# ---- design 1 ----
### Routed clock nets over the placement, design 1

The bar under the picture is 20 µm long.
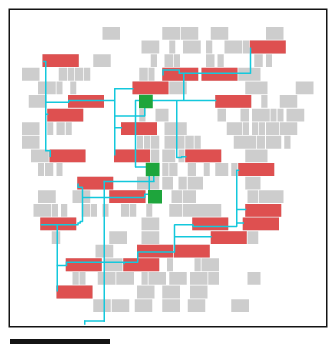

[config.mk]
export PLATFORM = sky130hd
export DESIGN_NAME = alu_step_ctrl
export DESIGN_NICKNAME = d
export VERILOG_FILES = /design/src/rtl/alu_ctrl_pkg.sv /design/src/rtl/tick_sync.sv /design/src/rtl/alu_step_ctrl.sv
export SDC_FILE = /design/constraint.sdc
export NUM_CORES = 1
export LEC_CHECK = 0
export CAP_MARGIN = 5
export CORE_MARGIN = 2
export CORE_UTILIZATION = 30
export DETAILED_ROUTE_END_ITERATION = 16
export PLACE_DENSITY = 0.59
export SYNTH_ARGS = -nofsm -noshare
export SYNTH_HDL_FRONTEND = slang
export SYNTH_SLANG_ARGS = --single-unit
[constraint.sdc]
create_clock -name clock -period 2.2 [get_ports clock]
set_clock_uncertainty 0.15 [all_clocks]
set_input_delay 0.33 -clock clock [delete_from_list [all_inputs] [get_ports clock]]
set_output_delay 0.33 -clock clock [all_outputs]
set_load 0.02 [all_outputs]
[src/rtl/alu_ctrl_pkg.sv]
// Shared types and constants for the tick-paced ALU sequencer and the ALU it drives.
package alu_ctrl_pkg;

  typedef enum logic [1:0] {
    IDLE      = 2'd0,
    WAIT_TICK = 2'd1,
    EXEC      = 2'd2,
    DONE      = 2'd3
  } ctrl_state_t;

  // Opcode encoding shared with the combinational ALU
  localparam logic [2:0] OP_ADD = 3'd0;
  localparam logic [2:0] OP_SUB = 3'd1;
  localparam logic [2:0] OP_AND = 3'd2;
  localparam logic [2:0] OP_OR  = 3'd3;
  localparam logic [2:0] OP_XOR = 3'd4;
  localparam logic [2:0] OP_NOT = 3'd5;
  localparam logic [2:0] OP_SHL = 3'd6;
  localparam logic [2:0] OP_SHR = 3'd7;

  localparam int SETTLE_MAX = 15;
  localparam int CNT_W      = 4;

endpackage

[src/rtl/tick_sync.sv]
// Brings the slow divided clock into the fast domain and emits a one-cycle pulse per rising edge.
module tick_sync (
  input  logic clock,
  input  logic reset,
  input  logic div_clock,
  output logic tick
);

  logic s0_q, s0_d;
  logic s1_q, s1_d;
  logic prev_q, prev_d;

  always_comb begin
    s0_d   = div_clock;
    s1_d   = s0_q;
    prev_d = s1_q;
  end

  // All zero on reset so a level already high at release still yields one tick
  always_ff @(posedge clock) begin
    if (reset) begin
      s0_q   <= 1'b0;
      s1_q   <= 1'b0;
      prev_q <= 1'b0;
    end else begin
      s0_q   <= s0_d;
      s1_q   <= s1_d;
      prev_q <= prev_d;
    end
  end

  assign tick = s1_q & ~prev_q;

endmodule

[src/rtl/alu_step_ctrl.sv]
// Sequencer that steps one ALU operation per slow-clock tick and holds the result behind valid/ready.
module alu_step_ctrl
  import alu_ctrl_pkg::*;
#(
  parameter int WIDTH  = 4,
  parameter int OP_W   = 3,
  parameter int SETTLE = 2
) (
  input  logic             clock,
  input  logic             reset,
  input  logic             div_clock,
  input  logic             req_valid,
  output logic             req_ready,
  input  logic [OP_W-1:0]  req_op,
  input  logic [WIDTH-1:0] req_a,
  input  logic [WIDTH-1:0] req_b,
  output logic [OP_W-1:0]  alu_op,
  output logic [WIDTH-1:0] alu_a,
  output logic [WIDTH-1:0] alu_b,
  input  logic [WIDTH-1:0] alu_result,
  input  logic             alu_carry,
  output logic             res_valid,
  input  logic             res_ready,
  output logic [WIDTH-1:0] res_data,
  output logic             res_carry,
  output logic             busy
);

  localparam logic [CNT_W-1:0] SETTLE_LAST = CNT_W'(SETTLE - 1);

  logic tick;

  tick_sync u_tick_sync (
    .clock     (clock),
    .reset     (reset),
    .div_clock (div_clock),
    .tick      (tick)
  );

  ctrl_state_t      state_q, state_d;
  logic [CNT_W-1:0] cnt_q, cnt_d;
  logic [OP_W-1:0]  op_q, op_d;
  logic [WIDTH-1:0] a_q, a_d;
  logic [WIDTH-1:0] b_q, b_d;
  logic [WIDTH-1:0] res_data_q, res_data_d;
  logic             res_carry_q, res_carry_d;

  always_comb begin
    state_d     = state_q;
    cnt_d       = cnt_q;
    op_d        = op_q;
    a_d         = a_q;
    b_d         = b_q;
    res_data_d  = res_data_q;
    res_carry_d = res_carry_q;
    req_ready   = 1'b0;
    res_valid   = 1'b0;
    case (state_q)
      IDLE: begin
        req_ready = 1'b1;
        if (req_valid) begin
          op_d    = req_op;
          a_d     = req_a;
          b_d     = req_b;
          state_d = WAIT_TICK;
        end
      end
      WAIT_TICK: begin
        if (tick) begin
          cnt_d   = '0;
          state_d = EXEC;
        end
      end
      // ALU inputs are stable throughout EXEC; sample on the last settle cycle
      EXEC: begin
        cnt_d = cnt_q + 1'b1;
        if (cnt_q == SETTLE_LAST) begin
          res_data_d  = alu_result;
          res_carry_d = alu_carry;
          state_d     = DONE;
        end
      end
      DONE: begin
        res_valid = 1'b1;
        if (res_ready) state_d = IDLE;
      end
      default: state_d = IDLE;
    endcase
  end

  always_ff @(posedge clock) begin
    if (reset) begin
      state_q     <= IDLE;
      cnt_q       <= '0;
      op_q        <= '0;
      a_q         <= '0;
      b_q         <= '0;
      res_data_q  <= '0;
      res_carry_q <= 1'b0;
    end else begin
      state_q     <= state_d;
      cnt_q       <= cnt_d;
      op_q        <= op_d;
      a_q         <= a_d;
      b_q         <= b_d;
      res_data_q  <= res_data_d;
      res_carry_q <= res_carry_d;
    end
  end

  assign alu_op    = op_q;
  assign alu_a     = a_q;
  assign alu_b     = b_q;
  assign res_data  = res_data_q;
  assign res_carry = res_carry_q;
  assign busy      = (state_q != IDLE);

endmodule

# ---- design 2 ----
--- src/rtl/car_if.sv ---
// car_if: command/feedback bundle between the elevator controller and the car hardware.
interface car_if #(
    parameter int SEG_W = 4
);
    logic [1:0]       engine;
    logic [1:0]       door_cmd;
    logic             obstruct;
    logic             load_over;
    logic [SEG_W-1:0] seg_pos;
    logic [2:0]       floor_idx;
    logic             at_floor;
    logic             moving;
    logic             door_closed;
    logic             door_opened;
    logic             overload;
    logic             cmd_reject;
    logic             obstruct_evt;
    logic             fault;

    modport master (
        output engine, door_cmd, obstruct, load_over,
        input  seg_pos, floor_idx, at_floor, moving, door_closed, door_opened,
               overload, cmd_reject, obstruct_evt, fault
    );

    modport slave (
        input  engine, door_cmd, obstruct, load_over,
        output seg_pos, floor_idx, at_floor, moving, door_closed, door_opened,
               overload, cmd_reject, obstruct_evt, fault
    );
endinterface

--- src/rtl/car_drive_unit.sv ---
// car_drive_unit: hoist motor, shaft encoder and door operator answering controller commands.
module car_drive_unit #(
    parameter int FLOORS       = 8,
    parameter int SEG_W        = 4,
    parameter int TRAVEL_TICKS = 16,
    parameter int DOOR_TICKS   = 8
) (
    input logic clk,
    input logic reset,
    car_if.slave bus
);
    localparam int CNT_W = $clog2(TRAVEL_TICKS);
    localparam int DPOS_W = $clog2(DOOR_TICKS + 1);
    localparam logic [SEG_W-1:0]  SEG_TOP   = SEG_W'(2 * (FLOORS - 1));
    localparam logic [CNT_W-1:0]  CNT_LAST  = CNT_W'(TRAVEL_TICKS - 1);
    localparam logic [DPOS_W-1:0] DPOS_FULL = DPOS_W'(DOOR_TICKS);
    localparam logic [DPOS_W-1:0] DPOS_NEAR = DPOS_W'(DOOR_TICKS - 1);
    localparam logic [DPOS_W-1:0] DPOS_ONE  = DPOS_W'(1);

    typedef enum logic [1:0] {M_STOP, M_RUN_UP, M_RUN_DN, M_FAULT} mstate_t;
    typedef enum logic [1:0] {D_CLOSED, D_OPENING, D_OPEN, D_CLOSING} dstate_t;

    mstate_t           mstate_q, mstate_d;
    dstate_t           dstate_q, dstate_d;
    logic [SEG_W-1:0]  seg_q, seg_d;
    logic [CNT_W-1:0]  cnt_q, cnt_d;
    logic [DPOS_W-1:0] dpos_q, dpos_d;
    logic              dir_up_q, dir_up_d;
    logic              cmd_reject_q, cmd_reject_d;
    logic              obstruct_evt_q, obstruct_evt_d;
    logic              obs_s1_q, obs_s2_q, load_s1_q, load_s2_q;

    logic at_floor, moving, door_closed, run_up, want_up, want, top, bot, wrap;
    logic open_ok, go_open, go_close, rev, d_up, d_dn, eng_rej;

    assign at_floor    = !seg_q[0] && cnt_q == '0;
    assign moving      = mstate_q == M_RUN_UP || mstate_q == M_RUN_DN;
    assign door_closed = dpos_q == '0;
    assign run_up      = mstate_q == M_RUN_UP;
    assign want_up     = bus.engine == 2'd2;
    assign want        = bus.engine == 2'd1 || want_up;
    assign top         = seg_q == SEG_TOP && cnt_q == '0;
    assign bot         = seg_q == '0 && cnt_q == '0;
    assign wrap        = cnt_q == CNT_LAST;
    assign open_ok     = bus.door_cmd == 2'd1 && at_floor && !moving;

    // A stopped car remembers its last direction so a same-direction restart resumes mid-segment.
    always_comb begin
        mstate_d = mstate_q;
        seg_d    = seg_q;
        cnt_d    = cnt_q;
        dir_up_d = dir_up_q;
        eng_rej  = 1'b0;
        if (mstate_q == M_STOP && want) begin
            if (!door_closed || open_ok) eng_rej = 1'b1;
            else if (want_up ? top : bot) mstate_d = M_FAULT;
            else begin
                mstate_d = want_up ? M_RUN_UP : M_RUN_DN;
                dir_up_d = want_up;
                cnt_d    = want_up == dir_up_q ? cnt_q : '0;
            end
        end else if (moving) begin
            if (want && want_up != run_up) begin
                mstate_d = want_up ? M_RUN_UP : M_RUN_DN;
                dir_up_d = want_up;
                cnt_d    = '0;
            end else if (run_up ? top : bot) mstate_d = want ? M_FAULT : M_STOP;
            else begin
                cnt_d    = wrap ? '0 : cnt_q + 1'b1;
                seg_d    = !wrap ? seg_q : run_up ? seg_q + 1'b1 : seg_q - 1'b1;
                mstate_d = want ? mstate_q : M_STOP;
            end
        end
    end

    assign go_open  = open_ok && (dstate_q == D_CLOSED || dstate_q == D_CLOSING);
    assign go_close = bus.door_cmd == 2'd2 && !obs_s2_q && (dstate_q == D_OPEN || dstate_q == D_OPENING);
    assign rev      = dstate_q == D_CLOSING && obs_s2_q;

    // The door leaf moves one step in the same cycle a stroke starts or reverses.
    always_comb begin
        d_up     = rev || go_open || (dstate_q == D_OPENING && !go_close);
        d_dn     = !d_up && (go_close || dstate_q == D_CLOSING);
        dpos_d   = d_up ? dpos_q + 1'b1 : d_dn ? dpos_q - 1'b1 : dpos_q;
        dstate_d = d_up ? (dpos_q == DPOS_NEAR ? D_OPEN : D_OPENING)
                 : d_dn ? (dpos_q == DPOS_ONE ? D_CLOSED : D_CLOSING) : dstate_q;
    end

    assign cmd_reject_d   = bus.engine == 2'd3 || bus.door_cmd == 2'd3
                          || (bus.door_cmd == 2'd1 && !open_ok) || eng_rej;
    assign obstruct_evt_d = rev;

    always_ff @(posedge clk or negedge reset) begin
        if (!reset) begin
            mstate_q       <= M_STOP;
            dstate_q       <= D_CLOSED;
            seg_q          <= '0;
            cnt_q          <= '0;
            dpos_q         <= '0;
            dir_up_q       <= 1'b0;
            cmd_reject_q   <= 1'b0;
            obstruct_evt_q <= 1'b0;
            obs_s1_q       <= 1'b0;
            obs_s2_q       <= 1'b0;
            load_s1_q      <= 1'b0;
            load_s2_q      <= 1'b0;
        end else begin
            mstate_q       <= mstate_d;
            dstate_q       <= dstate_d;
            seg_q          <= seg_d;
            cnt_q          <= cnt_d;
            dpos_q         <= dpos_d;
            dir_up_q       <= dir_up_d;
            cmd_reject_q   <= cmd_reject_d;
            obstruct_evt_q <= obstruct_evt_d;
            obs_s1_q       <= bus.obstruct;
            obs_s2_q       <= obs_s1_q;
            load_s1_q      <= bus.load_over;
            load_s2_q      <= load_s1_q;
        end
    end

    assign bus.seg_pos      = seg_q;
    assign bus.floor_idx    = 3'(seg_q >> 1);
    assign bus.at_floor     = at_floor;
    assign bus.moving       = moving;
    assign bus.door_closed  = door_closed;
    assign bus.door_opened  = dpos_q == DPOS_FULL;
    assign bus.overload     = load_s2_q;
    assign bus.cmd_reject   = cmd_reject_q;
    assign bus.obstruct_evt = obstruct_evt_q;
    assign bus.fault        = mstate_q == M_FAULT;
endmodule

--- src/flat_wrapper.sv ---
// flat-port wrapper written by rule: the top's interface ports become plain ports
module car_drive_unit_flat 
#(
    parameter int FLOORS       = 8,
    parameter int SEG_W        = 4,
    parameter int TRAVEL_TICKS = 16,
    parameter int DOOR_TICKS   = 8
)
  (clk, reset, bus_engine, bus_door_cmd, bus_obstruct, bus_load_over, bus_seg_pos, bus_floor_idx, bus_at_floor, bus_moving, bus_door_closed, bus_door_opened, bus_overload, bus_cmd_reject, bus_obstruct_evt, bus_fault);
  car_if #(.SEG_W(SEG_W)) bus_i ();
  input logic clk;
  input logic reset;
  input wire logic [$bits(bus_i.engine)-1:0] bus_engine;
  input wire logic [$bits(bus_i.door_cmd)-1:0] bus_door_cmd;
  input wire logic [$bits(bus_i.obstruct)-1:0] bus_obstruct;
  input wire logic [$bits(bus_i.load_over)-1:0] bus_load_over;
  output wire logic [$bits(bus_i.seg_pos)-1:0] bus_seg_pos;
  output wire logic [$bits(bus_i.floor_idx)-1:0] bus_floor_idx;
  output wire logic [$bits(bus_i.at_floor)-1:0] bus_at_floor;
  output wire logic [$bits(bus_i.moving)-1:0] bus_moving;
  output wire logic [$bits(bus_i.door_closed)-1:0] bus_door_closed;
  output wire logic [$bits(bus_i.door_opened)-1:0] bus_door_opened;
  output wire logic [$bits(bus_i.overload)-1:0] bus_overload;
  output wire logic [$bits(bus_i.cmd_reject)-1:0] bus_cmd_reject;
  output wire logic [$bits(bus_i.obstruct_evt)-1:0] bus_obstruct_evt;
  output wire logic [$bits(bus_i.fault)-1:0] bus_fault;
  assign bus_i.engine = bus_engine;
  assign bus_i.door_cmd = bus_door_cmd;
  assign bus_i.obstruct = bus_obstruct;
  assign bus_i.load_over = bus_load_over;
  assign bus_seg_pos = bus_i.seg_pos;
  assign bus_floor_idx = bus_i.floor_idx;
  assign bus_at_floor = bus_i.at_floor;
  assign bus_moving = bus_i.moving;
  assign bus_door_closed = bus_i.door_closed;
  assign bus_door_opened = bus_i.door_opened;
  assign bus_overload = bus_i.overload;
  assign bus_cmd_reject = bus_i.cmd_reject;
  assign bus_obstruct_evt = bus_i.obstruct_evt;
  assign bus_fault = bus_i.fault;
  car_drive_unit #(.FLOORS(FLOORS), .SEG_W(SEG_W), .TRAVEL_TICKS(TRAVEL_TICKS), .DOOR_TICKS(DOOR_TICKS)) u_core (.clk(clk), .reset(reset), .bus(bus_i));
endmodule
--- config.mk ---
export PLATFORM = sky130hd
export DESIGN_NAME = car_drive_unit_flat
export DESIGN_NICKNAME = d
export VERILOG_FILES = /design/src/rtl/car_if.sv /design/src/rtl/car_drive_unit.sv /design/src/flat_wrapper.sv
export SDC_FILE = /design/constraint.sdc
export NUM_CORES = 1
export LEC_CHECK = 0
export CAP_MARGIN = 20
export CORE_MARGIN = 4
export CORE_UTILIZATION = 60
export CTS_BUF_LIST = sky130_fd_sc_hd__clkbuf_4
export DETAILED_ROUTE_END_ITERATION = 7
export PLACE_DENSITY = 0.87
export SLEW_MARGIN = 20
export SYNTH_ARGS = -nofsm -noshare
export SYNTH_HDL_FRONTEND = slang
export SYNTH_SLANG_ARGS = --single-unit
--- constraint.sdc ---
create_clock -name clk -period 5.9 [get_ports clk]
set_clock_uncertainty 0.1 [all_clocks]
set_input_delay 0.885 -clock clk [delete_from_list [all_inputs] [get_ports clk]]
set_output_delay 0.885 -clock clk [all_outputs]
set_load 0.05 [all_outputs]
# ---- design 3 ----
[src/rtl/tile_painter.sv]
// tile_painter: maps VGA coordinates to banner/board regions, fetches tile and icon texels,
// overlays a blinking cursor outline and emits colour with aligned syncs at fixed latency.
module tile_painter #(
  parameter int TILE_LOG2 = 5,
  parameter int GRID_COLS = 10,
  parameter int GRID_ROWS = 10,
  parameter int NUM_BOARDS = 2,
  parameter int TOP_H = 100,
  parameter int TILE_CODE_W = 4,
  parameter int COLOR_W = 12,
  parameter logic [COLOR_W-1:0] TOP_COLOR = 12'hFFF,
  parameter logic [COLOR_W-1:0] BOTTOM_COLOR = 12'h0FF,
  parameter logic [COLOR_W-1:0] CURSOR_COLOR = 12'hF00,
  parameter int BLINK_LOG2 = 5,
  localparam int BW = NUM_BOARDS > 1 ? $clog2(NUM_BOARDS) : 1,
  localparam int AW = $clog2(NUM_BOARDS*GRID_COLS*GRID_ROWS),
  localparam int IW = TILE_CODE_W + 2*TILE_LOG2
) (
  input  logic               clk,
  input  logic               rst,
  input  logic [9:0]         pixel_x,
  input  logic [9:0]         pixel_y,
  input  logic               vid_on,
  input  logic               hsync_in,
  input  logic               vsync_in,
  input  logic               cursor_en,
  input  logic [BW-1:0]      cursor_board,
  input  logic [3:0]         cursor_col,
  input  logic [3:0]         cursor_row,
  output logic [AW-1:0]      tile_addr,
  input  logic [TILE_CODE_W-1:0] tile_data,
  output logic [IW-1:0]      icon_addr,
  input  logic [COLOR_W-1:0] icon_data,
  output logic [COLOR_W-1:0] screen_color,
  output logic               hsync_out,
  output logic               vsync_out
);
  localparam int BOARD_W = NUM_BOARDS*GRID_COLS*(1 << TILE_LOG2);
  localparam int BOT_Y = TOP_H + GRID_ROWS*(1 << TILE_LOG2);
  localparam int FW = BLINK_LOG2 + 1;
  typedef enum logic [1:0] {R_TOP, R_BOARD, R_BOT} region_t;
  typedef struct packed {
    region_t r;
    logic    v;
    logic    h;
    logic    hs;
    logic    vs;
  } side_t;
  localparam side_t SD_RST = '{r: R_TOP, v: 1'b0, h: 1'b0, hs: 1'b1, vs: 1'b1};
  side_t sd [4];
  logic [2*TILE_LOG2-1:0] off [2];
  logic [FW-1:0] frame;
  logic vs_q;
  region_t region;
  logic [9:0] yr, tx, b, col, row;
  logic [TILE_LOG2-1:0] ox, oy;
  logic [AW-1:0] addr;
  logic hit;
  logic [COLOR_W-1:0] color;
  always_comb begin
    yr = pixel_y - 10'(TOP_H);
    tx = pixel_x >> TILE_LOG2;
    b = 10'(tx / GRID_COLS);
    col = 10'(tx % GRID_COLS);
    row = yr >> TILE_LOG2;
    ox = pixel_x[TILE_LOG2-1:0];
    oy = yr[TILE_LOG2-1:0];
    addr = AW'(32'(b)*GRID_COLS*GRID_ROWS + 32'(row)*GRID_COLS + 32'(col));
    region = 32'(pixel_y) < TOP_H ? R_TOP :
             (32'(pixel_y) >= BOT_Y || 32'(pixel_x) >= BOARD_W) ? R_BOT : R_BOARD;
    // only in-range board tiles can match, so out-of-range cursor coordinates never hit
    hit = region == R_BOARD && cursor_en && !frame[FW-1] &&
          10'(cursor_board) == b && 10'(cursor_col) == col && 10'(cursor_row) == row &&
          (ox == '0 || ox == '1 || oy == '0 || oy == '1);
    color = !sd[3].v ? '0 : sd[3].r == R_TOP ? TOP_COLOR : sd[3].r == R_BOT ? BOTTOM_COLOR :
            sd[3].h ? CURSOR_COLOR : icon_data;
  end
  always_ff @(posedge clk) begin
    if (!rst) begin
      for (int i = 0; i < 4; i++) sd[i] <= SD_RST;
      off[0] <= '0;
      off[1] <= '0;
      tile_addr <= '0;
      icon_addr <= '0;
      screen_color <= '0;
      hsync_out <= 1'b1;
      vsync_out <= 1'b1;
      frame <= '0;
      vs_q <= 1'b1;
    end else begin
      sd[0] <= '{r: region, v: vid_on, h: hit, hs: hsync_in, vs: vsync_in};
      for (int i = 1; i < 4; i++) sd[i] <= sd[i-1];
      off[0] <= {oy, ox};
      off[1] <= off[0];
      if (region == R_BOARD) tile_addr <= addr;
      if (sd[1].r == R_BOARD) icon_addr <= {tile_data, off[1]};
      screen_color <= color;
      hsync_out <= sd[3].hs;
      vsync_out <= sd[3].vs;
      vs_q <= vsync_in;
      if (vs_q && !vsync_in) frame <= frame + 1'b1;
    end
  end
endmodule

[config.mk]
export PLATFORM = sky130hd
export DESIGN_NAME = tile_painter
export DESIGN_NICKNAME = d
export VERILOG_FILES = /design/src/rtl/tile_painter.sv
export SDC_FILE = /design/constraint.sdc
export NUM_CORES = 1
export LEC_CHECK = 0
export ABC_AREA = 0
export CAP_MARGIN = 20
export CORE_ASPECT_RATIO = 1.25
export CORE_MARGIN = 1
export CORE_UTILIZATION = 40
export DETAILED_ROUTE_END_ITERATION = 12
export GPL_TIMING_DRIVEN = 0
export PLACE_DENSITY_LB_ADDON = 0.3
export SYNTH_ARGS = -nofsm -noshare
export SYNTH_HDL_FRONTEND = slang
export SYNTH_SLANG_ARGS = --single-unit
[constraint.sdc]
create_clock -name clk -period 4.7 [get_ports clk]
set_input_delay 1.41 -clock clk [delete_from_list [all_inputs] [get_ports clk]]
set_output_delay 1.41 -clock clk [all_outputs]
set_load 0.01 [all_outputs]
# ---- design 4 ----
$ cat src/rtl/snake_pkg.sv
// snake_pkg: shared types, defaults and direction helper for the snake engine
package snake_pkg;
    localparam int DEF_GRID_W   = 64;
    localparam int DEF_GRID_H   = 48;
    localparam int DEF_MAX_LEN  = 32;
    localparam int DEF_INIT_LEN = 3;
    localparam int DEF_CELL_PX  = 10;

    typedef enum logic [1:0] {
        DIR_RIGHT = 2'b00,
        DIR_UP    = 2'b01,
        DIR_LEFT  = 2'b10,
        DIR_DOWN  = 2'b11
    } dir_t;

    typedef enum logic [2:0] {
        S_IDLE,
        S_RUN,
        S_SCAN,
        S_COMMIT,
        S_DEAD
    } state_t;

    // Opposite directions differ only in the upper encoding bit.
    function automatic dir_t opposite(dir_t d);
        return dir_t'(d ^ 2'b10);
    endfunction
endpackage

$ cat src/rtl/snake_render.sv
// snake_render: maps the VGA pixel to a grid cell and registers head/body/border hits
module snake_render
    import snake_pkg::*;
#(
    parameter int GRID_W  = DEF_GRID_W,
    parameter int GRID_H  = DEF_GRID_H,
    parameter int MAX_LEN = DEF_MAX_LEN,
    parameter int CELL_PX = DEF_CELL_PX,
    localparam int XW = $clog2(GRID_W),
    localparam int YW = $clog2(GRID_H),
    localparam int LW = $clog2(MAX_LEN + 1)
) (
    input  logic          clk_i,
    input  logic          rst_ni,
    input  logic [9:0]    px_i,
    input  logic [8:0]    py_i,
    input  logic [XW-1:0] seg_x_i [MAX_LEN],
    input  logic [YW-1:0] seg_y_i [MAX_LEN],
    input  logic [LW-1:0] length_i,
    output logic          pix_head_o,
    output logic          pix_body_o,
    output logic          pix_border_o
);
    logic [9:0] cx;
    logic [8:0] cy;
    logic       in_d, head_d, body_d, border_d;

    // Cell lookup and hit detection for the current pixel
    always_comb begin
        cx       = px_i / 10'(CELL_PX);
        cy       = py_i / 9'(CELL_PX);
        in_d     = int'(px_i) < GRID_W * CELL_PX && int'(py_i) < GRID_H * CELL_PX;
        head_d   = in_d && cx == 10'(seg_x_i[0]) && cy == 9'(seg_y_i[0]);
        border_d = in_d && (cx == 10'd0 || cx == 10'(GRID_W - 1) || cy == 9'd0 || cy == 9'(GRID_H - 1));
        body_d   = 1'b0;
        for (int i = 1; i < MAX_LEN; i++)
            body_d = body_d | (in_d && LW'(i) < length_i && cx == 10'(seg_x_i[i]) && cy == 9'(seg_y_i[i]));
    end

    // Hits are registered, giving one cycle of pixel-to-output latency
    always_ff @(posedge clk_i or negedge rst_ni) begin
        if (!rst_ni) begin
            pix_head_o   <= 1'b0;
            pix_body_o   <= 1'b0;
            pix_border_o <= 1'b0;
        end else begin
            pix_head_o   <= head_d;
            pix_body_o   <= body_d;
            pix_border_o <= border_d;
        end
    end
endmodule

$ cat src/rtl/snake_engine.sv
// snake_engine: snake game FSM with serial self-collision scan and segment store
module snake_engine
    import snake_pkg::*;
#(
    parameter int GRID_W   = DEF_GRID_W,
    parameter int GRID_H   = DEF_GRID_H,
    parameter int MAX_LEN  = DEF_MAX_LEN,
    parameter int INIT_LEN = DEF_INIT_LEN,
    parameter int CELL_PX  = DEF_CELL_PX,
    localparam int XW = $clog2(GRID_W),
    localparam int YW = $clog2(GRID_H),
    localparam int LW = $clog2(MAX_LEN + 1),
    localparam int IW = (MAX_LEN > 1) ? $clog2(MAX_LEN) : 1
) (
    input  logic          clk_i,
    input  logic          rst_ni,
    input  logic          start_i,
    input  logic          step_i,
    input  logic [1:0]    dir_i,
    input  logic [XW-1:0] apple_x_i,
    input  logic [YW-1:0] apple_y_i,
    input  logic [9:0]    px_i,
    input  logic [8:0]    py_i,
    output logic [XW-1:0] head_x_o,
    output logic [YW-1:0] head_y_o,
    output logic [LW-1:0] length_o,
    output logic          ate_o,
    output logic          game_over_o,
    output logic          busy_o,
    output logic          pix_head_o,
    output logic          pix_body_o,
    output logic          pix_border_o
);
    state_t        state_q;
    dir_t          cur_dir_q;
    logic [XW-1:0] seg_x_q [MAX_LEN];
    logic [YW-1:0] seg_y_q [MAX_LEN];
    logic [LW-1:0] length_q, idx_q;
    logic [XW-1:0] nx_q;
    logic [YW-1:0] ny_q;
    logic          grow_q, apple_q, ate_q, game_over_q;

    dir_t          dir_d;
    logic [XW-1:0] nx_d;
    logic [YW-1:0] ny_d;
    logic [LW-1:0] last_d;
    logic          border_d, apple_hit_d, grow_d, seg_hit_d;

    // Candidate move, border/apple tests and the per-cycle segment compare
    always_comb begin
        dir_d       = dir_t'(dir_i) == opposite(cur_dir_q) ? cur_dir_q : dir_t'(dir_i);
        nx_d        = dir_d == DIR_RIGHT ? seg_x_q[0] + XW'(1) : dir_d == DIR_LEFT ? seg_x_q[0] - XW'(1) : seg_x_q[0];
        ny_d        = dir_d == DIR_DOWN  ? seg_y_q[0] + YW'(1) : dir_d == DIR_UP   ? seg_y_q[0] - YW'(1) : seg_y_q[0];
        border_d    = nx_d == '0 || nx_d == XW'(GRID_W - 1) || ny_d == '0 || ny_d == YW'(GRID_H - 1);
        apple_hit_d = nx_d == apple_x_i && ny_d == apple_y_i;
        grow_d      = apple_hit_d && length_q < LW'(MAX_LEN);
        // A growing move keeps the tail in place, so the tail joins the scan range
        last_d      = grow_q ? length_q - LW'(1) : length_q - LW'(2);
        seg_hit_d   = idx_q <= last_d && seg_x_q[idx_q[IW-1:0]] == nx_q && seg_y_q[idx_q[IW-1:0]] == ny_q;
    end

    // Game FSM, segment store and registered status outputs
    always_ff @(posedge clk_i or negedge rst_ni) begin
        if (!rst_ni) begin
            state_q     <= S_IDLE;
            cur_dir_q   <= DIR_RIGHT;
            length_q    <= '0;
            idx_q       <= '0;
            nx_q        <= '0;
            ny_q        <= '0;
            grow_q      <= 1'b0;
            apple_q     <= 1'b0;
            ate_q       <= 1'b0;
            game_over_q <= 1'b0;
            for (int i = 0; i < MAX_LEN; i++) begin
                seg_x_q[i] <= '0;
                seg_y_q[i] <= '0;
            end
        end else begin
            ate_q <= 1'b0;
            if (!start_i) begin
                state_q     <= S_IDLE;
                length_q    <= '0;
                game_over_q <= 1'b0;
            end else begin
                case (state_q)
                    S_IDLE: begin
                        for (int i = 0; i < MAX_LEN; i++) begin
                            seg_x_q[i] <= XW'(GRID_W / 2 - i);
                            seg_y_q[i] <= YW'(GRID_H / 2);
                        end
                        length_q  <= LW'(INIT_LEN);
                        cur_dir_q <= DIR_RIGHT;
                        state_q   <= S_RUN;
                    end
                    S_RUN: if (step_i) begin
                        cur_dir_q   <= dir_d;
                        nx_q        <= nx_d;
                        ny_q        <= ny_d;
                        grow_q      <= grow_d;
                        apple_q     <= apple_hit_d;
                        idx_q       <= LW'(1);
                        state_q     <= border_d ? S_DEAD : S_SCAN;
                        game_over_q <= border_d;
                    end
                    S_SCAN: begin
                        if (seg_hit_d) begin
                            state_q     <= S_DEAD;
                            game_over_q <= 1'b1;
                        end else if (idx_q >= last_d) begin
                            state_q <= S_COMMIT;
                            ate_q   <= apple_q;
                        end else begin
                            idx_q <= idx_q + LW'(1);
                        end
                    end
                    S_COMMIT: begin
                        for (int i = MAX_LEN - 1; i > 0; i--) begin
                            seg_x_q[i] <= seg_x_q[i-1];
                            seg_y_q[i] <= seg_y_q[i-1];
                        end
                        seg_x_q[0] <= nx_q;
                        seg_y_q[0] <= ny_q;
                        length_q   <= length_q + LW'(grow_q);
                        state_q    <= S_RUN;
                    end
                    S_DEAD: state_q <= S_DEAD;
                    default: state_q <= S_IDLE;
                endcase
            end
        end
    end

    assign head_x_o    = seg_x_q[0];
    assign head_y_o    = seg_y_q[0];
    assign length_o    = length_q;
    assign ate_o       = ate_q;
    assign game_over_o = game_over_q;
    assign busy_o      = state_q == S_SCAN || state_q == S_COMMIT;

    snake_render #(
        .GRID_W (GRID_W),
        .GRID_H (GRID_H),
        .MAX_LEN(MAX_LEN),
        .CELL_PX(CELL_PX)
    ) u_render (
        .clk_i       (clk_i),
        .rst_ni      (rst_ni),
        .px_i        (px_i),
        .py_i        (py_i),
        .seg_x_i     (seg_x_q),
        .seg_y_i     (seg_y_q),
        .length_i    (length_q),
        .pix_head_o  (pix_head_o),
        .pix_body_o  (pix_body_o),
        .pix_border_o(pix_border_o)
    );
endmodule

$ cat config.mk
export PLATFORM = sky130hd
export DESIGN_NAME = snake_engine
export DESIGN_NICKNAME = d
export VERILOG_FILES = /design/src/rtl/snake_pkg.sv /design/src/rtl/snake_render.sv /design/src/rtl/snake_engine.sv
export SDC_FILE = /design/constraint.sdc
export NUM_CORES = 1
export LEC_CHECK = 0
export CELL_PAD_IN_SITES_DETAIL_PLACEMENT = 1
export CELL_PAD_IN_SITES_GLOBAL_PLACEMENT = 1
export CORE_ASPECT_RATIO = 0.6
export CORE_MARGIN = 3
export CORE_UTILIZATION = 55
export CTS_BUF_LIST = sky130_fd_sc_hd__clkbuf_8
export CTS_CLUSTER_SIZE = 28
export DETAILED_ROUTE_END_ITERATION = 10
export HOLD_SLACK_MARGIN = 0.12
export PLACE_DENSITY = 0.95
export SYNTH_ARGS = -nofsm -noshare
export SYNTH_HDL_FRONTEND = slang
export SYNTH_SLANG_ARGS = --single-unit
$ cat constraint.sdc
create_clock -name clk_i -period 11.2 [get_ports clk_i]
set_clock_uncertainty 0.2 [all_clocks]
set_input_delay 1.12 -clock clk_i [delete_from_list [all_inputs] [get_ports clk_i]]
set_output_delay 1.12 -clock clk_i [all_outputs]
set_load 0.005 [all_outputs]
### Metal layers overlaid, design 1

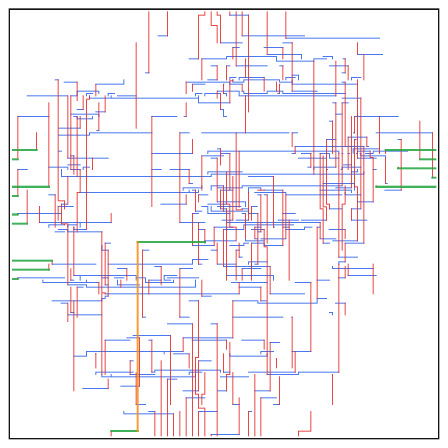
M1 -> blue  # wire length 1090 µm
M4 -> orange  # wire length 27.9 µm
M2 -> red  # wire length 1150 µm
M3 -> green  # wire length 62.6 µm
GRT Resource Usage Total: 0.125
vias after detailed routing: 932
routed len/inst: 11.3 µm
final WL: 2330 µm

About 'Routed clock nets over the placement' of design 1:
clock-net drivers -> green  # count 3
clock wires -> cyan  # length 300 µm
flip-flops -> red  # count 25
routed clock nets = 4
insertion delay to the later sink of the worst-skew pair: 0.30 ns
clock network power consumption: 0.000196 W

==> run summary, design 1 <==
This memo summarizes the results of the implementation run.

Logic synthesis
The aoi/oai-family share of the synthesized area is 0.144. The xor and xnor fraction of the mapped netlist area is 0.

Global route
After global routing the overflow that remains totals 0. The maximum number of pins on one net before global-route repair is 27.

Outcome
The flow ran to the end, and the final reports show no timing, DRC or antenna violations.

Floorplanning
The initial utilization of the core area, before any placement, comes to 0.315.

Finish
The final-layout non-clock buffer area share is 0.266. In the final layout, the share of cells above drive strength 1 is 0.0566. The final antenna diode tally reported by the flow is 0.

CTS
TritonCTS reports the number of clock sinks as 25. The report puts the hold buffer count at CTS at 0.

Setup path
The arrival time of data at the worst endpoint is listed as 1.60 ns. The capturing element type of the critical path is an output pin.

Flow run
In this run the maximum-capacitance check reported violations numbering 0. The number of warning messages in the logs is 30.

Power and ir drop
The power report attributes to the sequential group a share of 0.417.
## design 1: stage by stage
stage               cell area, µm²  total power [W]  cells  utilization  setup WS, ns
finish                        1520          0.00134    205        0.455         0.118
global route                  1520          0.00146    205        0.455       0.00972
CTS                           1520          0.00137    205        0.455         0.105
detailed placement            1490          0.00117    201        0.448         0.190
global placement              1490          0.00115    201        0.448         0.296
floorplan                     1050         0.000927    119            -         0.464
## design 1: sequential cells by signal, indices dropped and copies added (netlist names)
name and flops:
alu_op 3, u_tick_sync.prev_d 1, alu_b 4, u_tick_sync.s0_q 1, state_q 2, res_carry 1
u_tick_sync.prev_q 1, res_data 4, alu_a 4, cnt_q 4
## design 1: final timing paths
check                              start                             to  slack, ns  cells after the start
max              state_q[0]$_SDFFE_PP0P_                      req_ready       0.12                      3
min          u_tick_sync.s0_q$_SDFF_PP0_  u_tick_sync.prev_d$_SDFF_PP0_       0.30                      1
max reg2reg      state_q[0]$_SDFFE_PP0P_        state_q[0]$_SDFFE_PP0P_       0.33                      5
min reg2reg  u_tick_sync.s0_q$_SDFF_PP0_  u_tick_sync.prev_d$_SDFF_PP0_       0.30                      1
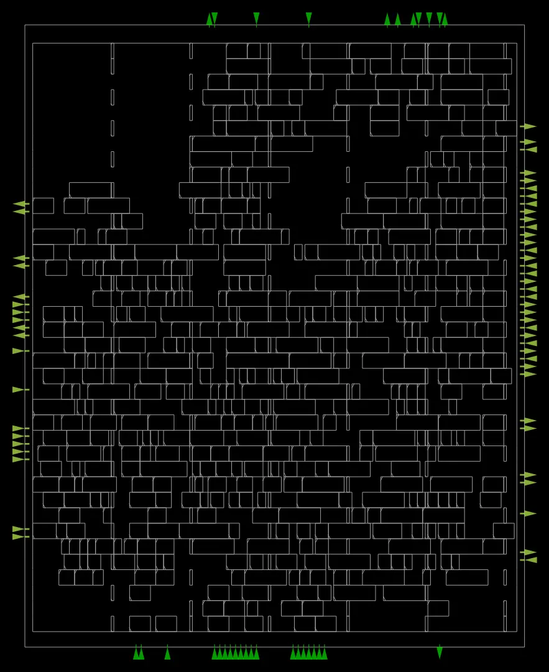
*Placement view, design 3*
Filler Cells Inserted: 803
Finished Core Util: 0.560

==> run summary, design 3 <==
This memo summarizes the results of the implementation run.

Outcome
The run finished with clean final reports.

Floorplanning
From bottom edge to top edge, the die measures ~110 µm.

Logic synthesis
By area the synthesized netlist is led by sky130_fd_sc_hd__dfxtp_1 47%, sky130_fd_sc_hd__ha_1 7.1%, sky130_fd_sc_hd__and2_1 5.3%. The share of async-settable or async-resettable flops after synthesis is 0. The register share after synthesis is 0.467.

Detailed routing
The detailed router finished its first iteration with a little under 60 violations. The routed design has between 7000 and 8000 µm of wire.

STA
Looking at the max-slew report, the worst-margin pin has a slew of 0.508 ns. In the final report, the number of hold violations comes to 0.

Finish
Counting only logic cells after layout, the most numerous master is sky130_fd_sc_hd__dfxtp_1.

Setup path
The type of origin of the critical path is an input pin.

CTS
The hold buffer count at CTS is 0. The number of buffers created by CTS is 9.

Global route
The global router's overall resource usage is 0.169. The met1 global-route usage is 0.178.
-- design 3: flip-flops by register name (all words and copies together), names as in the netlist --
register,flops
hsync_out,1
tile_addr,8
frame,6
sd,24
icon_addr,14
vsync_out,1
screen_color,12
off,20
-- design 3: layout make-up --
| cell class | count | area share |
|---|---|---|
| multi-input combinational | 273 | 0.386 |
| sequential | 86 | 0.349 |
| timing repair buffer | 83 | 0.168 |
| tap | 120 | 0.0305 |
| clock buffer | 11 | 0.0287 |
| clock inverter | 5 | 0.0168 |
| buffer | 16 | 0.0142 |
| inverter | 9 | 0.00685 |
-- design 3: final timing paths --
| kind | to | slack, ns | cells past startpoint |
|---|---|---|---|
| setup reg to reg | sd[0][2]$_SDFF_PN0_ | 2.93 | 4 |
| hold reg to reg | sd[3][1]$_SDFF_PN1_ | 0.40 | 1 |
| setup / recovery | tile_addr[7]$_SDFFE_PN0N_ | 0.20 | 16 |
| hold / removal | sd[3][1]$_SDFF_PN1_ | 0.40 | 1 |
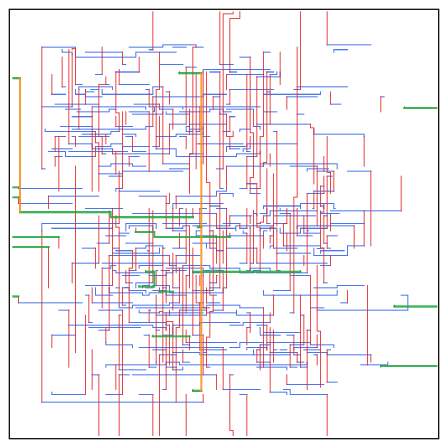
*Metal layers overlaid, design 2*
M2 -> red  # wire length 1370 µm
M3 -> green  # wire length 101 µm
M4 -> orange  # wire length 61.9 µm
M1 -> blue  # wire length 1310 µm

==> run summary, design 2 <==
This memo summarizes the results of the implementation run.

Finish
The area added between synthesis and finish is 15.3%. The layout has 182 filler cells. Measured on the finished design, the core utilization comes to 0.723. The final layout contains 195 nets. The number of standard cells in the final layout excluding fillers is 201.

Worst hold path
The critical hold path startpoint is u_core.load_s1_q$_DFF_PN0_.

Setup path
The category of the critical setup timing path is reg -> out. The worst register-to-register path depth is 7. The arrival time of data at the worst endpoint is listed as 2.40 ns. Looking at the critical path, the single cell with the biggest stage delay is sky130_fd_sc_hd__clkdlybuf4s50_1.

Logic synthesis
The synthesized design spends more area on one cell type than any other, namely sky130_fd_sc_hd__dfrtp_1. For reference, the top cells by area after synthesis are sky130_fd_sc_hd__dfrtp_1 37%, sky130_fd_sc_hd__ha_1 11%, sky130_fd_sc_hd__a21oi_1 4.6%. Summing every instance area after synthesis gives around 1500 µm².

Place
For this run the detailed placement stage logged an HPWL of 2170 µm. Timing analysis after detailed placement gives a worst setup slack of 2.48 ns. The placement stage leaves a total instance area of 1750 µm².

CTS
The longest clock path from root to sink contains 2 buffers. TritonCTS built the clock tree.

Global route
The layer with the highest usage is met2.

STA
Post-route period utilization is reported as 0.574.

Detailed routing
After detailed routing, no signal wire sits above met4. The final layout contains routed wiring with a total length of 2850 µm.

Outcome
The flow ran to the end, and the final reports show no timing, DRC or antenna violations.
[design 2: flip-flops by register name, indices dropped and copies added, names as in the netlist, 2 cells and up]
signal and flops:
u_core.bus.seg_pos 4, u_core.cnt_q 4, u_core.dpos_q 4, u_core.dstate_q 2, u_core.mstate_q 2
[design 2: power by group through the flow]
stage	Sequential, W	Clock, W	Combinational [W]
floorplan	0.000271	0	0.000389
global placement	0.000259	0	0.000491
detailed placement	0.000261	0	0.000506
CTS	0.000258	0.0000818	0.000508
global route	0.000268	0.0000868	0.000562
finish	0.000258	0.0000787	0.000505
[design 2: kinds of logic after synthesis]
group | after synthesis | share of synthesized area
muxes | 9 | 0.0650
and+or+nand+nor | 43 | 0.182
adders and majority gates | 15 | 0.127
xor gates and xnor gates | 9 | 0.0512
AOI/OAI and AO/OA | 32 | 0.137
buffers and inverters | 19 | 0.0642
DFF | 23 | 0.374
[design 2: area by class of cell]
class	instances	area [µm²]	share of cell area
inverter	14	53.8	0.0303
clock inverter	1	5.00	0.00282
tap	30	37.5	0.0212
multi-input combinational	108	865	0.487
sequential	23	576	0.324
timing repair buffer	22	215	0.121
clock buffer	3	22.5	0.0127
### Metal layers overlaid, design 4

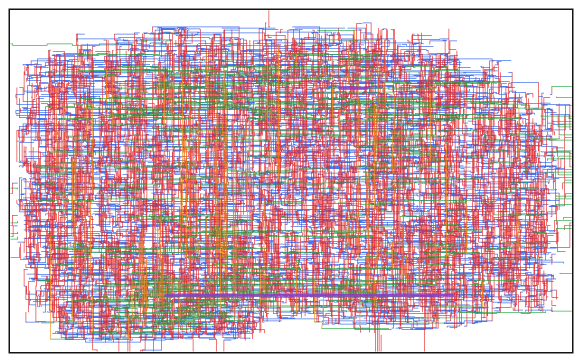
M3 -> green  # wire length 11400 µm
M5 -> purple  # wire length 159 µm
M1 -> blue  # wire length 36.9 mm
M2 -> red  # wire length 42.7 mm
M4 -> orange  # wire length 4370 µm

==> run summary, design 4 <==
This memo summarizes the results of the implementation run.

Global route
The met1 global-route usage is 0.523. The layer with the highest usage is met2. The overflow left after global routing is 0.

The global-route met2 utilization is 0.575. Entering global routing, the biggest net connects approximately 190 pins.

Place
Note, the detailed placer reported a final HPWL of 62800 µm.

STA
In the final report, the number of endpoints failing setup comes to 0. Setup repair after global routing left no endpoint under its margin. The final count of hold timing violations is 0. The max-slew headroom at the worst pin is 0.109.

Detailed routing
The count of nets left with antenna violations once routing finished came out at 0. After detailed routing, the met2 layer carries 42700 µm of wire. The total wirelength of the detailed-routed design is roughly 96000 µm.

Setup path
In this run the number of cells on the critical path is 13. Looking at the critical path, the highest net fanout was 29.

Flow run
The number of maximum-capacitance constraint violations is 0.

Power and ir drop
The switching power summed over all nets is 0.00180 W. The fraction of power spent switching nets is 0.384.

Logic synthesis
The share of the synthesized area in the top cell type is 0.406. In this run, distinct cell masters in the synthesized netlist total 96. Counting the warning lines in the Yosys log gives 0.

CTS
The buffer levels on the longest clock path is 3. The insertion delay to the later sink of the worst-skew pair is approximately 0.66 ns.

Finish
The sequential cell area is 10500 µm². The most common cell after layout, fill and taps aside is sky130_fd_sc_hd__dfrtp_1.

Worst hold path
According to the hold report, the worst path is of the reg -> reg type.

Outcome
The run finished with clean final reports.
[design 4: cell families (layout without fill, tap and decap cells)]
family	after synthesis	after routing	share of synthesized area
AND/OR/NAND/NOR	456	456	0.0984
buffers and inverters	254	249	0.0454
multiplexers	143	143	0.114
flip-flops	420	420	0.406
XOR/XNOR	383	383	0.130
other	0	1	0
adder cells (fa/ha/maj)	20	20	0.00967
AND-OR/OR-AND	637	637	0.197
[design 4: through the flow]
stage / setup WS (ns) / hold slack, ns / cells / cell area, µm² / util
after global placement: 4.58 / 0.260 / 2811 / 26600 / 0.582
after floorplan: 6.90 / 0.239 / 2313 / 25900 / -
after global routing: 4.56 / 0.333 / 2928 / 27900 / 0.612
final: 4.60 / 0.310 / 2929 / 27900 / 0.612
after detailed placement: 4.31 / 0.286 / 2811 / 26600 / 0.582
after CTS: 4.91 / 0.304 / 2928 / 27900 / 0.612
[design 4: cell type report]
| cell class | instances | area share |
|---|---|---|
| tap | 620 | 0.0278 |
| antenna | 1 | 0.0000895 |
| timing repair buffer | 92 | 0.0310 |
| inverter | 40 | 0.00537 |
| clock buffer | 85 | 0.0419 |
| multi-input combinational | 1639 | 0.510 |
| clock inverter | 32 | 0.00748 |
| sequential | 420 | 0.376 |

# ---- design 5 ----
$ cat config.mk
export PLATFORM = sky130hd
export DESIGN_NAME = rc5_scan_ctrl_flat
export DESIGN_NICKNAME = d
export VERILOG_FILES = /design/src/rtl/rc5_pkg.sv /design/src/rtl/rc5_scan_ctrl_if.sv /design/src/rtl/rc5_scan_shreg.sv /design/src/rtl/rc5_scan_ctrl.sv /design/src/flat_wrapper.sv
export SDC_FILE = /design/constraint.sdc
export NUM_CORES = 1
export LEC_CHECK = 0
export CORE_MARGIN = 2
export CORE_UTILIZATION = 30
export CTS_CLUSTER_SIZE = 30
export DETAILED_ROUTE_END_ITERATION = 10
export PLACE_DENSITY = 0.46
export SYNTH_ARGS = -nofsm -noshare
export SYNTH_HDL_FRONTEND = slang
export SYNTH_HIERARCHICAL = 1
export SYNTH_SLANG_ARGS = --single-unit
$ cat constraint.sdc
create_clock -name clk -period 6.2 [get_ports clk]
set_clock_uncertainty 0.15 [all_clocks]
set_input_delay 1.24 -clock clk [delete_from_list [all_inputs] [get_ports clk]]
set_output_delay 1.24 -clock clk [all_outputs]
set_load 0.02 [all_outputs]
$ cat src/rtl/rc5_pkg.sv
// Shared types and frame layout for the rc5 validation scan responder.
// Default widths give a 168-bit command frame and a 33-bit result chain.
package rc5_pkg;

  localparam int DEF_KEY_W    = 128;
  localparam int DEF_DATA_W   = 32;
  localparam int DEF_ROUNDS_W = 5;
  localparam int DEF_TIMEOUT  = 1023;

  localparam int IN_LEN  = DEF_KEY_W + DEF_DATA_W + DEF_ROUNDS_W + 3;
  localparam int OUT_LEN = DEF_DATA_W + 1;

  localparam int FR_LOAD = 165;
  localparam int FR_ENC  = 166;
  localparam int FR_DEC  = 167;

  typedef enum logic [1:0] {IDLE, APPLY, WAIT, HOLD} scan_state_t;

  typedef enum logic [1:0] {OP_NONE, OP_LOAD, OP_ENC, OP_DEC} op_t;

  // cmd = {start_decrypt, start_encrypt, load_key}; anything but one-hot is no operation
  function automatic op_t decode_cmd(input logic [2:0] cmd);
    case (cmd)
      3'b001:  return OP_LOAD;
      3'b010:  return OP_ENC;
      3'b100:  return OP_DEC;
      default: return OP_NONE;
    endcase
  endfunction

endpackage

$ cat src/rtl/rc5_scan_ctrl_if.sv
// Scan-pin and rc5-core signal bundle; slave is the responder, master the tester/core side.
interface rc5_scan_ctrl_if import rc5_pkg::*; #(
  parameter int KEY_W    = DEF_KEY_W,
  parameter int DATA_W   = DEF_DATA_W,
  parameter int ROUNDS_W = DEF_ROUNDS_W
);

  logic                scan_en;
  logic                scan_in;
  logic                begin_validate;
  logic                scan_out;
  logic [KEY_W-1:0]    core_key;
  logic [DATA_W-1:0]   core_d_in;
  logic [ROUNDS_W-1:0] core_num_rounds;
  logic                core_load_key;
  logic                core_start_encrypt;
  logic                core_start_decrypt;
  logic [DATA_W-1:0]   core_d_out;
  logic                core_done;
  logic                core_key_ready;

  modport slave (
    input  scan_en, scan_in, begin_validate,
    input  core_d_out, core_done, core_key_ready,
    output scan_out, core_key, core_d_in, core_num_rounds,
    output core_load_key, core_start_encrypt, core_start_decrypt
  );

  modport master (
    output scan_en, scan_in, begin_validate,
    output core_d_out, core_done, core_key_ready,
    input  scan_out, core_key, core_d_in, core_num_rounds,
    input  core_load_key, core_start_encrypt, core_start_decrypt
  );

endinterface

$ cat src/rtl/rc5_scan_shreg.sv
// Shift register: serial in at bit 0, parallel load has priority over shift.
// tap exposes the top PAR_W bits; tap[PAR_W-1] is the serial (MSB) output.
module rc5_scan_shreg #(
  parameter int W     = 8,
  parameter int PAR_W = W
) (
  input  logic             clk,
  input  logic             rst,
  input  logic             shift_en,
  input  logic             ser_in,
  input  logic             load_en,
  input  logic [W-1:0]     load_dat,
  output logic [PAR_W-1:0] tap
);

  logic [W-1:0] sr;

  always_ff @(posedge clk or posedge rst) begin
    if (rst) begin
      sr <= '0;
    end else if (load_en) begin
      sr <= load_dat;
    end else if (shift_en) begin
      sr <= {sr[W-2:0], ser_in};
    end
  end

  assign tap = sr[W-1 -: PAR_W];

endmodule

$ cat src/rtl/rc5_scan_ctrl.sv
// Scan responder: applies a shifted-in command frame to the rc5 core on a begin_validate edge,
// pulses the core one cycle after launch and captures {ok, d_out} on the completion edge or timeout.
module rc5_scan_ctrl import rc5_pkg::*; #(
  parameter int KEY_W    = DEF_KEY_W,
  parameter int DATA_W   = DEF_DATA_W,
  parameter int ROUNDS_W = DEF_ROUNDS_W,
  parameter int TIMEOUT  = DEF_TIMEOUT
) (
  input logic            clk,
  input logic            rst,
  rc5_scan_ctrl_if.slave bus
);

  localparam int FRAME_LEN = KEY_W + DATA_W + ROUNDS_W + 3;
  localparam int RES_LEN   = DATA_W + 1;
  localparam int B_LOAD    = KEY_W + DATA_W + ROUNDS_W;
  localparam int B_ENC     = B_LOAD + 1;
  localparam int B_DEC     = B_LOAD + 2;
  localparam int TMR_W     = $clog2(TIMEOUT + 1);

  scan_state_t state_q, state_d;
  op_t         op_q, op_frame;

  logic                bv_q, kr_q, dn_q;
  logic [TMR_W-1:0]    timer_q;
  logic [KEY_W-1:0]    key_q;
  logic [DATA_W-1:0]   din_q;
  logic [ROUNDS_W-1:0] rounds_q;

  logic [FRAME_LEN-1:0] in_q;
  logic                 out_msb;

  logic               launch, complete, timed_out;
  logic               in_shift, out_shift, out_load;
  logic [RES_LEN-1:0] out_dat;
  logic               pulse_load, pulse_enc, pulse_dec;

  assign launch    = bus.begin_validate & ~bv_q;
  assign op_frame  = decode_cmd({in_q[B_DEC], in_q[B_ENC], in_q[B_LOAD]});
  // Only a fresh rising edge counts; a level left high by a previous op is ignored
  assign complete  = (op_q == OP_LOAD) ? (bus.core_key_ready & ~kr_q)
                                       : (bus.core_done & ~dn_q);
  assign timed_out = (timer_q == TMR_W'(TIMEOUT));

  always_ff @(posedge clk or posedge rst) begin
    if (rst) begin
      state_q <= IDLE;
    end else begin
      state_q <= state_d;
    end
  end

  always_comb begin
    state_d = state_q;
    case (state_q)
      IDLE:    if (launch) state_d = APPLY;
      APPLY:   state_d = (op_q == OP_NONE) ? HOLD : WAIT;
      WAIT:    if (complete || timed_out) state_d = HOLD;
      HOLD:    if (!bus.begin_validate) state_d = IDLE;
      default: state_d = IDLE;
    endcase
  end

  always_comb begin
    pulse_load = 1'b0;
    pulse_enc  = 1'b0;
    pulse_dec  = 1'b0;
    out_load   = 1'b0;
    out_dat    = '0;
    in_shift   = bus.scan_en && (state_q == IDLE);
    out_shift  = bus.scan_en && ((state_q == IDLE) || (state_q == HOLD));
    case (state_q)
      APPLY: begin
        pulse_load = (op_q == OP_LOAD);
        pulse_enc  = (op_q == OP_ENC);
        pulse_dec  = (op_q == OP_DEC);
        out_load   = (op_q == OP_NONE);
      end
      WAIT: begin
        if (complete) begin
          out_load = 1'b1;
          out_dat  = {1'b1, (op_q == OP_LOAD) ? {DATA_W{1'b0}} : bus.core_d_out};
        end else if (timed_out) begin
          out_load = 1'b1;
        end
      end
      default: ;
    endcase
  end

  always_ff @(posedge clk or posedge rst) begin
    if (rst) begin
      bv_q     <= 1'b0;
      kr_q     <= 1'b0;
      dn_q     <= 1'b0;
      timer_q  <= '0;
      key_q    <= '0;
      din_q    <= '0;
      rounds_q <= '0;
      op_q     <= OP_NONE;
    end else begin
      bv_q <= bus.begin_validate;
      kr_q <= bus.core_key_ready;
      dn_q <= bus.core_done;
      if ((state_q == IDLE) && launch) begin
        key_q    <= in_q[KEY_W-1:0];
        din_q    <= in_q[KEY_W +: DATA_W];
        rounds_q <= in_q[KEY_W+DATA_W +: ROUNDS_W];
        op_q     <= op_frame;
      end
      if (state_q == APPLY) begin
        timer_q <= '0;
      end else if ((state_q == WAIT) && !timed_out) begin
        timer_q <= timer_q + 1'b1;
      end
    end
  end

  rc5_scan_shreg #(.W(FRAME_LEN), .PAR_W(FRAME_LEN)) u_in_sr (
    .clk      (clk),
    .rst      (rst),
    .shift_en (in_shift),
    .ser_in   (bus.scan_in),
    .load_en  (1'b0),
    .load_dat ({FRAME_LEN{1'b0}}),
    .tap      (in_q)
  );

  rc5_scan_shreg #(.W(RES_LEN), .PAR_W(1)) u_out_sr (
    .clk      (clk),
    .rst      (rst),
    .shift_en (out_shift),
    .ser_in   (1'b0),
    .load_en  (out_load),
    .load_dat (out_dat),
    .tap      (out_msb)
  );

  assign bus.scan_out           = out_msb;
  assign bus.core_key           = key_q;
  assign bus.core_d_in          = din_q;
  assign bus.core_num_rounds    = rounds_q;
  assign bus.core_load_key      = pulse_load;
  assign bus.core_start_encrypt = pulse_enc;
  assign bus.core_start_decrypt = pulse_dec;

endmodule

$ cat src/flat_wrapper.sv
// flat-port wrapper written by rule: the top's interface ports become plain ports
module rc5_scan_ctrl_flat import rc5_pkg::*;
#(
  parameter int KEY_W    = DEF_KEY_W,
  parameter int DATA_W   = DEF_DATA_W,
  parameter int ROUNDS_W = DEF_ROUNDS_W,
  parameter int TIMEOUT  = DEF_TIMEOUT
)
  (clk, rst, bus_scan_en, bus_scan_in, bus_begin_validate, bus_core_d_out, bus_core_done, bus_core_key_ready, bus_scan_out, bus_core_key, bus_core_d_in, bus_core_num_rounds, bus_core_load_key, bus_core_start_encrypt, bus_core_start_decrypt);
  rc5_scan_ctrl_if #(.KEY_W(KEY_W), .DATA_W(DATA_W), .ROUNDS_W(ROUNDS_W)) bus_i ();
  input logic clk;
  input logic rst;
  input wire logic [$bits(bus_i.scan_en)-1:0] bus_scan_en;
  input wire logic [$bits(bus_i.scan_in)-1:0] bus_scan_in;
  input wire logic [$bits(bus_i.begin_validate)-1:0] bus_begin_validate;
  input wire logic [$bits(bus_i.core_d_out)-1:0] bus_core_d_out;
  input wire logic [$bits(bus_i.core_done)-1:0] bus_core_done;
  input wire logic [$bits(bus_i.core_key_ready)-1:0] bus_core_key_ready;
  output wire logic [$bits(bus_i.scan_out)-1:0] bus_scan_out;
  output wire logic [$bits(bus_i.core_key)-1:0] bus_core_key;
  output wire logic [$bits(bus_i.core_d_in)-1:0] bus_core_d_in;
  output wire logic [$bits(bus_i.core_num_rounds)-1:0] bus_core_num_rounds;
  output wire logic [$bits(bus_i.core_load_key)-1:0] bus_core_load_key;
  output wire logic [$bits(bus_i.core_start_encrypt)-1:0] bus_core_start_encrypt;
  output wire logic [$bits(bus_i.core_start_decrypt)-1:0] bus_core_start_decrypt;
  assign bus_i.scan_en = bus_scan_en;
  assign bus_i.scan_in = bus_scan_in;
  assign bus_i.begin_validate = bus_begin_validate;
  assign bus_i.core_d_out = bus_core_d_out;
  assign bus_i.core_done = bus_core_done;
  assign bus_i.core_key_ready = bus_core_key_ready;
  assign bus_scan_out = bus_i.scan_out;
  assign bus_core_key = bus_i.core_key;
  assign bus_core_d_in = bus_i.core_d_in;
  assign bus_core_num_rounds = bus_i.core_num_rounds;
  assign bus_core_load_key = bus_i.core_load_key;
  assign bus_core_start_encrypt = bus_i.core_start_encrypt;
  assign bus_core_start_decrypt = bus_i.core_start_decrypt;
  rc5_scan_ctrl #(.KEY_W(KEY_W), .DATA_W(DATA_W), .ROUNDS_W(ROUNDS_W), .TIMEOUT(TIMEOUT)) u_core (.clk(clk), .rst(rst), .bus(bus_i));
endmodule
# ---- design 6 ----
--- config.mk ---
export PLATFORM = sky130hd
export DESIGN_NAME = proc_controller
export DESIGN_NICKNAME = d
export VERILOG_FILES = /design/src/rtl/proc_pkg.sv /design/src/rtl/proc_pc.sv /design/src/rtl/proc_controller.sv
export SDC_FILE = /design/constraint.sdc
export NUM_CORES = 1
export LEC_CHECK = 0
export CORE_UTILIZATION = 39
export DETAILED_ROUTE_END_ITERATION = 16
export GPL_ROUTABILITY_DRIVEN = 0
export GPL_TIMING_DRIVEN = 0
export HOLD_SLACK_MARGIN = 0.06
export PLACE_DENSITY = 0.9
export SYNTH_ARGS = -nofsm -noshare
export SYNTH_HDL_FRONTEND = slang
export SYNTH_SLANG_ARGS = --single-unit
--- constraint.sdc ---
create_clock -name clk -period 1.96 [get_ports clk]
set_input_delay 0.49 -clock clk [delete_from_list [all_inputs] [get_ports clk]]
set_output_delay 0.49 -clock clk [all_outputs]
set_load 0.1 [all_outputs]
--- src/rtl/proc_pkg.sv ---
// rtl/proc_pkg.sv - opcodes, ALU selects and state encoding for the processor control unit
package proc_pkg;

    localparam logic [3:0] OP_NOOP  = 4'h0;
    localparam logic [3:0] OP_STORE = 4'h1;
    localparam logic [3:0] OP_LOAD  = 4'h2;
    localparam logic [3:0] OP_ADD   = 4'h3;
    localparam logic [3:0] OP_SUB   = 4'h4;
    localparam logic [3:0] OP_HALT  = 4'h5;

    localparam logic [2:0] ALU_ADD = 3'b001;
    localparam logic [2:0] ALU_SUB = 3'b010;

    typedef enum logic [3:0] {
        ST_INIT   = 4'd0,
        ST_FETCH  = 4'd1,
        ST_DECODE = 4'd2,
        ST_NOOP   = 4'd3,
        ST_LOAD_A = 4'd4,
        ST_LOAD_B = 4'd5,
        ST_STORE  = 4'd6,
        ST_ADD    = 4'd7,
        ST_SUB    = 4'd8,
        ST_HALT   = 4'd9
    } state_t;

    // Unassigned opcodes fall through to NOOP.
    function automatic state_t op_to_state(input logic [3:0] op);
        case (op)
            OP_STORE: return ST_STORE;
            OP_LOAD:  return ST_LOAD_A;
            OP_ADD:   return ST_ADD;
            OP_SUB:   return ST_SUB;
            OP_HALT:  return ST_HALT;
            default:  return ST_NOOP;
        endcase
    endfunction

endpackage

--- src/rtl/proc_pc.sv ---
// rtl/proc_pc.sv - program counter with increment enable and natural modulo-2^PC_W wrap
module proc_pc #(
    parameter int PC_W = 7
) (
    input  logic            clk,
    input  logic            rst_n,
    input  logic            inc_en,
    output logic [PC_W-1:0] pc
);

    always_ff @(posedge clk or negedge rst_n) begin
        if (!rst_n) begin
            pc <= '0;
        end else if (inc_en) begin
            pc <= pc + 1'b1;
        end
    end

endmodule

--- src/rtl/proc_controller.sv ---
// rtl/proc_controller.sv - fetch/decode/execute sequencer driving the datapath control inputs
module proc_controller
    import proc_pkg::*;
#(
    parameter int PC_W = 7
) (
    input  logic            clk,
    input  logic            rst_n,
    output logic [PC_W-1:0] im_addr,
    input  logic [15:0]     im_data,
    output logic [7:0]      D_Addr,
    output logic            D_wr,
    output logic            RF_s,
    output logic [3:0]      RF_W_addr,
    output logic            RF_W_en,
    output logic [3:0]      RF_Ra_addr,
    output logic [3:0]      RF_Rb_addr,
    output logic [2:0]      Alu_s0,
    output logic            halted,
    output logic [3:0]      state_o,
    output logic [15:0]     ir_o
);

    state_t          state;
    logic [15:0]     ir;
    logic [PC_W-1:0] pc;

    // PC advances only while the fetched word is being captured into IR.
    proc_pc #(.PC_W(PC_W)) u_pc (
        .clk    (clk),
        .rst_n  (rst_n),
        .inc_en (state == ST_DECODE),
        .pc     (pc)
    );

    always_ff @(posedge clk or negedge rst_n) begin
        if (!rst_n) begin
            state <= ST_INIT;
            ir    <= '0;
        end else begin
            case (state)
                ST_INIT:   state <= ST_FETCH;
                ST_FETCH:  state <= ST_DECODE;
                ST_DECODE: begin
                    ir    <= im_data;
                    state <= op_to_state(im_data[15:12]);
                end
                ST_LOAD_A: state <= ST_LOAD_B;
                ST_NOOP,
                ST_LOAD_B,
                ST_STORE,
                ST_ADD,
                ST_SUB:    state <= ST_FETCH;
                ST_HALT:   state <= ST_HALT;
                default:   state <= ST_INIT;
            endcase
        end
    end

    // Decoded purely from registered state and IR, so reset kills enables without waiting for a clock.
    always_comb begin
        D_Addr     = '0;
        D_wr       = 1'b0;
        RF_s       = 1'b0;
        RF_W_addr  = '0;
        RF_W_en    = 1'b0;
        RF_Ra_addr = '0;
        RF_Rb_addr = '0;
        Alu_s0     = '0;
        halted     = 1'b0;
        case (state)
            ST_STORE: begin
                D_Addr     = ir[11:4];
                RF_Ra_addr = ir[3:0];
                D_wr       = 1'b1;
            end
            ST_LOAD_A: begin
                D_Addr = ir[11:4];
                RF_s   = 1'b1;
            end
            ST_LOAD_B: begin
                D_Addr    = ir[11:4];
                RF_s      = 1'b1;
                RF_W_addr = ir[3:0];
                RF_W_en   = 1'b1;
            end
            ST_ADD: begin
                RF_Ra_addr = ir[11:8];
                RF_Rb_addr = ir[7:4];
                RF_W_addr  = ir[3:0];
                RF_W_en    = 1'b1;
                Alu_s0     = ALU_ADD;
            end
            ST_SUB: begin
                RF_Ra_addr = ir[11:8];
                RF_Rb_addr = ir[7:4];
                RF_W_addr  = ir[3:0];
                RF_W_en    = 1'b1;
                Alu_s0     = ALU_SUB;
            end
            ST_HALT: halted = 1'b1;
            default: ;
        endcase
    end

    assign im_addr = pc;
    assign state_o = state;
    assign ir_o    = ir;

endmodule

### Routed clock nets over the placement, design 6

The bar under the picture is 20 µm long.
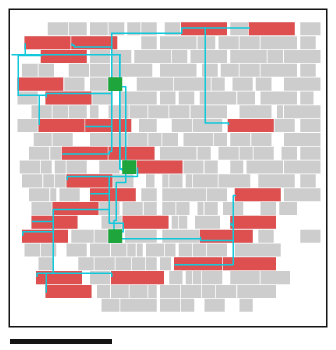
clock wires -> cyan  # length 358 µm
flip-flops -> red  # count 27
clock-net drivers -> green  # count 3
routed clock nets = 4
flops lie = all over the die
insertion delay to the later sink of the worst-skew pair: 0.33 ns
Clock Skews: 0.00129 ns

==> run summary, design 6 <==
This memo summarizes the results of the implementation run.

Logic synthesis
The share of synthesized cell area in full adder, half adder and majority cells is 0.00886. The post-synthesis average cell area is 11.9 µm². The post-synth tally of flip-flops with integrated enable is 0. The synthesis stats list as the most numerous cell sky130_fd_sc_hd__dfrtp_1. The post-synthesis cell area is 1410 µm².

For this run, the leading register cell type out of synthesis is sky130_fd_sc_hd__dfrtp_1. Per Yosys stat, the portion of area used by sequential elements is 0.478. Per the synth log, the flip-flop and latch total comes to 27.

Finish
The number of standard cells in the final layout excluding fillers is 259. The final net count is 233. By instance count after routing, the leading logic cell types are 26 x sky130_fd_sc_hd__clkdlybuf4s15_2, 25 x sky130_fd_sc_hd__buf_12, 23 x sky130_fd_sc_hd__dfrtp_1, 17 x sky130_fd_sc_hd__mux2_2, 17 x sky130_fd_sc_hd__buf_4.

Global route
The overflow left after global routing is 0. Entering global routing, the biggest net connects 28 pins. The initial antenna violation count is 0.

Outcome
The checks that failed: setup timing. The flow ran to the end, but the final reports show violations.

Detailed routing
The per-cell routed wire length is 18.9 µm.

CTS
The clock sink total is 27. The CTS clock-pin slew for the worst setup and hold paths is 0.16 ns.

Floorplanning
In this run the count of I/O pins placed on the die edge is just over 70.

STA
The number of slew-limit violations in the final report is 0. The worst path setup slack after routing is -0.706 ns. The slew at the pin closest to its max-slew limit is 0.959 ns.

The minimum clock period after layout is 2.67 ns. The number of setup violations in the final report is 27.

Setup path
In this run the critical register-to-register path is captured at ir_o[10]$_DFFE_PN0P_. For this design, the slowest cell found on the critical path is sky130_fd_sc_hd__or4b_4.
## design 6: per-layer routing
metal / GRT usage / up-vias / share of wire
li1: - / 604 / -
met1: 0.298 / 645 / 0.38
met2: 0.497 / 42 / 0.54
met3: 0.0441 / 18 / 0.032
met4: 0.134 / 0 / 0.043
met5: 0 / - / 0
## design 6: flip-flops by register name, indices dropped and copies added (netlist names)
name	cells
u_pc.pc	7
state_o	4
ir_o	16
## design 6: stage by stage
step / hold slack [ns] / TNS (ns)
after floorplan: 0.194 / -12.94
after global placement: 0.464 / -30.80
after detailed placement: 0.471 / -32.13
after CTS: 0.494 / -11.56
after global routing: 0.175 / -14.18
final: 0.146 / -12.44
## design 6: final cells by class
class                   count  area (µm²)
well taps                  46        57.6
inverters                   3        15.0
clock inverters             1        5.00
plain buffers               6        77.6
clock buffers               3        22.5
multi-input cells          82         797
flip-flops and latches     27         688
fillers                   174         598
repair buffers             91        1150
## design 6: repair_timing
action                                  4_1_cts  5_1_grt
endpoints found under the setup margin       53       44
pin swaps                                     8        5
hold endpoints to repair                      0        0
resized                                     318        3
buffers inserted                             13        9
hold buffers                                  0        0
### Routed clock nets over the placement, design 5

The bar under the picture is 50 µm long.
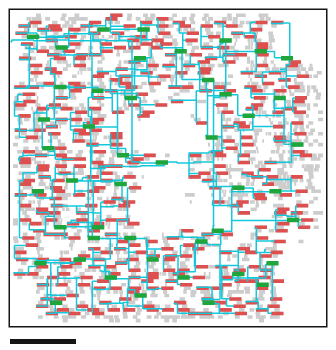
flip-flops -> red  # count 383
clock wires -> cyan  # length 5900 µm
clock-net drivers -> green  # count 46
routed clock nets = 47

==> run summary, design 5 <==
This memo summarizes the results of the implementation run.

Setup path
The count of buffer and inverter cells on the critical path is 2. The data arrival time of the critical path is 2.46 ns. The worst reg2reg path depth is 7. The critical path endpoint has a required time of 4.81 ns.

Finish
Counting the fill cells in the layout gives 5363. Of the total standard cell area in the layout, the multi-input combinational portion is 0.331. The fraction of standard cell area that is sequential is 0.449.

For this run, the script counts the antenna cells in the layout as 0. Of all the cell area in the finished design, non-clock buffers hold 0.103.

Detailed routing
Summing over every cut layer, the via total after detailed routing is 10752. Dividing the detail-routed via count by the number of cells gives about 4.4.

Logic synthesis
The commonest cells after synthesis are 383 x sky130_fd_sc_hd__dfrtp_1, 209 x sky130_fd_sc_hd__nand2_1, 202 x sky130_fd_sc_hd__mux2i_1, 165 x sky130_fd_sc_hd__mux2_2, 150 x sky130_fd_sc_hd__o21ai_1. The main area contributors are sky130_fd_sc_hd__dfrtp_1 58%, sky130_fd_sc_hd__mux2i_1 12%, sky130_fd_sc_hd__mux2_2 11%. The post-synth count of flops with an enable pin is 0. The most numerous cell in the Yosys netlist is sky130_fd_sc_hd__dfrtp_1. The aoi/oai-family share of the synthesized area is 0.0703.

Per the synth stats, the proportion of register bits with asynchronous set or reset is 1.00.

Outcome
The flow ran to the end, and the final reports show no timing, DRC or antenna violations.

STA
Setup repair after global routing left no endpoint under its margin. The minimum clock period after layout is 3.85 ns. Measured against its own limit, the worst slew margin works out to 0.0923.

CTS
The CTS clock-pin slew for the worst setup and hold paths is roughly 0.050 ns.
-- design 5: flip-flops by register name, summed over array words and instances, names as in the netlist --
| register | flops |
|---|---|
| u_core/kr_q | 1 |
| u_core/bv_q | 1 |
| u_core/dn_q | 1 |
| u_core/bus.core_num_rounds | 5 |
| u_core/op_q | 2 |
| u_core/state_q | 2 |
| u_core/bus.core_key | 128 |
| u_core/bus.core_d_in | 32 |
| u_core/timer_q | 10 |
| u_core/u_out_sr/sr | 33 |
| u_core/u_in_sr/tap | 168 |
-- design 5: through the flow --
step	hold slack, ns	utilization	setup slack (ns)	area [µm²]
finish	0.353	0.389	2.35	21300
global route	0.370	0.389	2.25	21300
CTS	0.356	0.389	2.31	21300
detailed placement	0.342	0.360	2.31	19800
global placement	0.336	0.360	2.40	19800
floorplan	0.341	-	0.263	17200

# ---- design 7 ----
### Routed clock nets over the placement, design 7

The bar under the picture is 50 µm long.
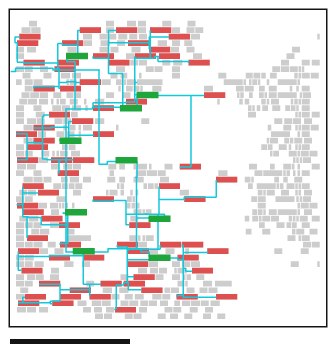

## src/rtl/memunit_if.sv

```systemverilog
// Membus: single-outstanding request/response bus between the load/store unit and
// memory-mapped responders (RAM, ACLINT registers).
interface memunit_if #(
  parameter int unsigned XLEN           = 32,
  parameter int unsigned MEM_DATA_WIDTH = 32
);
  logic                          valid;
  logic                          ready;
  logic [XLEN-1:0]               addr;
  logic                          wen;
  logic [MEM_DATA_WIDTH-1:0]     wdata;
  logic [MEM_DATA_WIDTH/8-1:0]   wmask;
  logic                          rvalid;
  logic [MEM_DATA_WIDTH-1:0]     rdata;

  modport master (
    output valid, addr, wen, wdata, wmask,
    input  ready, rvalid, rdata
  );

  modport slave (
    input  valid, addr, wen, wdata, wmask,
    output ready, rvalid, rdata
  );
endinterface

```

## src/rtl/memunit.sv

```systemverilog
// Load/store unit: issues one Membus transaction per load/store, stalls the pipeline
// until the responder completes, lane-aligns stores and extends loads.
module memunit #(
  parameter int unsigned XLEN           = 32,
  parameter int unsigned MEM_DATA_WIDTH = 32
) (
  input  logic            clk,
  input  logic            rst,
  input  logic            valid,
  input  logic            is_load,
  input  logic            is_store,
  input  logic [2:0]      funct3,
  input  logic [XLEN-1:0] addr,
  input  logic [XLEN-1:0] wdata,
  output logic            stall,
  output logic [XLEN-1:0] rdata,
  output logic            error,
  memunit_if.master       membus
);

  typedef enum logic [1:0] {StInit, StWaitReady, StWaitValid} state_e;

  state_e state_q, state_d;

  logic [XLEN-1:0]           addr_q;
  logic                      wen_q;
  logic [MEM_DATA_WIDTH-1:0] wdata_q;
  logic [3:0]                wmask_q;
  logic [2:0]                funct3_q;
  logic [1:0]                off_q;

  logic                      req;
  logic                      illegal;
  logic                      misaligned;
  logic                      load_en;
  logic [MEM_DATA_WIDTH-1:0] lane_wdata;
  logic [3:0]                lane_wmask;
  logic [7:0]                rbyte;
  logic [15:0]               rhalf;
  logic [XLEN-1:0]           ext;

  // Request decode and legality
  always_comb begin
    req        = valid & (is_load | is_store);
    illegal    = (funct3 == 3'b011) | (funct3[2:1] == 2'b11);
    misaligned = 1'b0;
    case (funct3[1:0])
      2'b01:   misaligned = addr[0];
      2'b10:   misaligned = |addr[1:0];
      default: misaligned = 1'b0;
    endcase
  end

  // Store lane alignment; loads never enable any byte
  always_comb begin
    lane_wdata = wdata[MEM_DATA_WIDTH-1:0];
    lane_wmask = 4'b1111;
    case (funct3[1:0])
      2'b00: begin
        lane_wdata = {4{wdata[7:0]}};
        lane_wmask = 4'b0001 << addr[1:0];
      end
      2'b01: begin
        lane_wdata = {2{wdata[15:0]}};
        lane_wmask = 4'b0011 << addr[1:0];
      end
      default: ;
    endcase
    if (!is_store) lane_wmask = 4'b0000;
  end

  always_comb begin
    state_d = state_q;
    stall   = 1'b0;
    error   = 1'b0;
    load_en = 1'b0;
    unique case (state_q)
      StInit: begin
        if (req) begin
          if (illegal || misaligned) begin
            error = 1'b1;
          end else begin
            load_en = 1'b1;
            stall   = 1'b1;
            state_d = StWaitReady;
          end
        end
      end
      StWaitReady: begin
        stall = 1'b1;
        if (membus.ready) state_d = StWaitValid;
      end
      StWaitValid: begin
        if (membus.rvalid) state_d = StInit;
        else               stall   = 1'b1;
      end
      default: state_d = StInit;
    endcase
  end

  always_ff @(posedge clk or negedge rst) begin
    if (!rst) begin
      state_q  <= StInit;
      addr_q   <= '0;
      wen_q    <= 1'b0;
      wdata_q  <= '0;
      wmask_q  <= '0;
      funct3_q <= '0;
      off_q    <= '0;
    end else begin
      state_q <= state_d;
      if (load_en) begin
        addr_q   <= {addr[XLEN-1:2], 2'b00};
        wen_q    <= is_store;
        wdata_q  <= lane_wdata;
        wmask_q  <= lane_wmask;
        funct3_q <= funct3;
        off_q    <= addr[1:0];
      end
    end
  end

  assign membus.valid = (state_q == StWaitReady);
  assign membus.addr  = addr_q;
  assign membus.wen   = wen_q;
  assign membus.wdata = wdata_q;
  assign membus.wmask = wmask_q;

  // Read extraction from the live bus word, using the latched size and offset
  always_comb begin
    case (off_q)
      2'd0:    rbyte = membus.rdata[7:0];
      2'd1:    rbyte = membus.rdata[15:8];
      2'd2:    rbyte = membus.rdata[23:16];
      default: rbyte = membus.rdata[31:24];
    endcase
    rhalf = off_q[1] ? membus.rdata[31:16] : membus.rdata[15:0];
    case (funct3_q)
      3'b000:  ext = {{(XLEN-8){rbyte[7]}}, rbyte};
      3'b100:  ext = {{(XLEN-8){1'b0}}, rbyte};
      3'b001:  ext = {{(XLEN-16){rhalf[15]}}, rhalf};
      3'b101:  ext = {{(XLEN-16){1'b0}}, rhalf};
      default: ext = membus.rdata[XLEN-1:0];
    endcase
    rdata = '0;
    if (state_q == StWaitValid && membus.rvalid && !wen_q) rdata = ext;
  end

endmodule

```

## src/flat_wrapper.sv

```systemverilog
// flat-port wrapper written by rule: the top's interface ports become plain ports
module memunit_flat 
#(
  parameter int unsigned XLEN           = 32,
  parameter int unsigned MEM_DATA_WIDTH = 32
)
  (clk, rst, valid, is_load, is_store, funct3, addr, wdata, stall, rdata, error, membus_valid, membus_addr, membus_wen, membus_wdata, membus_wmask, membus_ready, membus_rvalid, membus_rdata);
  memunit_if #(.XLEN(XLEN), .MEM_DATA_WIDTH(MEM_DATA_WIDTH)) membus_i ();
  input  logic clk;
  input  logic rst;
  input  logic valid;
  input  logic is_load;
  input  logic is_store;
  input  logic [2:0] funct3;
  input  logic [XLEN-1:0] addr;
  input  logic [XLEN-1:0] wdata;
  output logic stall;
  output logic [XLEN-1:0] rdata;
  output logic error;
  output wire logic [$bits(membus_i.valid)-1:0] membus_valid;
  output wire logic [$bits(membus_i.addr)-1:0] membus_addr;
  output wire logic [$bits(membus_i.wen)-1:0] membus_wen;
  output wire logic [$bits(membus_i.wdata)-1:0] membus_wdata;
  output wire logic [$bits(membus_i.wmask)-1:0] membus_wmask;
  input wire logic [$bits(membus_i.ready)-1:0] membus_ready;
  input wire logic [$bits(membus_i.rvalid)-1:0] membus_rvalid;
  input wire logic [$bits(membus_i.rdata)-1:0] membus_rdata;
  assign membus_valid = membus_i.valid;
  assign membus_addr = membus_i.addr;
  assign membus_wen = membus_i.wen;
  assign membus_wdata = membus_i.wdata;
  assign membus_wmask = membus_i.wmask;
  assign membus_i.ready = membus_ready;
  assign membus_i.rvalid = membus_rvalid;
  assign membus_i.rdata = membus_rdata;
  memunit #(.XLEN(XLEN), .MEM_DATA_WIDTH(MEM_DATA_WIDTH)) u_core (.clk(clk), .rst(rst), .valid(valid), .is_load(is_load), .is_store(is_store), .funct3(funct3), .addr(addr), .wdata(wdata), .stall(stall), .rdata(rdata), .error(error), .membus(membus_i));
endmodule
```

## config.mk

```make
export PLATFORM = sky130hd
export DESIGN_NAME = memunit_flat
export DESIGN_NICKNAME = d
export VERILOG_FILES = /design/src/rtl/memunit_if.sv /design/src/rtl/memunit.sv /design/src/flat_wrapper.sv
export SDC_FILE = /design/constraint.sdc
export NUM_CORES = 1
export LEC_CHECK = 0
export CORE_MARGIN = 2
export CORE_UTILIZATION = 25
export CTS_BUF_LIST = sky130_fd_sc_hd__clkbuf_16
export DETAILED_ROUTE_END_ITERATION = 6
export HOLD_SLACK_MARGIN = 0.08
export PLACE_DENSITY = 0.65
export SYNTH_ARGS = -nofsm -noshare
export SYNTH_HDL_FRONTEND = slang
export SYNTH_SLANG_ARGS = --single-unit
```

## constraint.sdc

```tcl
create_clock -name clk -period 5.1 [get_ports clk]
set_input_delay 1.02 -clock clk [delete_from_list [all_inputs] [get_ports clk]]
set_output_delay 1.02 -clock clk [all_outputs]
set_load 0.01 [all_outputs]
```

# ---- design 8 ----
==> src/rtl/scope_pkg.sv <==
// Shared definitions for the capture/dump scope: RAM geometry and address type.
package scope_pkg;

  localparam int RAM_DEPTH = 384;
  localparam int ADDR_W    = 9;

  typedef logic [ADDR_W-1:0] addr_t;

  localparam addr_t LAST_ADDR = addr_t'(RAM_DEPTH - 1);

endpackage

==> src/rtl/circ_addr_inc.sv <==
// Circular increment over the capture RAM address space (0 .. RAM_DEPTH-1).
module circ_addr_inc
  import scope_pkg::*;
(
  input  addr_t addr,
  output addr_t next_addr
);

  // Anything at or beyond the top entry folds back to 0, so 384..511 never appear.
  always_comb begin
    if (addr >= LAST_ADDR) next_addr = '0;
    else                   next_addr = addr + addr_t'(1);
  end

endmodule

==> src/rtl/dump_sequencer.sv <==
// Streams a completed circular capture buffer to a byte transmitter, oldest byte first.
module dump_sequencer
  import scope_pkg::*;
(
  input  logic       clk,
  input  logic       rst_n,
  input  logic       start_dump,
  input  logic       capture_done,
  input  addr_t      last_addr,
  output logic       ram_en,
  output addr_t      ram_addr,
  input  logic [7:0] ram_rdata,
  output logic [7:0] tx_data,
  output logic       tx_send,
  input  logic       tx_done,
  output logic       dump_busy,
  output logic       dump_finished,
  output logic       clr_capture_done,
  output logic       dump_nak
);

  typedef enum logic [2:0] {
    IDLE,
    READ,
    WAIT_DATA,
    SEND,
    WAIT_TX,
    DONE
  } state_t;

  state_t     state, state_next;
  addr_t      ptr;
  addr_t      inc_in, inc_out;
  logic [8:0] cnt;
  logic       last_byte;
  logic       accept;

  assign accept    = (state == IDLE) && start_dump && capture_done;
  assign last_byte = (cnt == 9'(RAM_DEPTH - 1));

  // One incrementer: seeds the pointer from last_addr in IDLE, advances it otherwise.
  assign inc_in = (state == IDLE) ? last_addr : ptr;

  circ_addr_inc u_inc (
    .addr      (inc_in),
    .next_addr (inc_out)
  );

  // NOTE: async reset in the sensitivity list and <= for every flop keeps all state
  // updates race-free and lets rst_n override the clock.
  always_ff @(posedge clk or negedge rst_n) begin
    if (!rst_n) state <= IDLE;
    else        state <= state_next;
  end

  // NOTE: state_next gets a default before the case so no path can infer a latch.
  always_comb begin
    state_next = state;
    unique case (state)
      IDLE:      if (accept) state_next = READ;
      READ:      state_next = WAIT_DATA;
      WAIT_DATA: state_next = SEND;
      SEND:      state_next = WAIT_TX;
      WAIT_TX:   if (tx_done) state_next = last_byte ? DONE : READ;
      DONE:      state_next = IDLE;
      default:   state_next = IDLE;
    endcase
  end

  always_comb begin
    ram_en           = (state == READ);
    tx_send          = (state == SEND);
    dump_busy        = (state != IDLE);
    dump_finished    = (state == DONE);
    clr_capture_done = (state == DONE);
  end

  assign ram_addr = ptr;

  always_ff @(posedge clk or negedge rst_n) begin
    if (!rst_n) begin
      ptr      <= '0;
      cnt      <= '0;
      tx_data  <= '0;
      dump_nak <= 1'b0;
    end else begin
      dump_nak <= (state == IDLE) && start_dump && !capture_done;
      unique case (state)
        IDLE: if (accept) begin
          ptr <= inc_out;
          cnt <= '0;
        end
        WAIT_DATA: tx_data <= ram_rdata;
        WAIT_TX: if (tx_done && !last_byte) begin
          ptr <= inc_out;
          cnt <= cnt + 9'd1;
        end
        default: ;
      endcase
    end
  end

endmodule

==> config.mk <==
export PLATFORM = sky130hd
export DESIGN_NAME = dump_sequencer
export DESIGN_NICKNAME = d
export VERILOG_FILES = /design/src/rtl/scope_pkg.sv /design/src/rtl/circ_addr_inc.sv /design/src/rtl/dump_sequencer.sv
export SDC_FILE = /design/constraint.sdc
export NUM_CORES = 1
export LEC_CHECK = 0
export ABC_AREA = 1
export CAP_MARGIN = 15
export CORE_UTILIZATION = 50
export CTS_CLUSTER_SIZE = 24
export DETAILED_ROUTE_END_ITERATION = 12
export PLACE_DENSITY_LB_ADDON = 0.1
export SYNTH_ARGS = -nofsm -noshare
export SYNTH_HDL_FRONTEND = slang
export SYNTH_HIERARCHICAL = 1
export SYNTH_SLANG_ARGS = --single-unit
==> constraint.sdc <==
create_clock -name clk -period 5.3 [get_ports clk]
set_clock_uncertainty 0.1 [all_clocks]
set_input_delay 1.59 -clock clk [delete_from_list [all_inputs] [get_ports clk]]
set_output_delay 1.59 -clock clk [all_outputs]
set_load 0.005 [all_outputs]
### The metal 3 layer, design 7

The bar under the picture is 50 µm long.
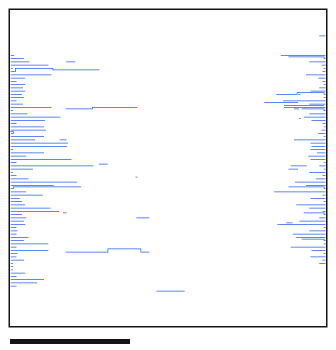
wire length on this layer = 1220 µm
nets with wire on the layer = 145
main direction = horizontal
longest straight run = 34.3 µm

### Metal layers overlaid, design 7

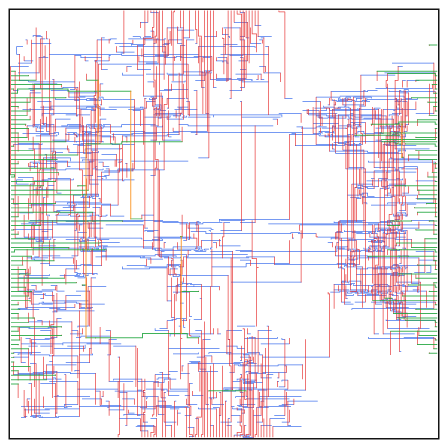
M3 -> green  # wire length 1220 µm
M4 -> orange  # wire length 159 µm
M1 -> blue  # wire length 5330 µm
M2 -> red  # wire length 6300 µm

About 'Routed clock nets over the placement' of design 7:
flip-flops -> red  # count 74
clock wires -> cyan  # length 1150 µm
clock-net drivers -> green  # count 9
routed clock nets = 10

==> run summary, design 7 <==
This memo summarizes the results of the implementation run.

Outcome
The flow ran to the end, and the final reports show no timing, DRC or antenna violations.

Power and ir drop
The power of the clock network is ~0.00067 W. The script computed the net switching share of total power as 0.322. In the power breakdown, the internal column shows 0.00208 W.

Finish
The number of non-clock buffers in the layout is 211. The area added between synthesis and finish is 61.3%. The final net count is 673.

STA
Setup repair after global routing left no endpoint under its margin. The worst path setup slack after routing is slightly below 0.8 ns. Dividing the final minimum period by the clock period gives 0.844.

Setup path
The critical path's largest stage delay is between 0.5 and 0.6 ns. For reference, the critical path cell chain is clkdlybuf4s50_1 > ha_1 > o211ai_1 > nand3_1 > nor3b_1 > clkdlybuf4s50_1.

Logic synthesis
The dominant combinational cell family by area after synthesis is multiplexers. The synthesized netlist has a Yosys-reported chip area of approximately 4100 µm². Per the synthesis report, the simple-gate share of the synthesized area is 0.101. The distinct cell type count after synthesis is 36. The portion of synthesized area spent on multiplexers is 0.289. Synthesis produced 367 cells. For this run the top cell type by instance count after synthesis was sky130_fd_sc_hd__dfrtp_1.

Global route
The global router's overall resource usage is 0.150. The met3 demand-to-capacity share in global routing is 0.0538.

CTS
The clock H-tree reported by CTS has 3 levels.

Floorplanning
The initial core utilization is 0.258.

Place
Detailed placement reports a standard cell area of roughly 6300 µm².
-- design 7: worst paths after layout --
path                                                         start                                   to  slack, ns
worst max-delay path                                     funct3[0]                                error       0.79
worst min-delay path            u_core.membus.addr[16]$_DFFE_PN0P_   u_core.membus.addr[16]$_DFFE_PN0P_       0.48
worst max register to register       u_core.state_q[1]$_DFFE_PN0P_  u_core.membus.wdata[29]$_DFFE_PN0P_       3.11
worst min register to register  u_core.membus.addr[16]$_DFFE_PN0P_   u_core.membus.addr[16]$_DFFE_PN0P_       0.48
max in group asynchronous                                      rst          u_core.off_q[0]$_DFFE_PN0P_       3.62
min in group asynchronous                                      rst  u_core.membus.wdata[23]$_DFFE_PN0P_       0.84
-- design 7: routing by layer --
| layer | wire length [µm] | up-vias |
|---|---|---|
| met1 | 5330 | 1712 |
| met4 | 159 | 0 |
| met2 | 6300 | 165 |
| met3 | 1220 | 13 |
| li1 | - | 1704 |
| met5 | 0 | - |
-- design 7: sequential cells by signal (all words and copies together) (netlist names) --
signal,count
u_core.funct3_q,3
u_core.membus.addr,30
u_core.membus.wdata,32
u_core.membus.wen,1
u_core.membus.wmask,4
u_core.off_q,2
u_core.state_q,2
### Metal layers overlaid, design 8

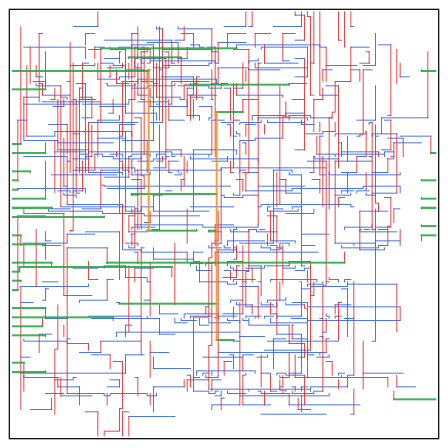
M1 -> blue  # wire length 1780 µm
M4 -> orange  # wire length 57.8 µm
M3 -> green  # wire length 272 µm
M2 -> red  # wire length 1750 µm

==> run summary, design 8 <==
This memo summarizes the results of the implementation run.

Floorplanning
The number of I/O pins is 45. The cell row count is 22. The floorplan step set the die width to 63.9 µm. The chip occupies 4080 µm².

Outcome
The run finished with clean final reports.

Setup path
The start point of the critical path is state[1]$_DFFE_PN0P_. The worst reg2reg path startpoint is state[1]$_DFFE_PN0P_. The report puts the cell count of the worst reg-to-reg path at 11.

The worst setup path is captured at an output pin.

CTS
Clock-pin slew was measured on the worst setup and hold paths at 0.06 ns. Buffers inserted during clock tree synthesis total 5. The hold buffer count at CTS is 0. The clock tree synthesis step divided the H-tree into 2 levels.

Global route
The first global-routing pass estimated 6430 µm of wire. After global routing the overflow that remains totals 0.

Logic synthesis
The area share of and/or/nand/nor cells after synthesis is 0.381. Of the total synthesized cell area, the portion taken by full adders, half adders and majority gates is 0.0131. At floorplan, the net count of the design was reported as 266. The total number of yosys warnings is 6. The distinct cell type count after synthesis is 27.

The aoi/oai-family share of the synthesized area is 0.0170.

STA
Setup repair after global routing left no endpoint under its margin. The minimum clock period after layout is 3.52 ns. The number of slew-limit violations in the final report is 0. Measured against its own limit, the worst slew margin works out to 0.681. The final count of hold timing violations is 0.

Finish
In the final layout, the share of cells above drive strength 1 is 0.176. The area added between synthesis and finish is 29.8%.

Power and ir drop
Of the total power, combinational logic draws 0.527. The power of the clock network is 0.000228 W.
## design 8: final cells by class
class                   count  area, µm²
clock inverters             3       40.0
multi-input cells         182       1020
well taps                  48       60.1
fillers                   323       1180
repair buffers             45        448
flip-flops and latches     30        751
clock buffers               5       68.8
inverters                  25       93.8
## design 8: registers in the layout, summed over array words and instances (netlist names)
register,cells
cnt,9
ram_addr,9
tx_data,8
state,3
dump_nak,1
## design 8: through the flow
stage	hold slack [ns]	cells	cell area (µm²)	utilization	setup WS, ns
after floorplan	0.367	242	1910	-	2.49
after global placement	0.384	330	2370	0.649	1.99
after detailed placement	0.381	330	2370	0.649	1.94
after CTS	0.398	338	2480	0.678	1.73
after global routing	0.417	338	2480	0.678	1.69
final	0.393	338	2480	0.678	1.78
## design 8: layer usage
layer,global-route usage,share of wire,vias up
li1,-,-,844
met1,0.266,0.46,752
met2,0.322,0.45,44
met3,0.0607,0.070,7
met4,0.0710,0.015,0
met5,0,0,-
## design 8: worst max-delay path: stages (launching register included)
cell and delay (ns):
sky130_fd_sc_hd__dfrtp_1 0.50, sky130_fd_sc_hd__nor2_4 0.09, sky130_fd_sc_hd__nand2_1 0.37, sky130_fd_sc_hd__clkdlybuf4s50_1 0.59

==> notes/layouts.md <==
Pictures saved along the way, in no particular order.

Layout detail.
picture 1
Window x 12 to 52, y 0 to 40 µm. Cells in gray, sequential cells in the stronger gray; small squares are vias.
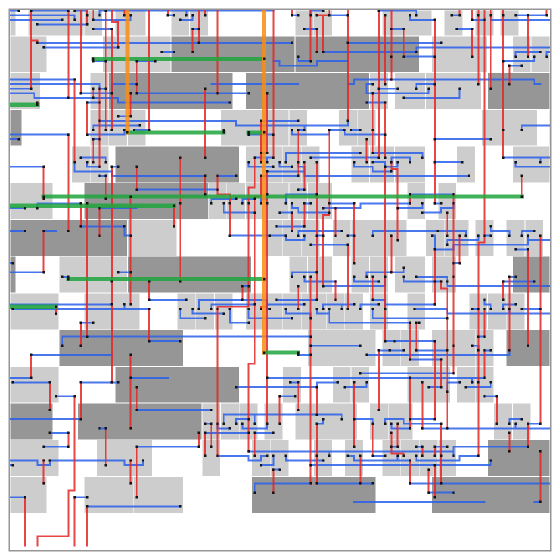
picture 2
Window x 46 to 86, y 20 to 60 µm. Cells in gray, sequential cells in the stronger gray; small squares are vias.
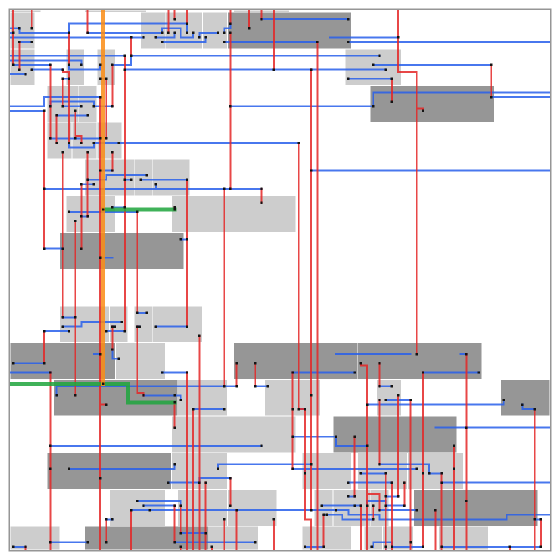
- picture 2 = design 7
- picture 1 = design 8

Key to picture 1:
M4 -> orange
M3 -> green
M2 -> red
M1 -> blue
sequential cells in the window = 15
cells with their middle in the window = 133
most frequent = nand2_1 (54), dfrtp_1 (15), nor2_1 (14)
netlist names of flops here include = cnt (7), ram_addr (4), tx_data (3)


# ---- design 9 ----
### Routed clock nets over the placement, design 9

The bar under the picture is 20 µm long.
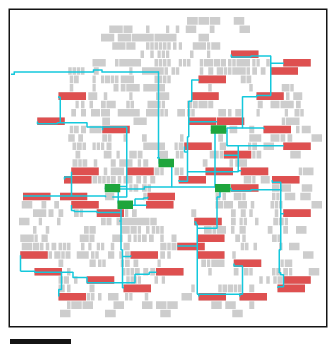

## src/rtl/tetris_score_pkg.sv

```systemverilog
// Shared constants, FSM state type and line-count helpers for the score/level stage.
// No ports; imported by line_score_accum.
// Base points are small enough (max 8) that a 4-bit field holds them.
package tetris_score_pkg;

  localparam int SCORE_W         = 12;
  localparam int LEVEL_W         = 4;
  localparam int LEVEL_MAX       = 15;
  localparam int LINES_PER_LEVEL = 10;

  localparam logic [3:0] PTS_1 = 4'd1;
  localparam logic [3:0] PTS_2 = 4'd3;
  localparam logic [3:0] PTS_3 = 4'd5;
  localparam logic [3:0] PTS_4 = 4'd8;

  typedef enum logic [1:0] {
    IDLE  = 2'd0,
    AWARD = 2'd1,
    LINES = 2'd2
  } state_t;

  // Events reporting more than four lines are treated as a four-line clear.
  function automatic logic [2:0] clamp_lines(input logic [2:0] n);
    return (n > 3'd4) ? 3'd4 : n;
  endfunction

  function automatic logic [3:0] base_points(input logic [2:0] n);
    case (n)
      3'd1:    return PTS_1;
      3'd2:    return PTS_2;
      3'd3:    return PTS_3;
      3'd4:    return PTS_4;
      default: return 4'd0;
    endcase
  endfunction

endpackage

```

## src/rtl/score_inc12.sv

```systemverilog
// Combinational 12-bit +1 incrementer with carry-out; zero latency, no handshake.
// Ports: i_a operand, o_sum = i_a+1 (mod 4096), o_carry set when i_a is 4095.
// The carry-out is what the owner uses to hold a counter at full scale.
module score_inc12 (
  input  logic [11:0] i_a,
  output logic [11:0] o_sum,
  output logic        o_carry
);

  assign {o_carry, o_sum} = {1'b0, i_a} + 13'd1;

endmodule

```

## src/rtl/line_score_accum.sv

```systemverilog
// Converts one line-clear event into points, then steps score and line total by one per cycle.
// Latency: accept at T, score steps over T+1..T+P, lines over T+P+1..T+P+N, ready after T+P+N.
// Backpressure: i_clear_ready only in IDLE with game_reset low; no queueing, upstream holds the event.
// Ports: i_clk/i_rst (async, active-high), i_game_reset (sync clear), i_clear_valid/i_clear_lines/o_clear_ready
// handshake, o_busy, o_score, o_lines_total, o_level, o_score_sat (sticky full-scale score).
module line_score_accum #(
  parameter int WIDTH           = tetris_score_pkg::SCORE_W,
  parameter int LEVEL_W         = tetris_score_pkg::LEVEL_W,
  parameter int LINES_PER_LEVEL = tetris_score_pkg::LINES_PER_LEVEL
) (
  input  logic               i_clk,
  input  logic               i_rst,
  input  logic               i_game_reset,
  input  logic               i_clear_valid,
  input  logic [2:0]         i_clear_lines,
  output logic               o_clear_ready,
  output logic               o_busy,
  output logic [WIDTH-1:0]   o_score,
  output logic [WIDTH-1:0]   o_lines_total,
  output logic [LEVEL_W-1:0] o_level,
  output logic               o_score_sat
);

  import tetris_score_pkg::*;

  localparam int                 LM_W    = $clog2(LINES_PER_LEVEL);
  localparam logic [LM_W-1:0]    LM_LAST = LM_W'(LINES_PER_LEVEL - 1);
  localparam logic [LEVEL_W-1:0] LVL_TOP = '1;

  state_t             r_state;
  logic [7:0]         r_p;
  logic [2:0]         r_n;
  logic [WIDTH-1:0]   r_score;
  logic [WIDTH-1:0]   r_lines;
  logic [LM_W-1:0]    r_lines_mod;
  logic [LEVEL_W-1:0] r_level;
  logic               r_score_sat;

  logic               w_accept;
  logic [2:0]         w_n_clamped;
  logic [3:0]         w_base;
  logic [LEVEL_W:0]   w_lvl_p1;
  logic [7:0]         w_p_load;
  logic [WIDTH-1:0]   w_score_sum;
  logic               w_score_co;
  logic [WIDTH-1:0]   w_lines_sum;
  logic               w_lines_co;

  // game_reset must block acceptance in the same cycle, hence the combinational term.
  assign o_clear_ready = (r_state == IDLE) && !i_game_reset;
  assign o_busy        = (r_state != IDLE);
  assign o_score       = r_score;
  assign o_lines_total = r_lines;
  assign o_level       = r_level;
  assign o_score_sat   = r_score_sat;

  assign w_accept    = i_clear_valid && o_clear_ready;
  assign w_n_clamped = clamp_lines(i_clear_lines);
  assign w_base      = base_points(w_n_clamped);
  assign w_lvl_p1    = {1'b0, r_level} + 1'b1;
  // Largest award is 8 x 16 = 128, so an 8-bit product never overflows.
  assign w_p_load    = 8'(w_base) * 8'(w_lvl_p1);

  score_inc12 u_score_inc (
    .i_a     (r_score),
    .o_sum   (w_score_sum),
    .o_carry (w_score_co)
  );

  score_inc12 u_lines_inc (
    .i_a     (r_lines),
    .o_sum   (w_lines_sum),
    .o_carry (w_lines_co)
  );

  always_ff @(posedge i_clk or posedge i_rst) begin
    if (i_rst) begin
      r_state     <= IDLE;
      r_p         <= '0;
      r_n         <= '0;
      r_score     <= '0;
      r_lines     <= '0;
      r_lines_mod <= '0;
      r_level     <= '0;
      r_score_sat <= 1'b0;
    end else if (i_game_reset) begin
      r_state     <= IDLE;
      r_p         <= '0;
      r_n         <= '0;
      r_score     <= '0;
      r_lines     <= '0;
      r_lines_mod <= '0;
      r_level     <= '0;
      r_score_sat <= 1'b0;
    end else begin
      case (r_state)
        IDLE: begin
          // A zero-line event completes the handshake without leaving IDLE.
          if (w_accept && (w_n_clamped != 3'd0)) begin
            r_p     <= w_p_load;
            r_n     <= w_n_clamped;
            r_state <= AWARD;
          end
        end
        AWARD: begin
          // Carry-out means score is already 4095: hold, but keep draining P so
          // latency does not depend on saturation.
          if (!w_score_co) begin
            r_score <= w_score_sum;
            if (&w_score_sum) r_score_sat <= 1'b1;
          end
          r_p <= r_p - 8'd1;
          if (r_p == 8'd1) r_state <= LINES;
        end
        LINES: begin
          if (!w_lines_co) r_lines <= w_lines_sum;
          if (r_lines_mod == LM_LAST) begin
            r_lines_mod <= '0;
            if (r_level != LVL_TOP) r_level <= r_level + 1'b1;
          end else begin
            r_lines_mod <= r_lines_mod + 1'b1;
          end
          r_n <= r_n - 3'd1;
          if (r_n == 3'd1) r_state <= IDLE;
        end
        default: r_state <= IDLE;
      endcase
    end
  end

endmodule

```

## config.mk

```make
export PLATFORM = sky130hd
export DESIGN_NAME = line_score_accum
export DESIGN_NICKNAME = d
export VERILOG_FILES = /design/src/rtl/tetris_score_pkg.sv /design/src/rtl/score_inc12.sv /design/src/rtl/line_score_accum.sv
export SDC_FILE = /design/constraint.sdc
export NUM_CORES = 1
export LEC_CHECK = 0
export ABC_AREA = 1
export CORE_UTILIZATION = 33
export DETAILED_ROUTE_END_ITERATION = 8
export PLACE_DENSITY_LB_ADDON = 0.1
export RECOVER_POWER = 100
export SKIP_CTS_REPAIR_TIMING = 1
export SYNTH_ARGS = -nofsm -noshare
export SYNTH_HDL_FRONTEND = slang
export SYNTH_SLANG_ARGS = --single-unit
```

## constraint.sdc

```tcl
create_clock -name i_clk -period 7.96 [get_ports i_clk]
set_input_delay 0.796 -clock i_clk [delete_from_list [all_inputs] [get_ports i_clk]]
set_output_delay 0.796 -clock i_clk [all_outputs]
set_load 0.02 [all_outputs]
```

# ---- design 10 ----
$ cat config.mk
export PLATFORM = sky130hd
export DESIGN_NAME = whack_round_ctrl
export DESIGN_NICKNAME = d
export VERILOG_FILES = /design/src/rtl/whack_round_ctrl.sv
export SDC_FILE = /design/constraint.sdc
export NUM_CORES = 1
export LEC_CHECK = 0
export CAP_MARGIN = 20
export CORE_MARGIN = 2
export CORE_UTILIZATION = 30
export CTS_CLUSTER_SIZE = 25
export DETAILED_ROUTE_END_ITERATION = 16
export PLACE_DENSITY = 0.53
export SYNTH_ARGS = -nofsm -noshare
export SYNTH_HDL_FRONTEND = slang
export SYNTH_SLANG_ARGS = --single-unit
$ cat constraint.sdc
create_clock -name clk -period 2.5 [get_ports clk]
set_input_delay 0.5 -clock clk [delete_from_list [all_inputs] [get_ports clk]]
set_output_delay 0.5 -clock clk [all_outputs]
set_load 0.02 [all_outputs]
$ cat src/rtl/whack_round_ctrl.sv
// Whack-a-mole round controller: picks a pseudo-random mole, times the
// visible window, scores hits, charges lives for misses and shrinks the window
// as the player keeps hitting.
module whack_round_ctrl #(
  parameter int          GAP_TICKS    = 200,
  parameter int          WINDOW_TICKS = 500,
  parameter int          MIN_WINDOW   = 100,
  parameter int          SPEEDUP      = 25,
  parameter int          LIVES        = 3,
  parameter logic [7:0]  LFSR_SEED    = 8'hA5
) (
  input  logic       clk,
  input  logic       rst,
  input  logic       tick,
  input  logic       start,
  input  logic [3:0] btn,
  output logic [3:0] mole,
  output logic [7:0] score,
  output logic [2:0] lives_left,
  output logic       busy,
  output logic       game_over,
  output logic       hit_pulse,
  output logic       miss_pulse
);

  localparam logic [15:0] GAP_C   = 16'(GAP_TICKS);
  localparam logic [15:0] WIN_C   = 16'(WINDOW_TICKS);
  localparam logic [15:0] MIN_C   = 16'(MIN_WINDOW);
  localparam logic [15:0] SPD_C   = 16'(SPEEDUP);
  localparam logic [2:0]  LIVES_C = 3'(LIVES);

  typedef enum logic [1:0] {IDLE, ARM, SHOW, OVER} state_t;

  state_t      state;
  logic [7:0]  lfsr;
  logic [3:0]  btn_q;
  logic [15:0] cnt;
  logic [15:0] window;
  logic [1:0]  idx;       // lit index while in SHOW, last shown index otherwise

  logic [3:0]  edges;
  logic [3:0]  lit;
  logic        wrong;
  logic        good;
  logic [1:0]  pick;
  logic [15:0] win_next;

  // Button edges, hit/miss classification, next index and next window
  always_comb begin
    edges    = btn & ~btn_q;
    lit      = 4'b0001 << idx;
    wrong    = |(edges & ~lit);
    good     = |(edges & lit);
    pick     = (lfsr[1:0] == idx) ? lfsr[1:0] + 2'd1 : lfsr[1:0];
    win_next = MIN_C;
    if ({1'b0, window} >= ({1'b0, MIN_C} + {1'b0, SPD_C}))
      win_next = window - SPD_C;
  end

  // Free-running Galois LFSR, x^8+x^6+x^5+x^4+1 (right-shift form)
  always_ff @(posedge clk or posedge rst) begin
    if (rst) lfsr <= LFSR_SEED;
    else     lfsr <= {1'b0, lfsr[7:1]} ^ (lfsr[0] ? 8'hB8 : 8'h00);
  end

  // Button history for rising-edge detection
  always_ff @(posedge clk or posedge rst) begin
    if (rst) btn_q <= 4'd0;
    else     btn_q <= btn;
  end

  // Round FSM with registered outputs
  always_ff @(posedge clk or posedge rst) begin
    if (rst) begin
      state      <= IDLE;
      mole       <= 4'd0;
      score      <= 8'd0;
      lives_left <= LIVES_C;
      busy       <= 1'b0;
      game_over  <= 1'b0;
      hit_pulse  <= 1'b0;
      miss_pulse <= 1'b0;
      window     <= WIN_C;
      cnt        <= 16'd0;
      idx        <= 2'd0;
    end else begin
      hit_pulse  <= 1'b0;
      miss_pulse <= 1'b0;
      case (state)
        IDLE, OVER: begin
          if (start) begin
            score      <= 8'd0;
            lives_left <= LIVES_C;
            window     <= WIN_C;
            cnt        <= GAP_C;
            busy       <= 1'b1;
            game_over  <= 1'b0;
            mole       <= 4'd0;
            state      <= ARM;
          end
        end
        ARM: begin
          if (cnt == 16'd0) begin
            idx   <= pick;
            mole  <= 4'b0001 << pick;
            cnt   <= window;
            state <= SHOW;
          end else if (tick) begin
            cnt <= cnt - 16'd1;
          end
        end
        SHOW: begin
          // A wrong edge beats a simultaneous correct one; a correct edge
          // beats the window running out in the same cycle.
          if (wrong || (!good && cnt == 16'd0)) begin
            miss_pulse <= 1'b1;
            lives_left <= lives_left - 3'd1;
            mole       <= 4'd0;
            cnt        <= GAP_C;
            if (lives_left == 3'd1) begin
              busy      <= 1'b0;
              game_over <= 1'b1;
              state     <= OVER;
            end else begin
              state <= ARM;
            end
          end else if (good) begin
            hit_pulse <= 1'b1;
            if (score != 8'hFF) score <= score + 8'd1;
            window <= win_next;
            mole   <= 4'd0;
            cnt    <= GAP_C;
            state  <= ARM;
          end else if (tick) begin
            cnt <= cnt - 16'd1;
          end
        end
        default: state <= IDLE;
      endcase
    end
  end

endmodule

# ---- design 11 ----
**config.mk**
```make
export PLATFORM = sky130hd
export DESIGN_NAME = ddr_tx_sequencer_flat
export DESIGN_NICKNAME = d
export VERILOG_FILES = /design/src/rtl/ddr_tx_sequencer_if.sv /design/src/rtl/ddr_tx_sequencer.sv /design/src/flat_wrapper.sv
export SDC_FILE = /design/constraint.sdc
export NUM_CORES = 1
export LEC_CHECK = 0
export CORE_MARGIN = 2
export CORE_UTILIZATION = 45
export DETAILED_ROUTE_END_ITERATION = 8
export GPL_TIMING_DRIVEN = 0
export PLACE_DENSITY = 0.81
export RECOVER_POWER = 100
export SETUP_SLACK_MARGIN = 0.2
export SYNTH_ARGS = -nofsm -noshare
export SYNTH_HDL_FRONTEND = slang
export SYNTH_SLANG_ARGS = --single-unit
```
**constraint.sdc**
```tcl
create_clock -name clk -period 1.8 [get_ports clk]
set_input_delay 0.18 -clock clk [delete_from_list [all_inputs] [get_ports clk]]
set_output_delay 0.18 -clock clk [all_outputs]
set_load 0.01 [all_outputs]
```
**src/rtl/ddr_tx_sequencer_if.sv**
```systemverilog
// ddr_tx_sequencer_if: valid/ready word handshake between a word source and the DDR transmit sequencer
interface ddr_tx_sequencer_if #(
  parameter int W = 8
);
  logic [W-1:0] data;
  logic         valid;
  logic         ready;
  modport master (output data, valid, input ready);
  modport slave (input data, valid, output ready);
endinterface

```
**src/rtl/ddr_tx_sequencer.sv**
```systemverilog
// ddr_tx_sequencer: MSB-first 2-bit/clk serialiser for ddr_out cells with forwarded clock and frame strobe; optional trailing parity pair via DDR_TX_SEQ_PARITY_EN
module ddr_tx_sequencer #(
  parameter int W          = 8,
  parameter int GAP_CYCLES = 0,
  parameter bit IDLE_LEVEL = 1'b0
) (
  input  logic              clk,
  input  logic              rst_n,
  ddr_tx_sequencer_if.slave src,
  output logic              out_d_rise,
  output logic              out_d_fall,
  output logic              sck_rise,
  output logic              sck_fall,
  output logic              frame,
  output logic              busy
);
  localparam int CW = $clog2(W / 2) + 1;
  localparam int GW = GAP_CYCLES > 1 ? $clog2(GAP_CYCLES) : 1;
  localparam logic [CW-1:0] CNT_LOAD = CW'(W / 2 - 1);
  localparam logic [GW-1:0] GAP_LOAD = GW'(GAP_CYCLES > 0 ? GAP_CYCLES - 1 : 0);

  generate
    if (W < 2 || W % 2 != 0) begin : g_bad_w
      $error("ddr_tx_sequencer: W must be even and >= 2");
    end
  endgenerate

`ifdef DDR_TX_SEQ_PARITY_EN
  typedef enum logic [1:0] {IDLE, SHIFT, PARITY, GAP} state_t;
`else
  typedef enum logic [1:0] {IDLE, SHIFT, GAP} state_t;
`endif

  state_t        state, state_n;
  logic [CW-1:0] cnt, cnt_n;
  logic [GW-1:0] gcnt, gcnt_n;
  logic [W-1:0]  sreg, sreg_n;
  logic          d_rise_n, d_fall_n, sck_n, frame_n;
  logic          last, take;
`ifdef DDR_TX_SEQ_PARITY_EN
  logic          par, par_n;
`endif

  assign last = state == SHIFT && cnt == '0;
`ifdef DDR_TX_SEQ_PARITY_EN
  assign src.ready = state == IDLE || (state == PARITY && GAP_CYCLES == 0);
`else
  assign src.ready = state == IDLE || (last && GAP_CYCLES == 0);
`endif
  assign take     = src.valid && src.ready;
  assign busy     = state != IDLE;
  assign sck_fall = 1'b0;

  // next state and next registered outputs: load on accept, shift pairs, then parity/gap/idle
  always_comb begin
    state_n  = state;
    cnt_n    = cnt;
    gcnt_n   = gcnt;
    sreg_n   = sreg;
    d_rise_n = IDLE_LEVEL;
    d_fall_n = IDLE_LEVEL;
    sck_n    = 1'b0;
    frame_n  = 1'b0;
`ifdef DDR_TX_SEQ_PARITY_EN
    par_n    = par;
`endif
    if (take) begin
      state_n              = SHIFT;
      cnt_n                = CNT_LOAD;
      sreg_n               = src.data << 2;
      {d_rise_n, d_fall_n} = src.data[W-1 -: 2];
      sck_n                = 1'b1;
      frame_n              = 1'b1;
`ifdef DDR_TX_SEQ_PARITY_EN
      par_n                = ^src.data;
`endif
    end else if (state == SHIFT && !last) begin
      cnt_n                = cnt - 1'b1;
      sreg_n               = sreg << 2;
      {d_rise_n, d_fall_n} = sreg[W-1 -: 2];
      sck_n                = 1'b1;
      frame_n              = 1'b1;
`ifdef DDR_TX_SEQ_PARITY_EN
    end else if (last) begin
      state_n  = PARITY;
      d_rise_n = par;
      d_fall_n = ~par;
      sck_n    = 1'b1;
      frame_n  = 1'b1;
    end else if (state == PARITY) begin
      state_n = GAP_CYCLES > 0 ? GAP : IDLE;
      gcnt_n  = GAP_LOAD;
`else
    end else if (last) begin
      state_n = GAP_CYCLES > 0 ? GAP : IDLE;
      gcnt_n  = GAP_LOAD;
`endif
    end else if (state == GAP) begin
      state_n = gcnt == '0 ? IDLE : GAP;
      gcnt_n  = gcnt - 1'b1;
    end
  end

  // state and output registers; reset discards any word in flight
  always_ff @(posedge clk or negedge rst_n) begin
    if (!rst_n) begin
      state      <= IDLE;
      cnt        <= '0;
      gcnt       <= '0;
      sreg       <= '0;
      out_d_rise <= IDLE_LEVEL;
      out_d_fall <= IDLE_LEVEL;
      sck_rise   <= 1'b0;
      frame      <= 1'b0;
`ifdef DDR_TX_SEQ_PARITY_EN
      par        <= 1'b0;
`endif
    end else begin
      state      <= state_n;
      cnt        <= cnt_n;
      gcnt       <= gcnt_n;
      sreg       <= sreg_n;
      out_d_rise <= d_rise_n;
      out_d_fall <= d_fall_n;
      sck_rise   <= sck_n;
      frame      <= frame_n;
`ifdef DDR_TX_SEQ_PARITY_EN
      par        <= par_n;
`endif
    end
  end
endmodule

```
**src/flat_wrapper.sv**
```systemverilog
// flat-port wrapper written by rule: the top's interface ports become plain ports
module ddr_tx_sequencer_flat 
#(
  parameter int W          = 8,
  parameter int GAP_CYCLES = 0,
  parameter bit IDLE_LEVEL = 1'b0
)
  (clk, rst_n, out_d_rise, out_d_fall, sck_rise, sck_fall, frame, busy, src_data, src_valid, src_ready);
  ddr_tx_sequencer_if #(.W(W)) src_i ();
  input  logic clk;
  input  logic rst_n;
  output logic out_d_rise;
  output logic out_d_fall;
  output logic sck_rise;
  output logic sck_fall;
  output logic frame;
  output logic busy;
  input wire logic [$bits(src_i.data)-1:0] src_data;
  input wire logic [$bits(src_i.valid)-1:0] src_valid;
  output wire logic [$bits(src_i.ready)-1:0] src_ready;
  assign src_i.data = src_data;
  assign src_i.valid = src_valid;
  assign src_ready = src_i.ready;
  ddr_tx_sequencer #(.W(W), .GAP_CYCLES(GAP_CYCLES), .IDLE_LEVEL(IDLE_LEVEL)) u_core (.clk(clk), .rst_n(rst_n), .src(src_i), .out_d_rise(out_d_rise), .out_d_fall(out_d_fall), .sck_rise(sck_rise), .sck_fall(sck_fall), .frame(frame), .busy(busy));
endmodule
```
### Routed clock nets over the placement, design 11

The bar under the picture is 10 µm long.
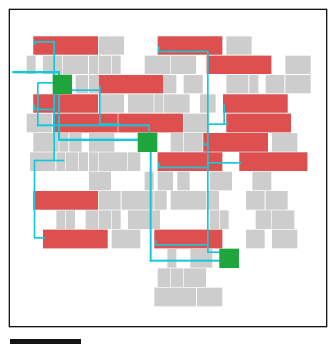
clock wires -> cyan  # length 203 µm
clock-net drivers -> green  # count 3
flip-flops -> red  # count 15
routed clock nets = 4

==> run summary, design 11 <==
This memo summarizes the results of the implementation run.

Place
At the placement stage, the worst setup path has a slack of 0.0931 ns.

Setup path
OpenSTA lists the critical path startpoint as u_core.sck_rise$_DFF_PN0_. The worst reg2reg path depth is 8. The worst reg-to-reg setup slack is 0.33 ns.

Outcome
The run finished with clean final reports.

Power and ir drop
In this run, power in combinational logic comes to 0.000705 W. The sequential power is 0.000521 W.

CTS
The CTS clock-pin slew for the worst setup and hold paths is roughly 0.090 ns. The hold buffer count at CTS is 0. Clock tree synthesis selected as its root buffer the cell sky130_fd_sc_hd__clkbuf_4.

STA
Setup slack on the critical path of the routed design comes to 0.241 ns. The maximum frequency from static timing analysis is between 600 and 700 MHz.

Finish
Of the cells placed in the final design, the portion with a size suffix greater than 1 is 0.264. The final layout contains 105 nets. Per the cell usage report, the commonest logic cells after layout are 13 x sky130_fd_sc_hd__dfrtp_1, 9 x sky130_fd_sc_hd__nand2_1, 9 x sky130_fd_sc_hd__o21ai_0, 9 x sky130_fd_sc_hd__clkdlybuf4s50_1, 5 x sky130_fd_sc_hd__dlygate4sd3_1. Once layout is done, the placed cells without fillers occupy 953 µm².

Detailed routing
Per the detail_route log, met3 wirelength is 67 µm.

Global route
The via count of the first global-routing pass is 493.
[design 11: synthesized netlist by cell type, drive strengths merged]
cell	instances
inv	3
a22oi	1
buf	4
nand2b	2
ha	2
or2	2
a21oi	4
nand3	1
a22o	1
nor2b	1
nor3	1
nand2	10
and2	1
xnor2	1
nor2	2
xor2	1
dfrtp	15
mux2i	3
and2b	1
o21a	1
conb	1
o21ai	10
[design 11: worst max-delay path: stages, from the launching register on]
cell and delay, ns:
sky130_fd_sc_hd__dfrtp_1 0.38, sky130_fd_sc_hd__buf_4 0.12, sky130_fd_sc_hd__dlygate4sd3_1 0.59
[design 11: layout make-up]
type                            instances  share of cell area
Tap cell                               16              0.0210
Clock buffer                            4              0.0276
Multi-Input combinational cell         46               0.323
Buffer                                  4              0.0394
Timing Repair Buffer                   19               0.181
Sequential cell                        15               0.396
Inverter                                3              0.0118
[design 11: routing by layer]
| layer | GRT usage | vias up |
|---|---|---|
| met2 | 0.224 | 13 |
| met1 | 0.182 | 230 |
| li1 | - | 268 |
| met5 | 0 | - |
| met4 | 0.0909 | 0 |
| met3 | 0.0735 | 4 |
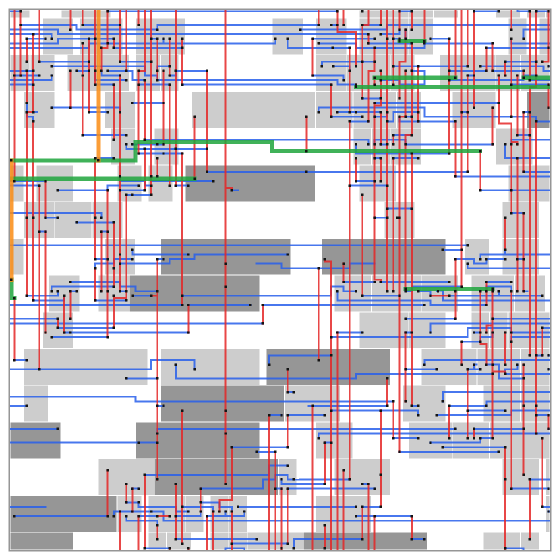
*Layout detail, design 10*
Window x 39 to 79, y 15 to 55 µm. Cells in gray, sequential cells in the stronger gray; small squares are vias.
M1 -> blue
M3 -> green
M4 -> orange
M2 -> red
netlist names of flops here include = window (3), idx (2), mole (2)
cells with their middle in the window = 88
most frequent = buf_4 (10), a21oi_1 (7)
sequential cells in the window = 9

==> run summary, design 10 <==
This memo summarizes the results of the implementation run.

Outcome
The run finished with clean final reports.

Logic synthesis
The area share of and/or/nand/nor cells after synthesis is 0.227. The count of state elements after synthesis is 67. The share of the synthesized area in the top cell type is 0.356.

Finish
The number of clock buffer instances in the layout is 10. The area of the multi-input gates is 2040 µm².

Global route
The global-route met2 utilization is 0.247. The met3 demand-to-capacity share in global routing is 0.0315.

CTS
The CTS report gives the tree buffer count as 9.

Detailed routing
According to the report, the first pass of detailed routing completed in 5 iterations. Once detail routing completed, the nets flagged for antenna violations numbered 0.

STA
The minimum clock period after layout is 2.36 ns.

Floorplanning
The core box area is ~13000 µm².

Place
The global placer's final weighted congestion is 0.800.

Power and ir drop
The biggest power consumer among the groups is combinational cells.
## design 10: cell families after synthesis
| family | after synthesis |
|---|---|
| AOI/OAI and AO/OA | 121 |
| xor gates and xnor gates | 8 |
| adders and majority gates | 9 |
| buffers and inverters | 37 |
| DFF | 67 |
| muxes | 10 |
| and+or+nand+nor | 164 |
## design 10: worst max-delay path: stages
cell and delay [ns]:
sky130_fd_sc_hd__clkdlybuf4s50_1 0.50, sky130_fd_sc_hd__nand2b_1 0.08, sky130_fd_sc_hd__mux4_2 0.49, sky130_fd_sc_hd__buf_4 0.18, sky130_fd_sc_hd__nand2_1 0.09, sky130_fd_sc_hd__o21bai_2 0.08, sky130_fd_sc_hd__a21oi_2 0.28, sky130_fd_sc_hd__mux2_2 0.38
## design 10: worst min-delay path by stage
stage                                    to  slack, ns  depth (start not counted)
after floorplan           lfsr[2]$_DFF_PP1_       0.33                          0
after global placement    lfsr[2]$_DFF_PP1_       0.34                          0
after detailed placement  lfsr[2]$_DFF_PP1_       0.35                          0
after CTS                 lfsr[2]$_DFF_PP1_       0.36                          0
after global routing      lfsr[2]$_DFF_PP1_       0.38                          0
final                     lfsr[2]$_DFF_PP1_       0.35                          0
### Placement view, design 9

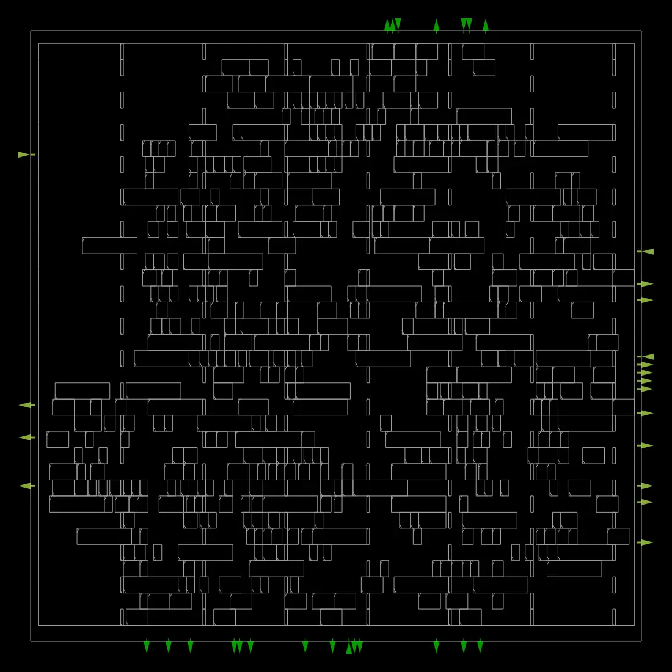
final non-filler cell total: 608
flip-flop and latch share of the layout cell area: 0.295
number of sequential storage elements: 46

## Picture notes: 'Routed clock nets over the placement' of design 9
clock-net drivers -> green  # count 5
flip-flops -> red  # count 46
clock wires -> cyan  # length 702 µm
routed clock nets = 6

==> run summary, design 9 <==
This memo summarizes the results of the implementation run.

Outcome
The checks that failed: capacitance limit, slew limit. The flow ran to the end, but the final reports show violations.

Finish
The top cell types in the final layout, fill and taps aside, are 88 x sky130_fd_sc_hd__nand2_1, 66 x sky130_fd_sc_hd__inv_1, 46 x sky130_fd_sc_hd__dfrtp_1, 39 x sky130_fd_sc_hd__nor2_1, 38 x sky130_fd_sc_hd__o21ai_0. The number of ordinary inverters in the final layout is 76. The dominant kind of cell by area is combinational gates.

The area of the multi-input gates is 1810 µm².

Logic synthesis
Of the total synthesized cell area, the portion taken by XOR and XNOR cells is 0.0470. The share of cell area taken by muxes after synthesis is 0. In this run, distinct cell masters in the synthesized netlist total ~41.

Power and ir drop
The power report attributes to the combinational group a share of 0.296. The clock network power share is 0.277. The analysis attributes to cell leakage a power of about 1.9 nW.

STA
The number of slew-limit violations in the final report is 47. Counting endpoints that fail hold in the final report gives 0. Endpoints with negative setup slack in the final report add up to 0.

Worst hold path
The number of cells traversed by the worst hold path is 2. For hold timing, the worst endpoint is r_n[2]$_DFFE_PP0P_.

Setup path
The worst setup path is of the in -> out kind. The data arrival time of the critical path is 4.52 ns.

Flow run
The number of warning messages in the logs is 30. The number of maximum-capacitance constraint violations is 1.

Detailed routing
For this block, the routed nets add up to 7740 µm of wire. The vias per cell is 4.85.
-- design 9: power by group through the flow --
stage / combinational (W) / sequential [W] / clock (W)
floorplan: 0.000149 / 0.000289 / 0
global placement: 0.000214 / 0.000288 / 0
detailed placement: 0.000213 / 0.000288 / 0
CTS: 0.000214 / 0.000284 / 0.000189
global route: 0.000230 / 0.000288 / 0.000196
finish: 0.000196 / 0.000283 / 0.000184
-- design 9: registers in the layout, summed over array words and instances, names as in the netlist --
register	cells
o_score_sat	1
o_level	4
r_state	2
r_lines_mod	4
o_lines_total	12
o_score	12
r_n	3
r_p	8
-- design 9: critical path, cell delays in order --
cell,delay (ns)
sky130_fd_sc_hd__dlygate4sd3_1,0.52
sky130_fd_sc_hd__clkbuf_1,0.87
sky130_fd_sc_hd__clkinvlp_2,1.11
sky130_fd_sc_hd__nand3_1,0.30
sky130_fd_sc_hd__clkinvlp_2,0.22
sky130_fd_sc_hd__dlygate4sd3_1,0.71
-- design 9: stage by stage --
step	instance area (µm²)	utilization	hold WS [ns]
2_1_floorplan	3350	-	0.442
3_3_place_gp	3870	0.394	0.460
3_5_place_dp	3870	0.394	0.467
4_1_cts	3980	0.405	0.492
5_1_grt	3900	0.397	0.503
6_report	3900	0.397	0.491


==> notes/layouts.md <==
Pictures saved along the way, in no particular order.

Metal layers overlaid.
panel A
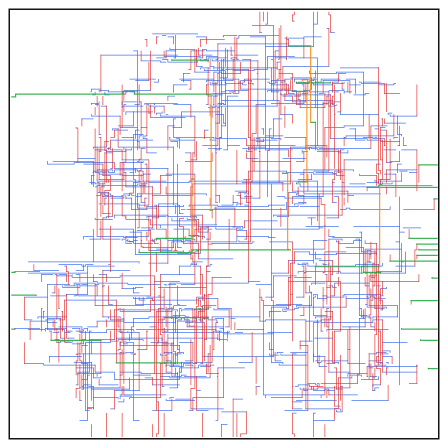
panel B
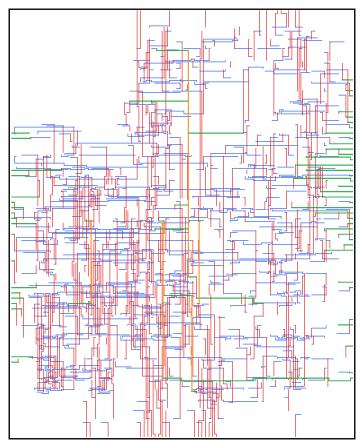
panel C
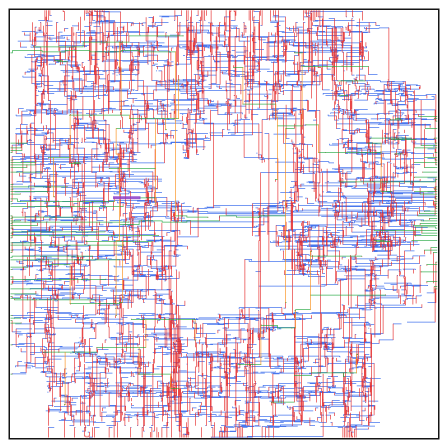
panel D
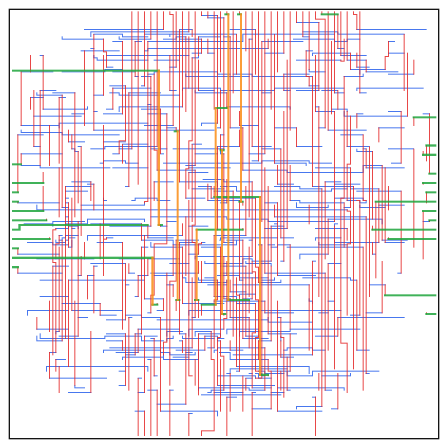
panel E
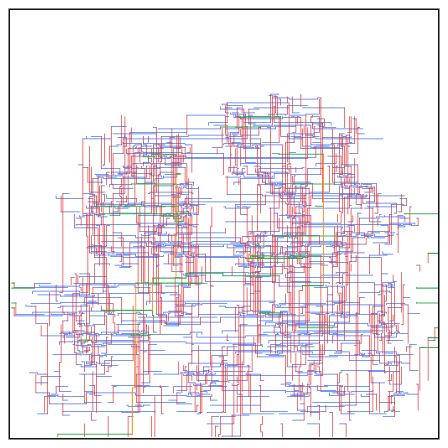
panel F
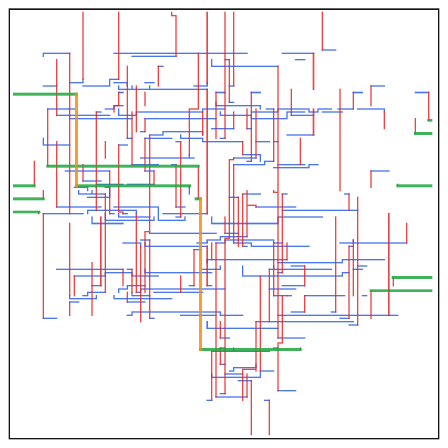
The one with the most wire is panel C.
The one with the least wire is panel F.
panel A: design 9
panel F: design 11
panel C: design 5
panel E: design 10
panel B: design 3
panel D: design 6

Key to panel A:
M1 -> blue  # wire length 3810 µm
M3 -> green  # wire length 272 µm
M2 -> red  # wire length 3540 µm
M4 -> orange  # wire length 120 µm


==> layout pictures side by side <==
Layout detail.
(a)
Window x 12 to 52, y 0 to 40 µm. Cells in gray, sequential cells in the stronger gray; small squares are vias.
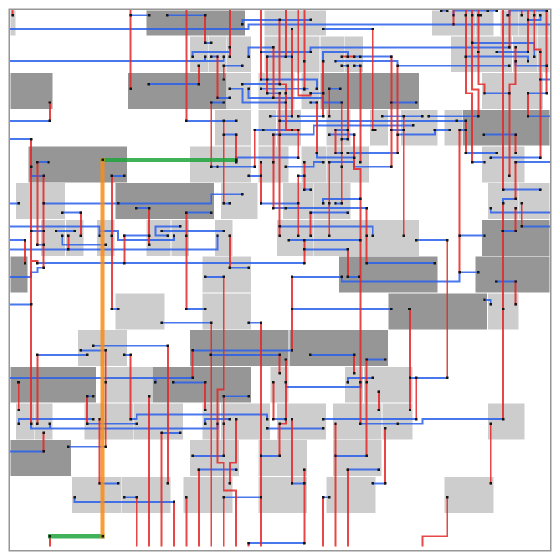
(b)
Window x 100 to 140, y 52 to 92 µm. Cells in gray, sequential cells in the stronger gray; small squares are vias.
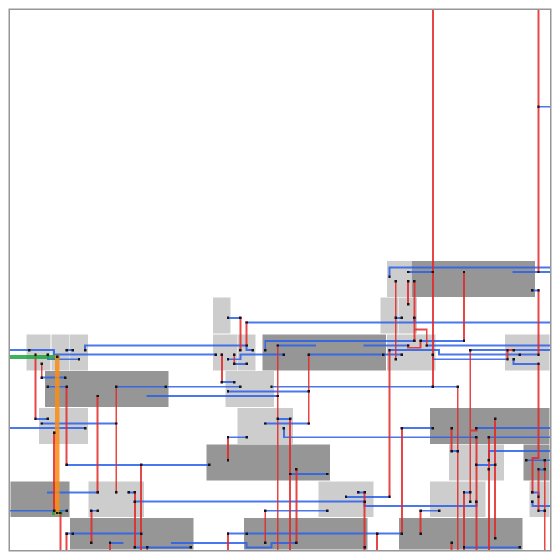
(c)
Window x 31 to 71, y 11 to 51 µm. Cells in gray, sequential cells in the stronger gray; small squares are vias.
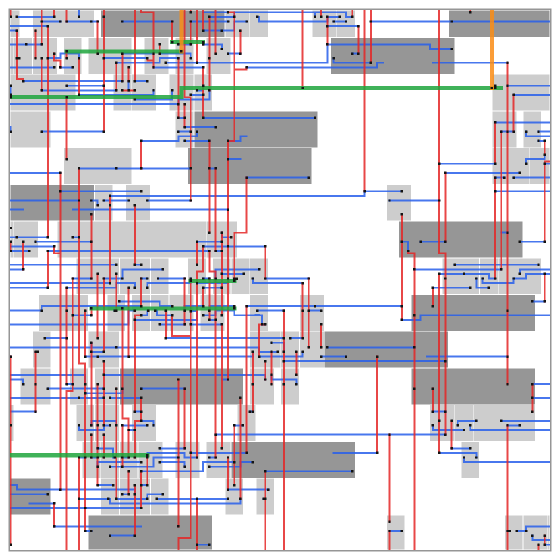
(d)
Window x 24 to 64, y 13 to 53 µm. Cells in gray, sequential cells in the stronger gray; small squares are vias.
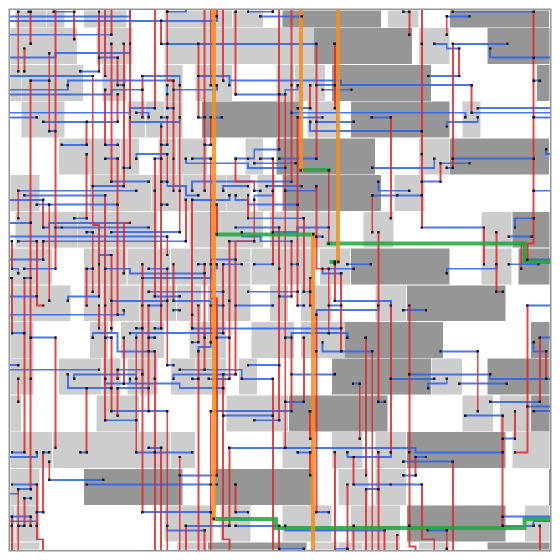
(e)
Window x 123 to 163, y 32 to 72 µm. Cells in gray, sequential cells in the stronger gray; small squares are vias.
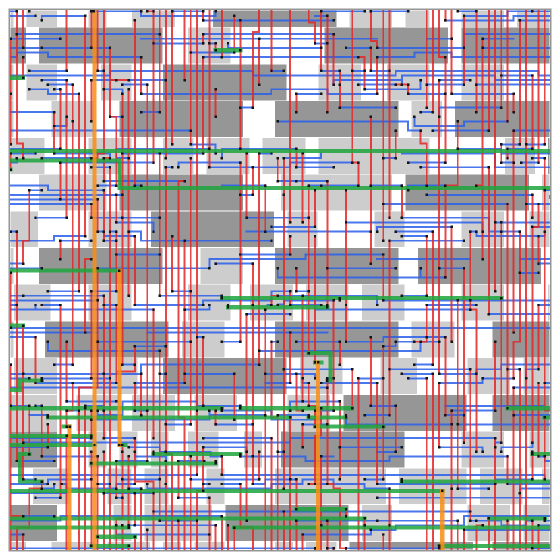
(f)
Window x 11 to 51, y 0 to 40 µm. Cells in gray, sequential cells in the stronger gray; small squares are vias.
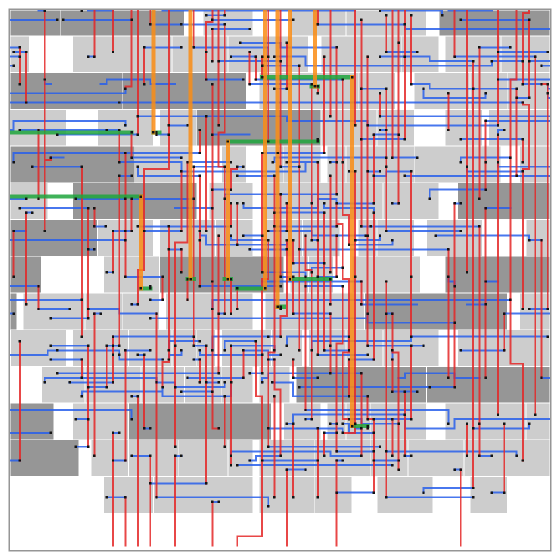
design 1 -> (a)
design 3 -> (d)
design 5 -> (b)
design 6 -> (f)
design 9 -> (c)
design 4 -> (e)

No activity file was given, so power comes from the tool's default toggle rates.
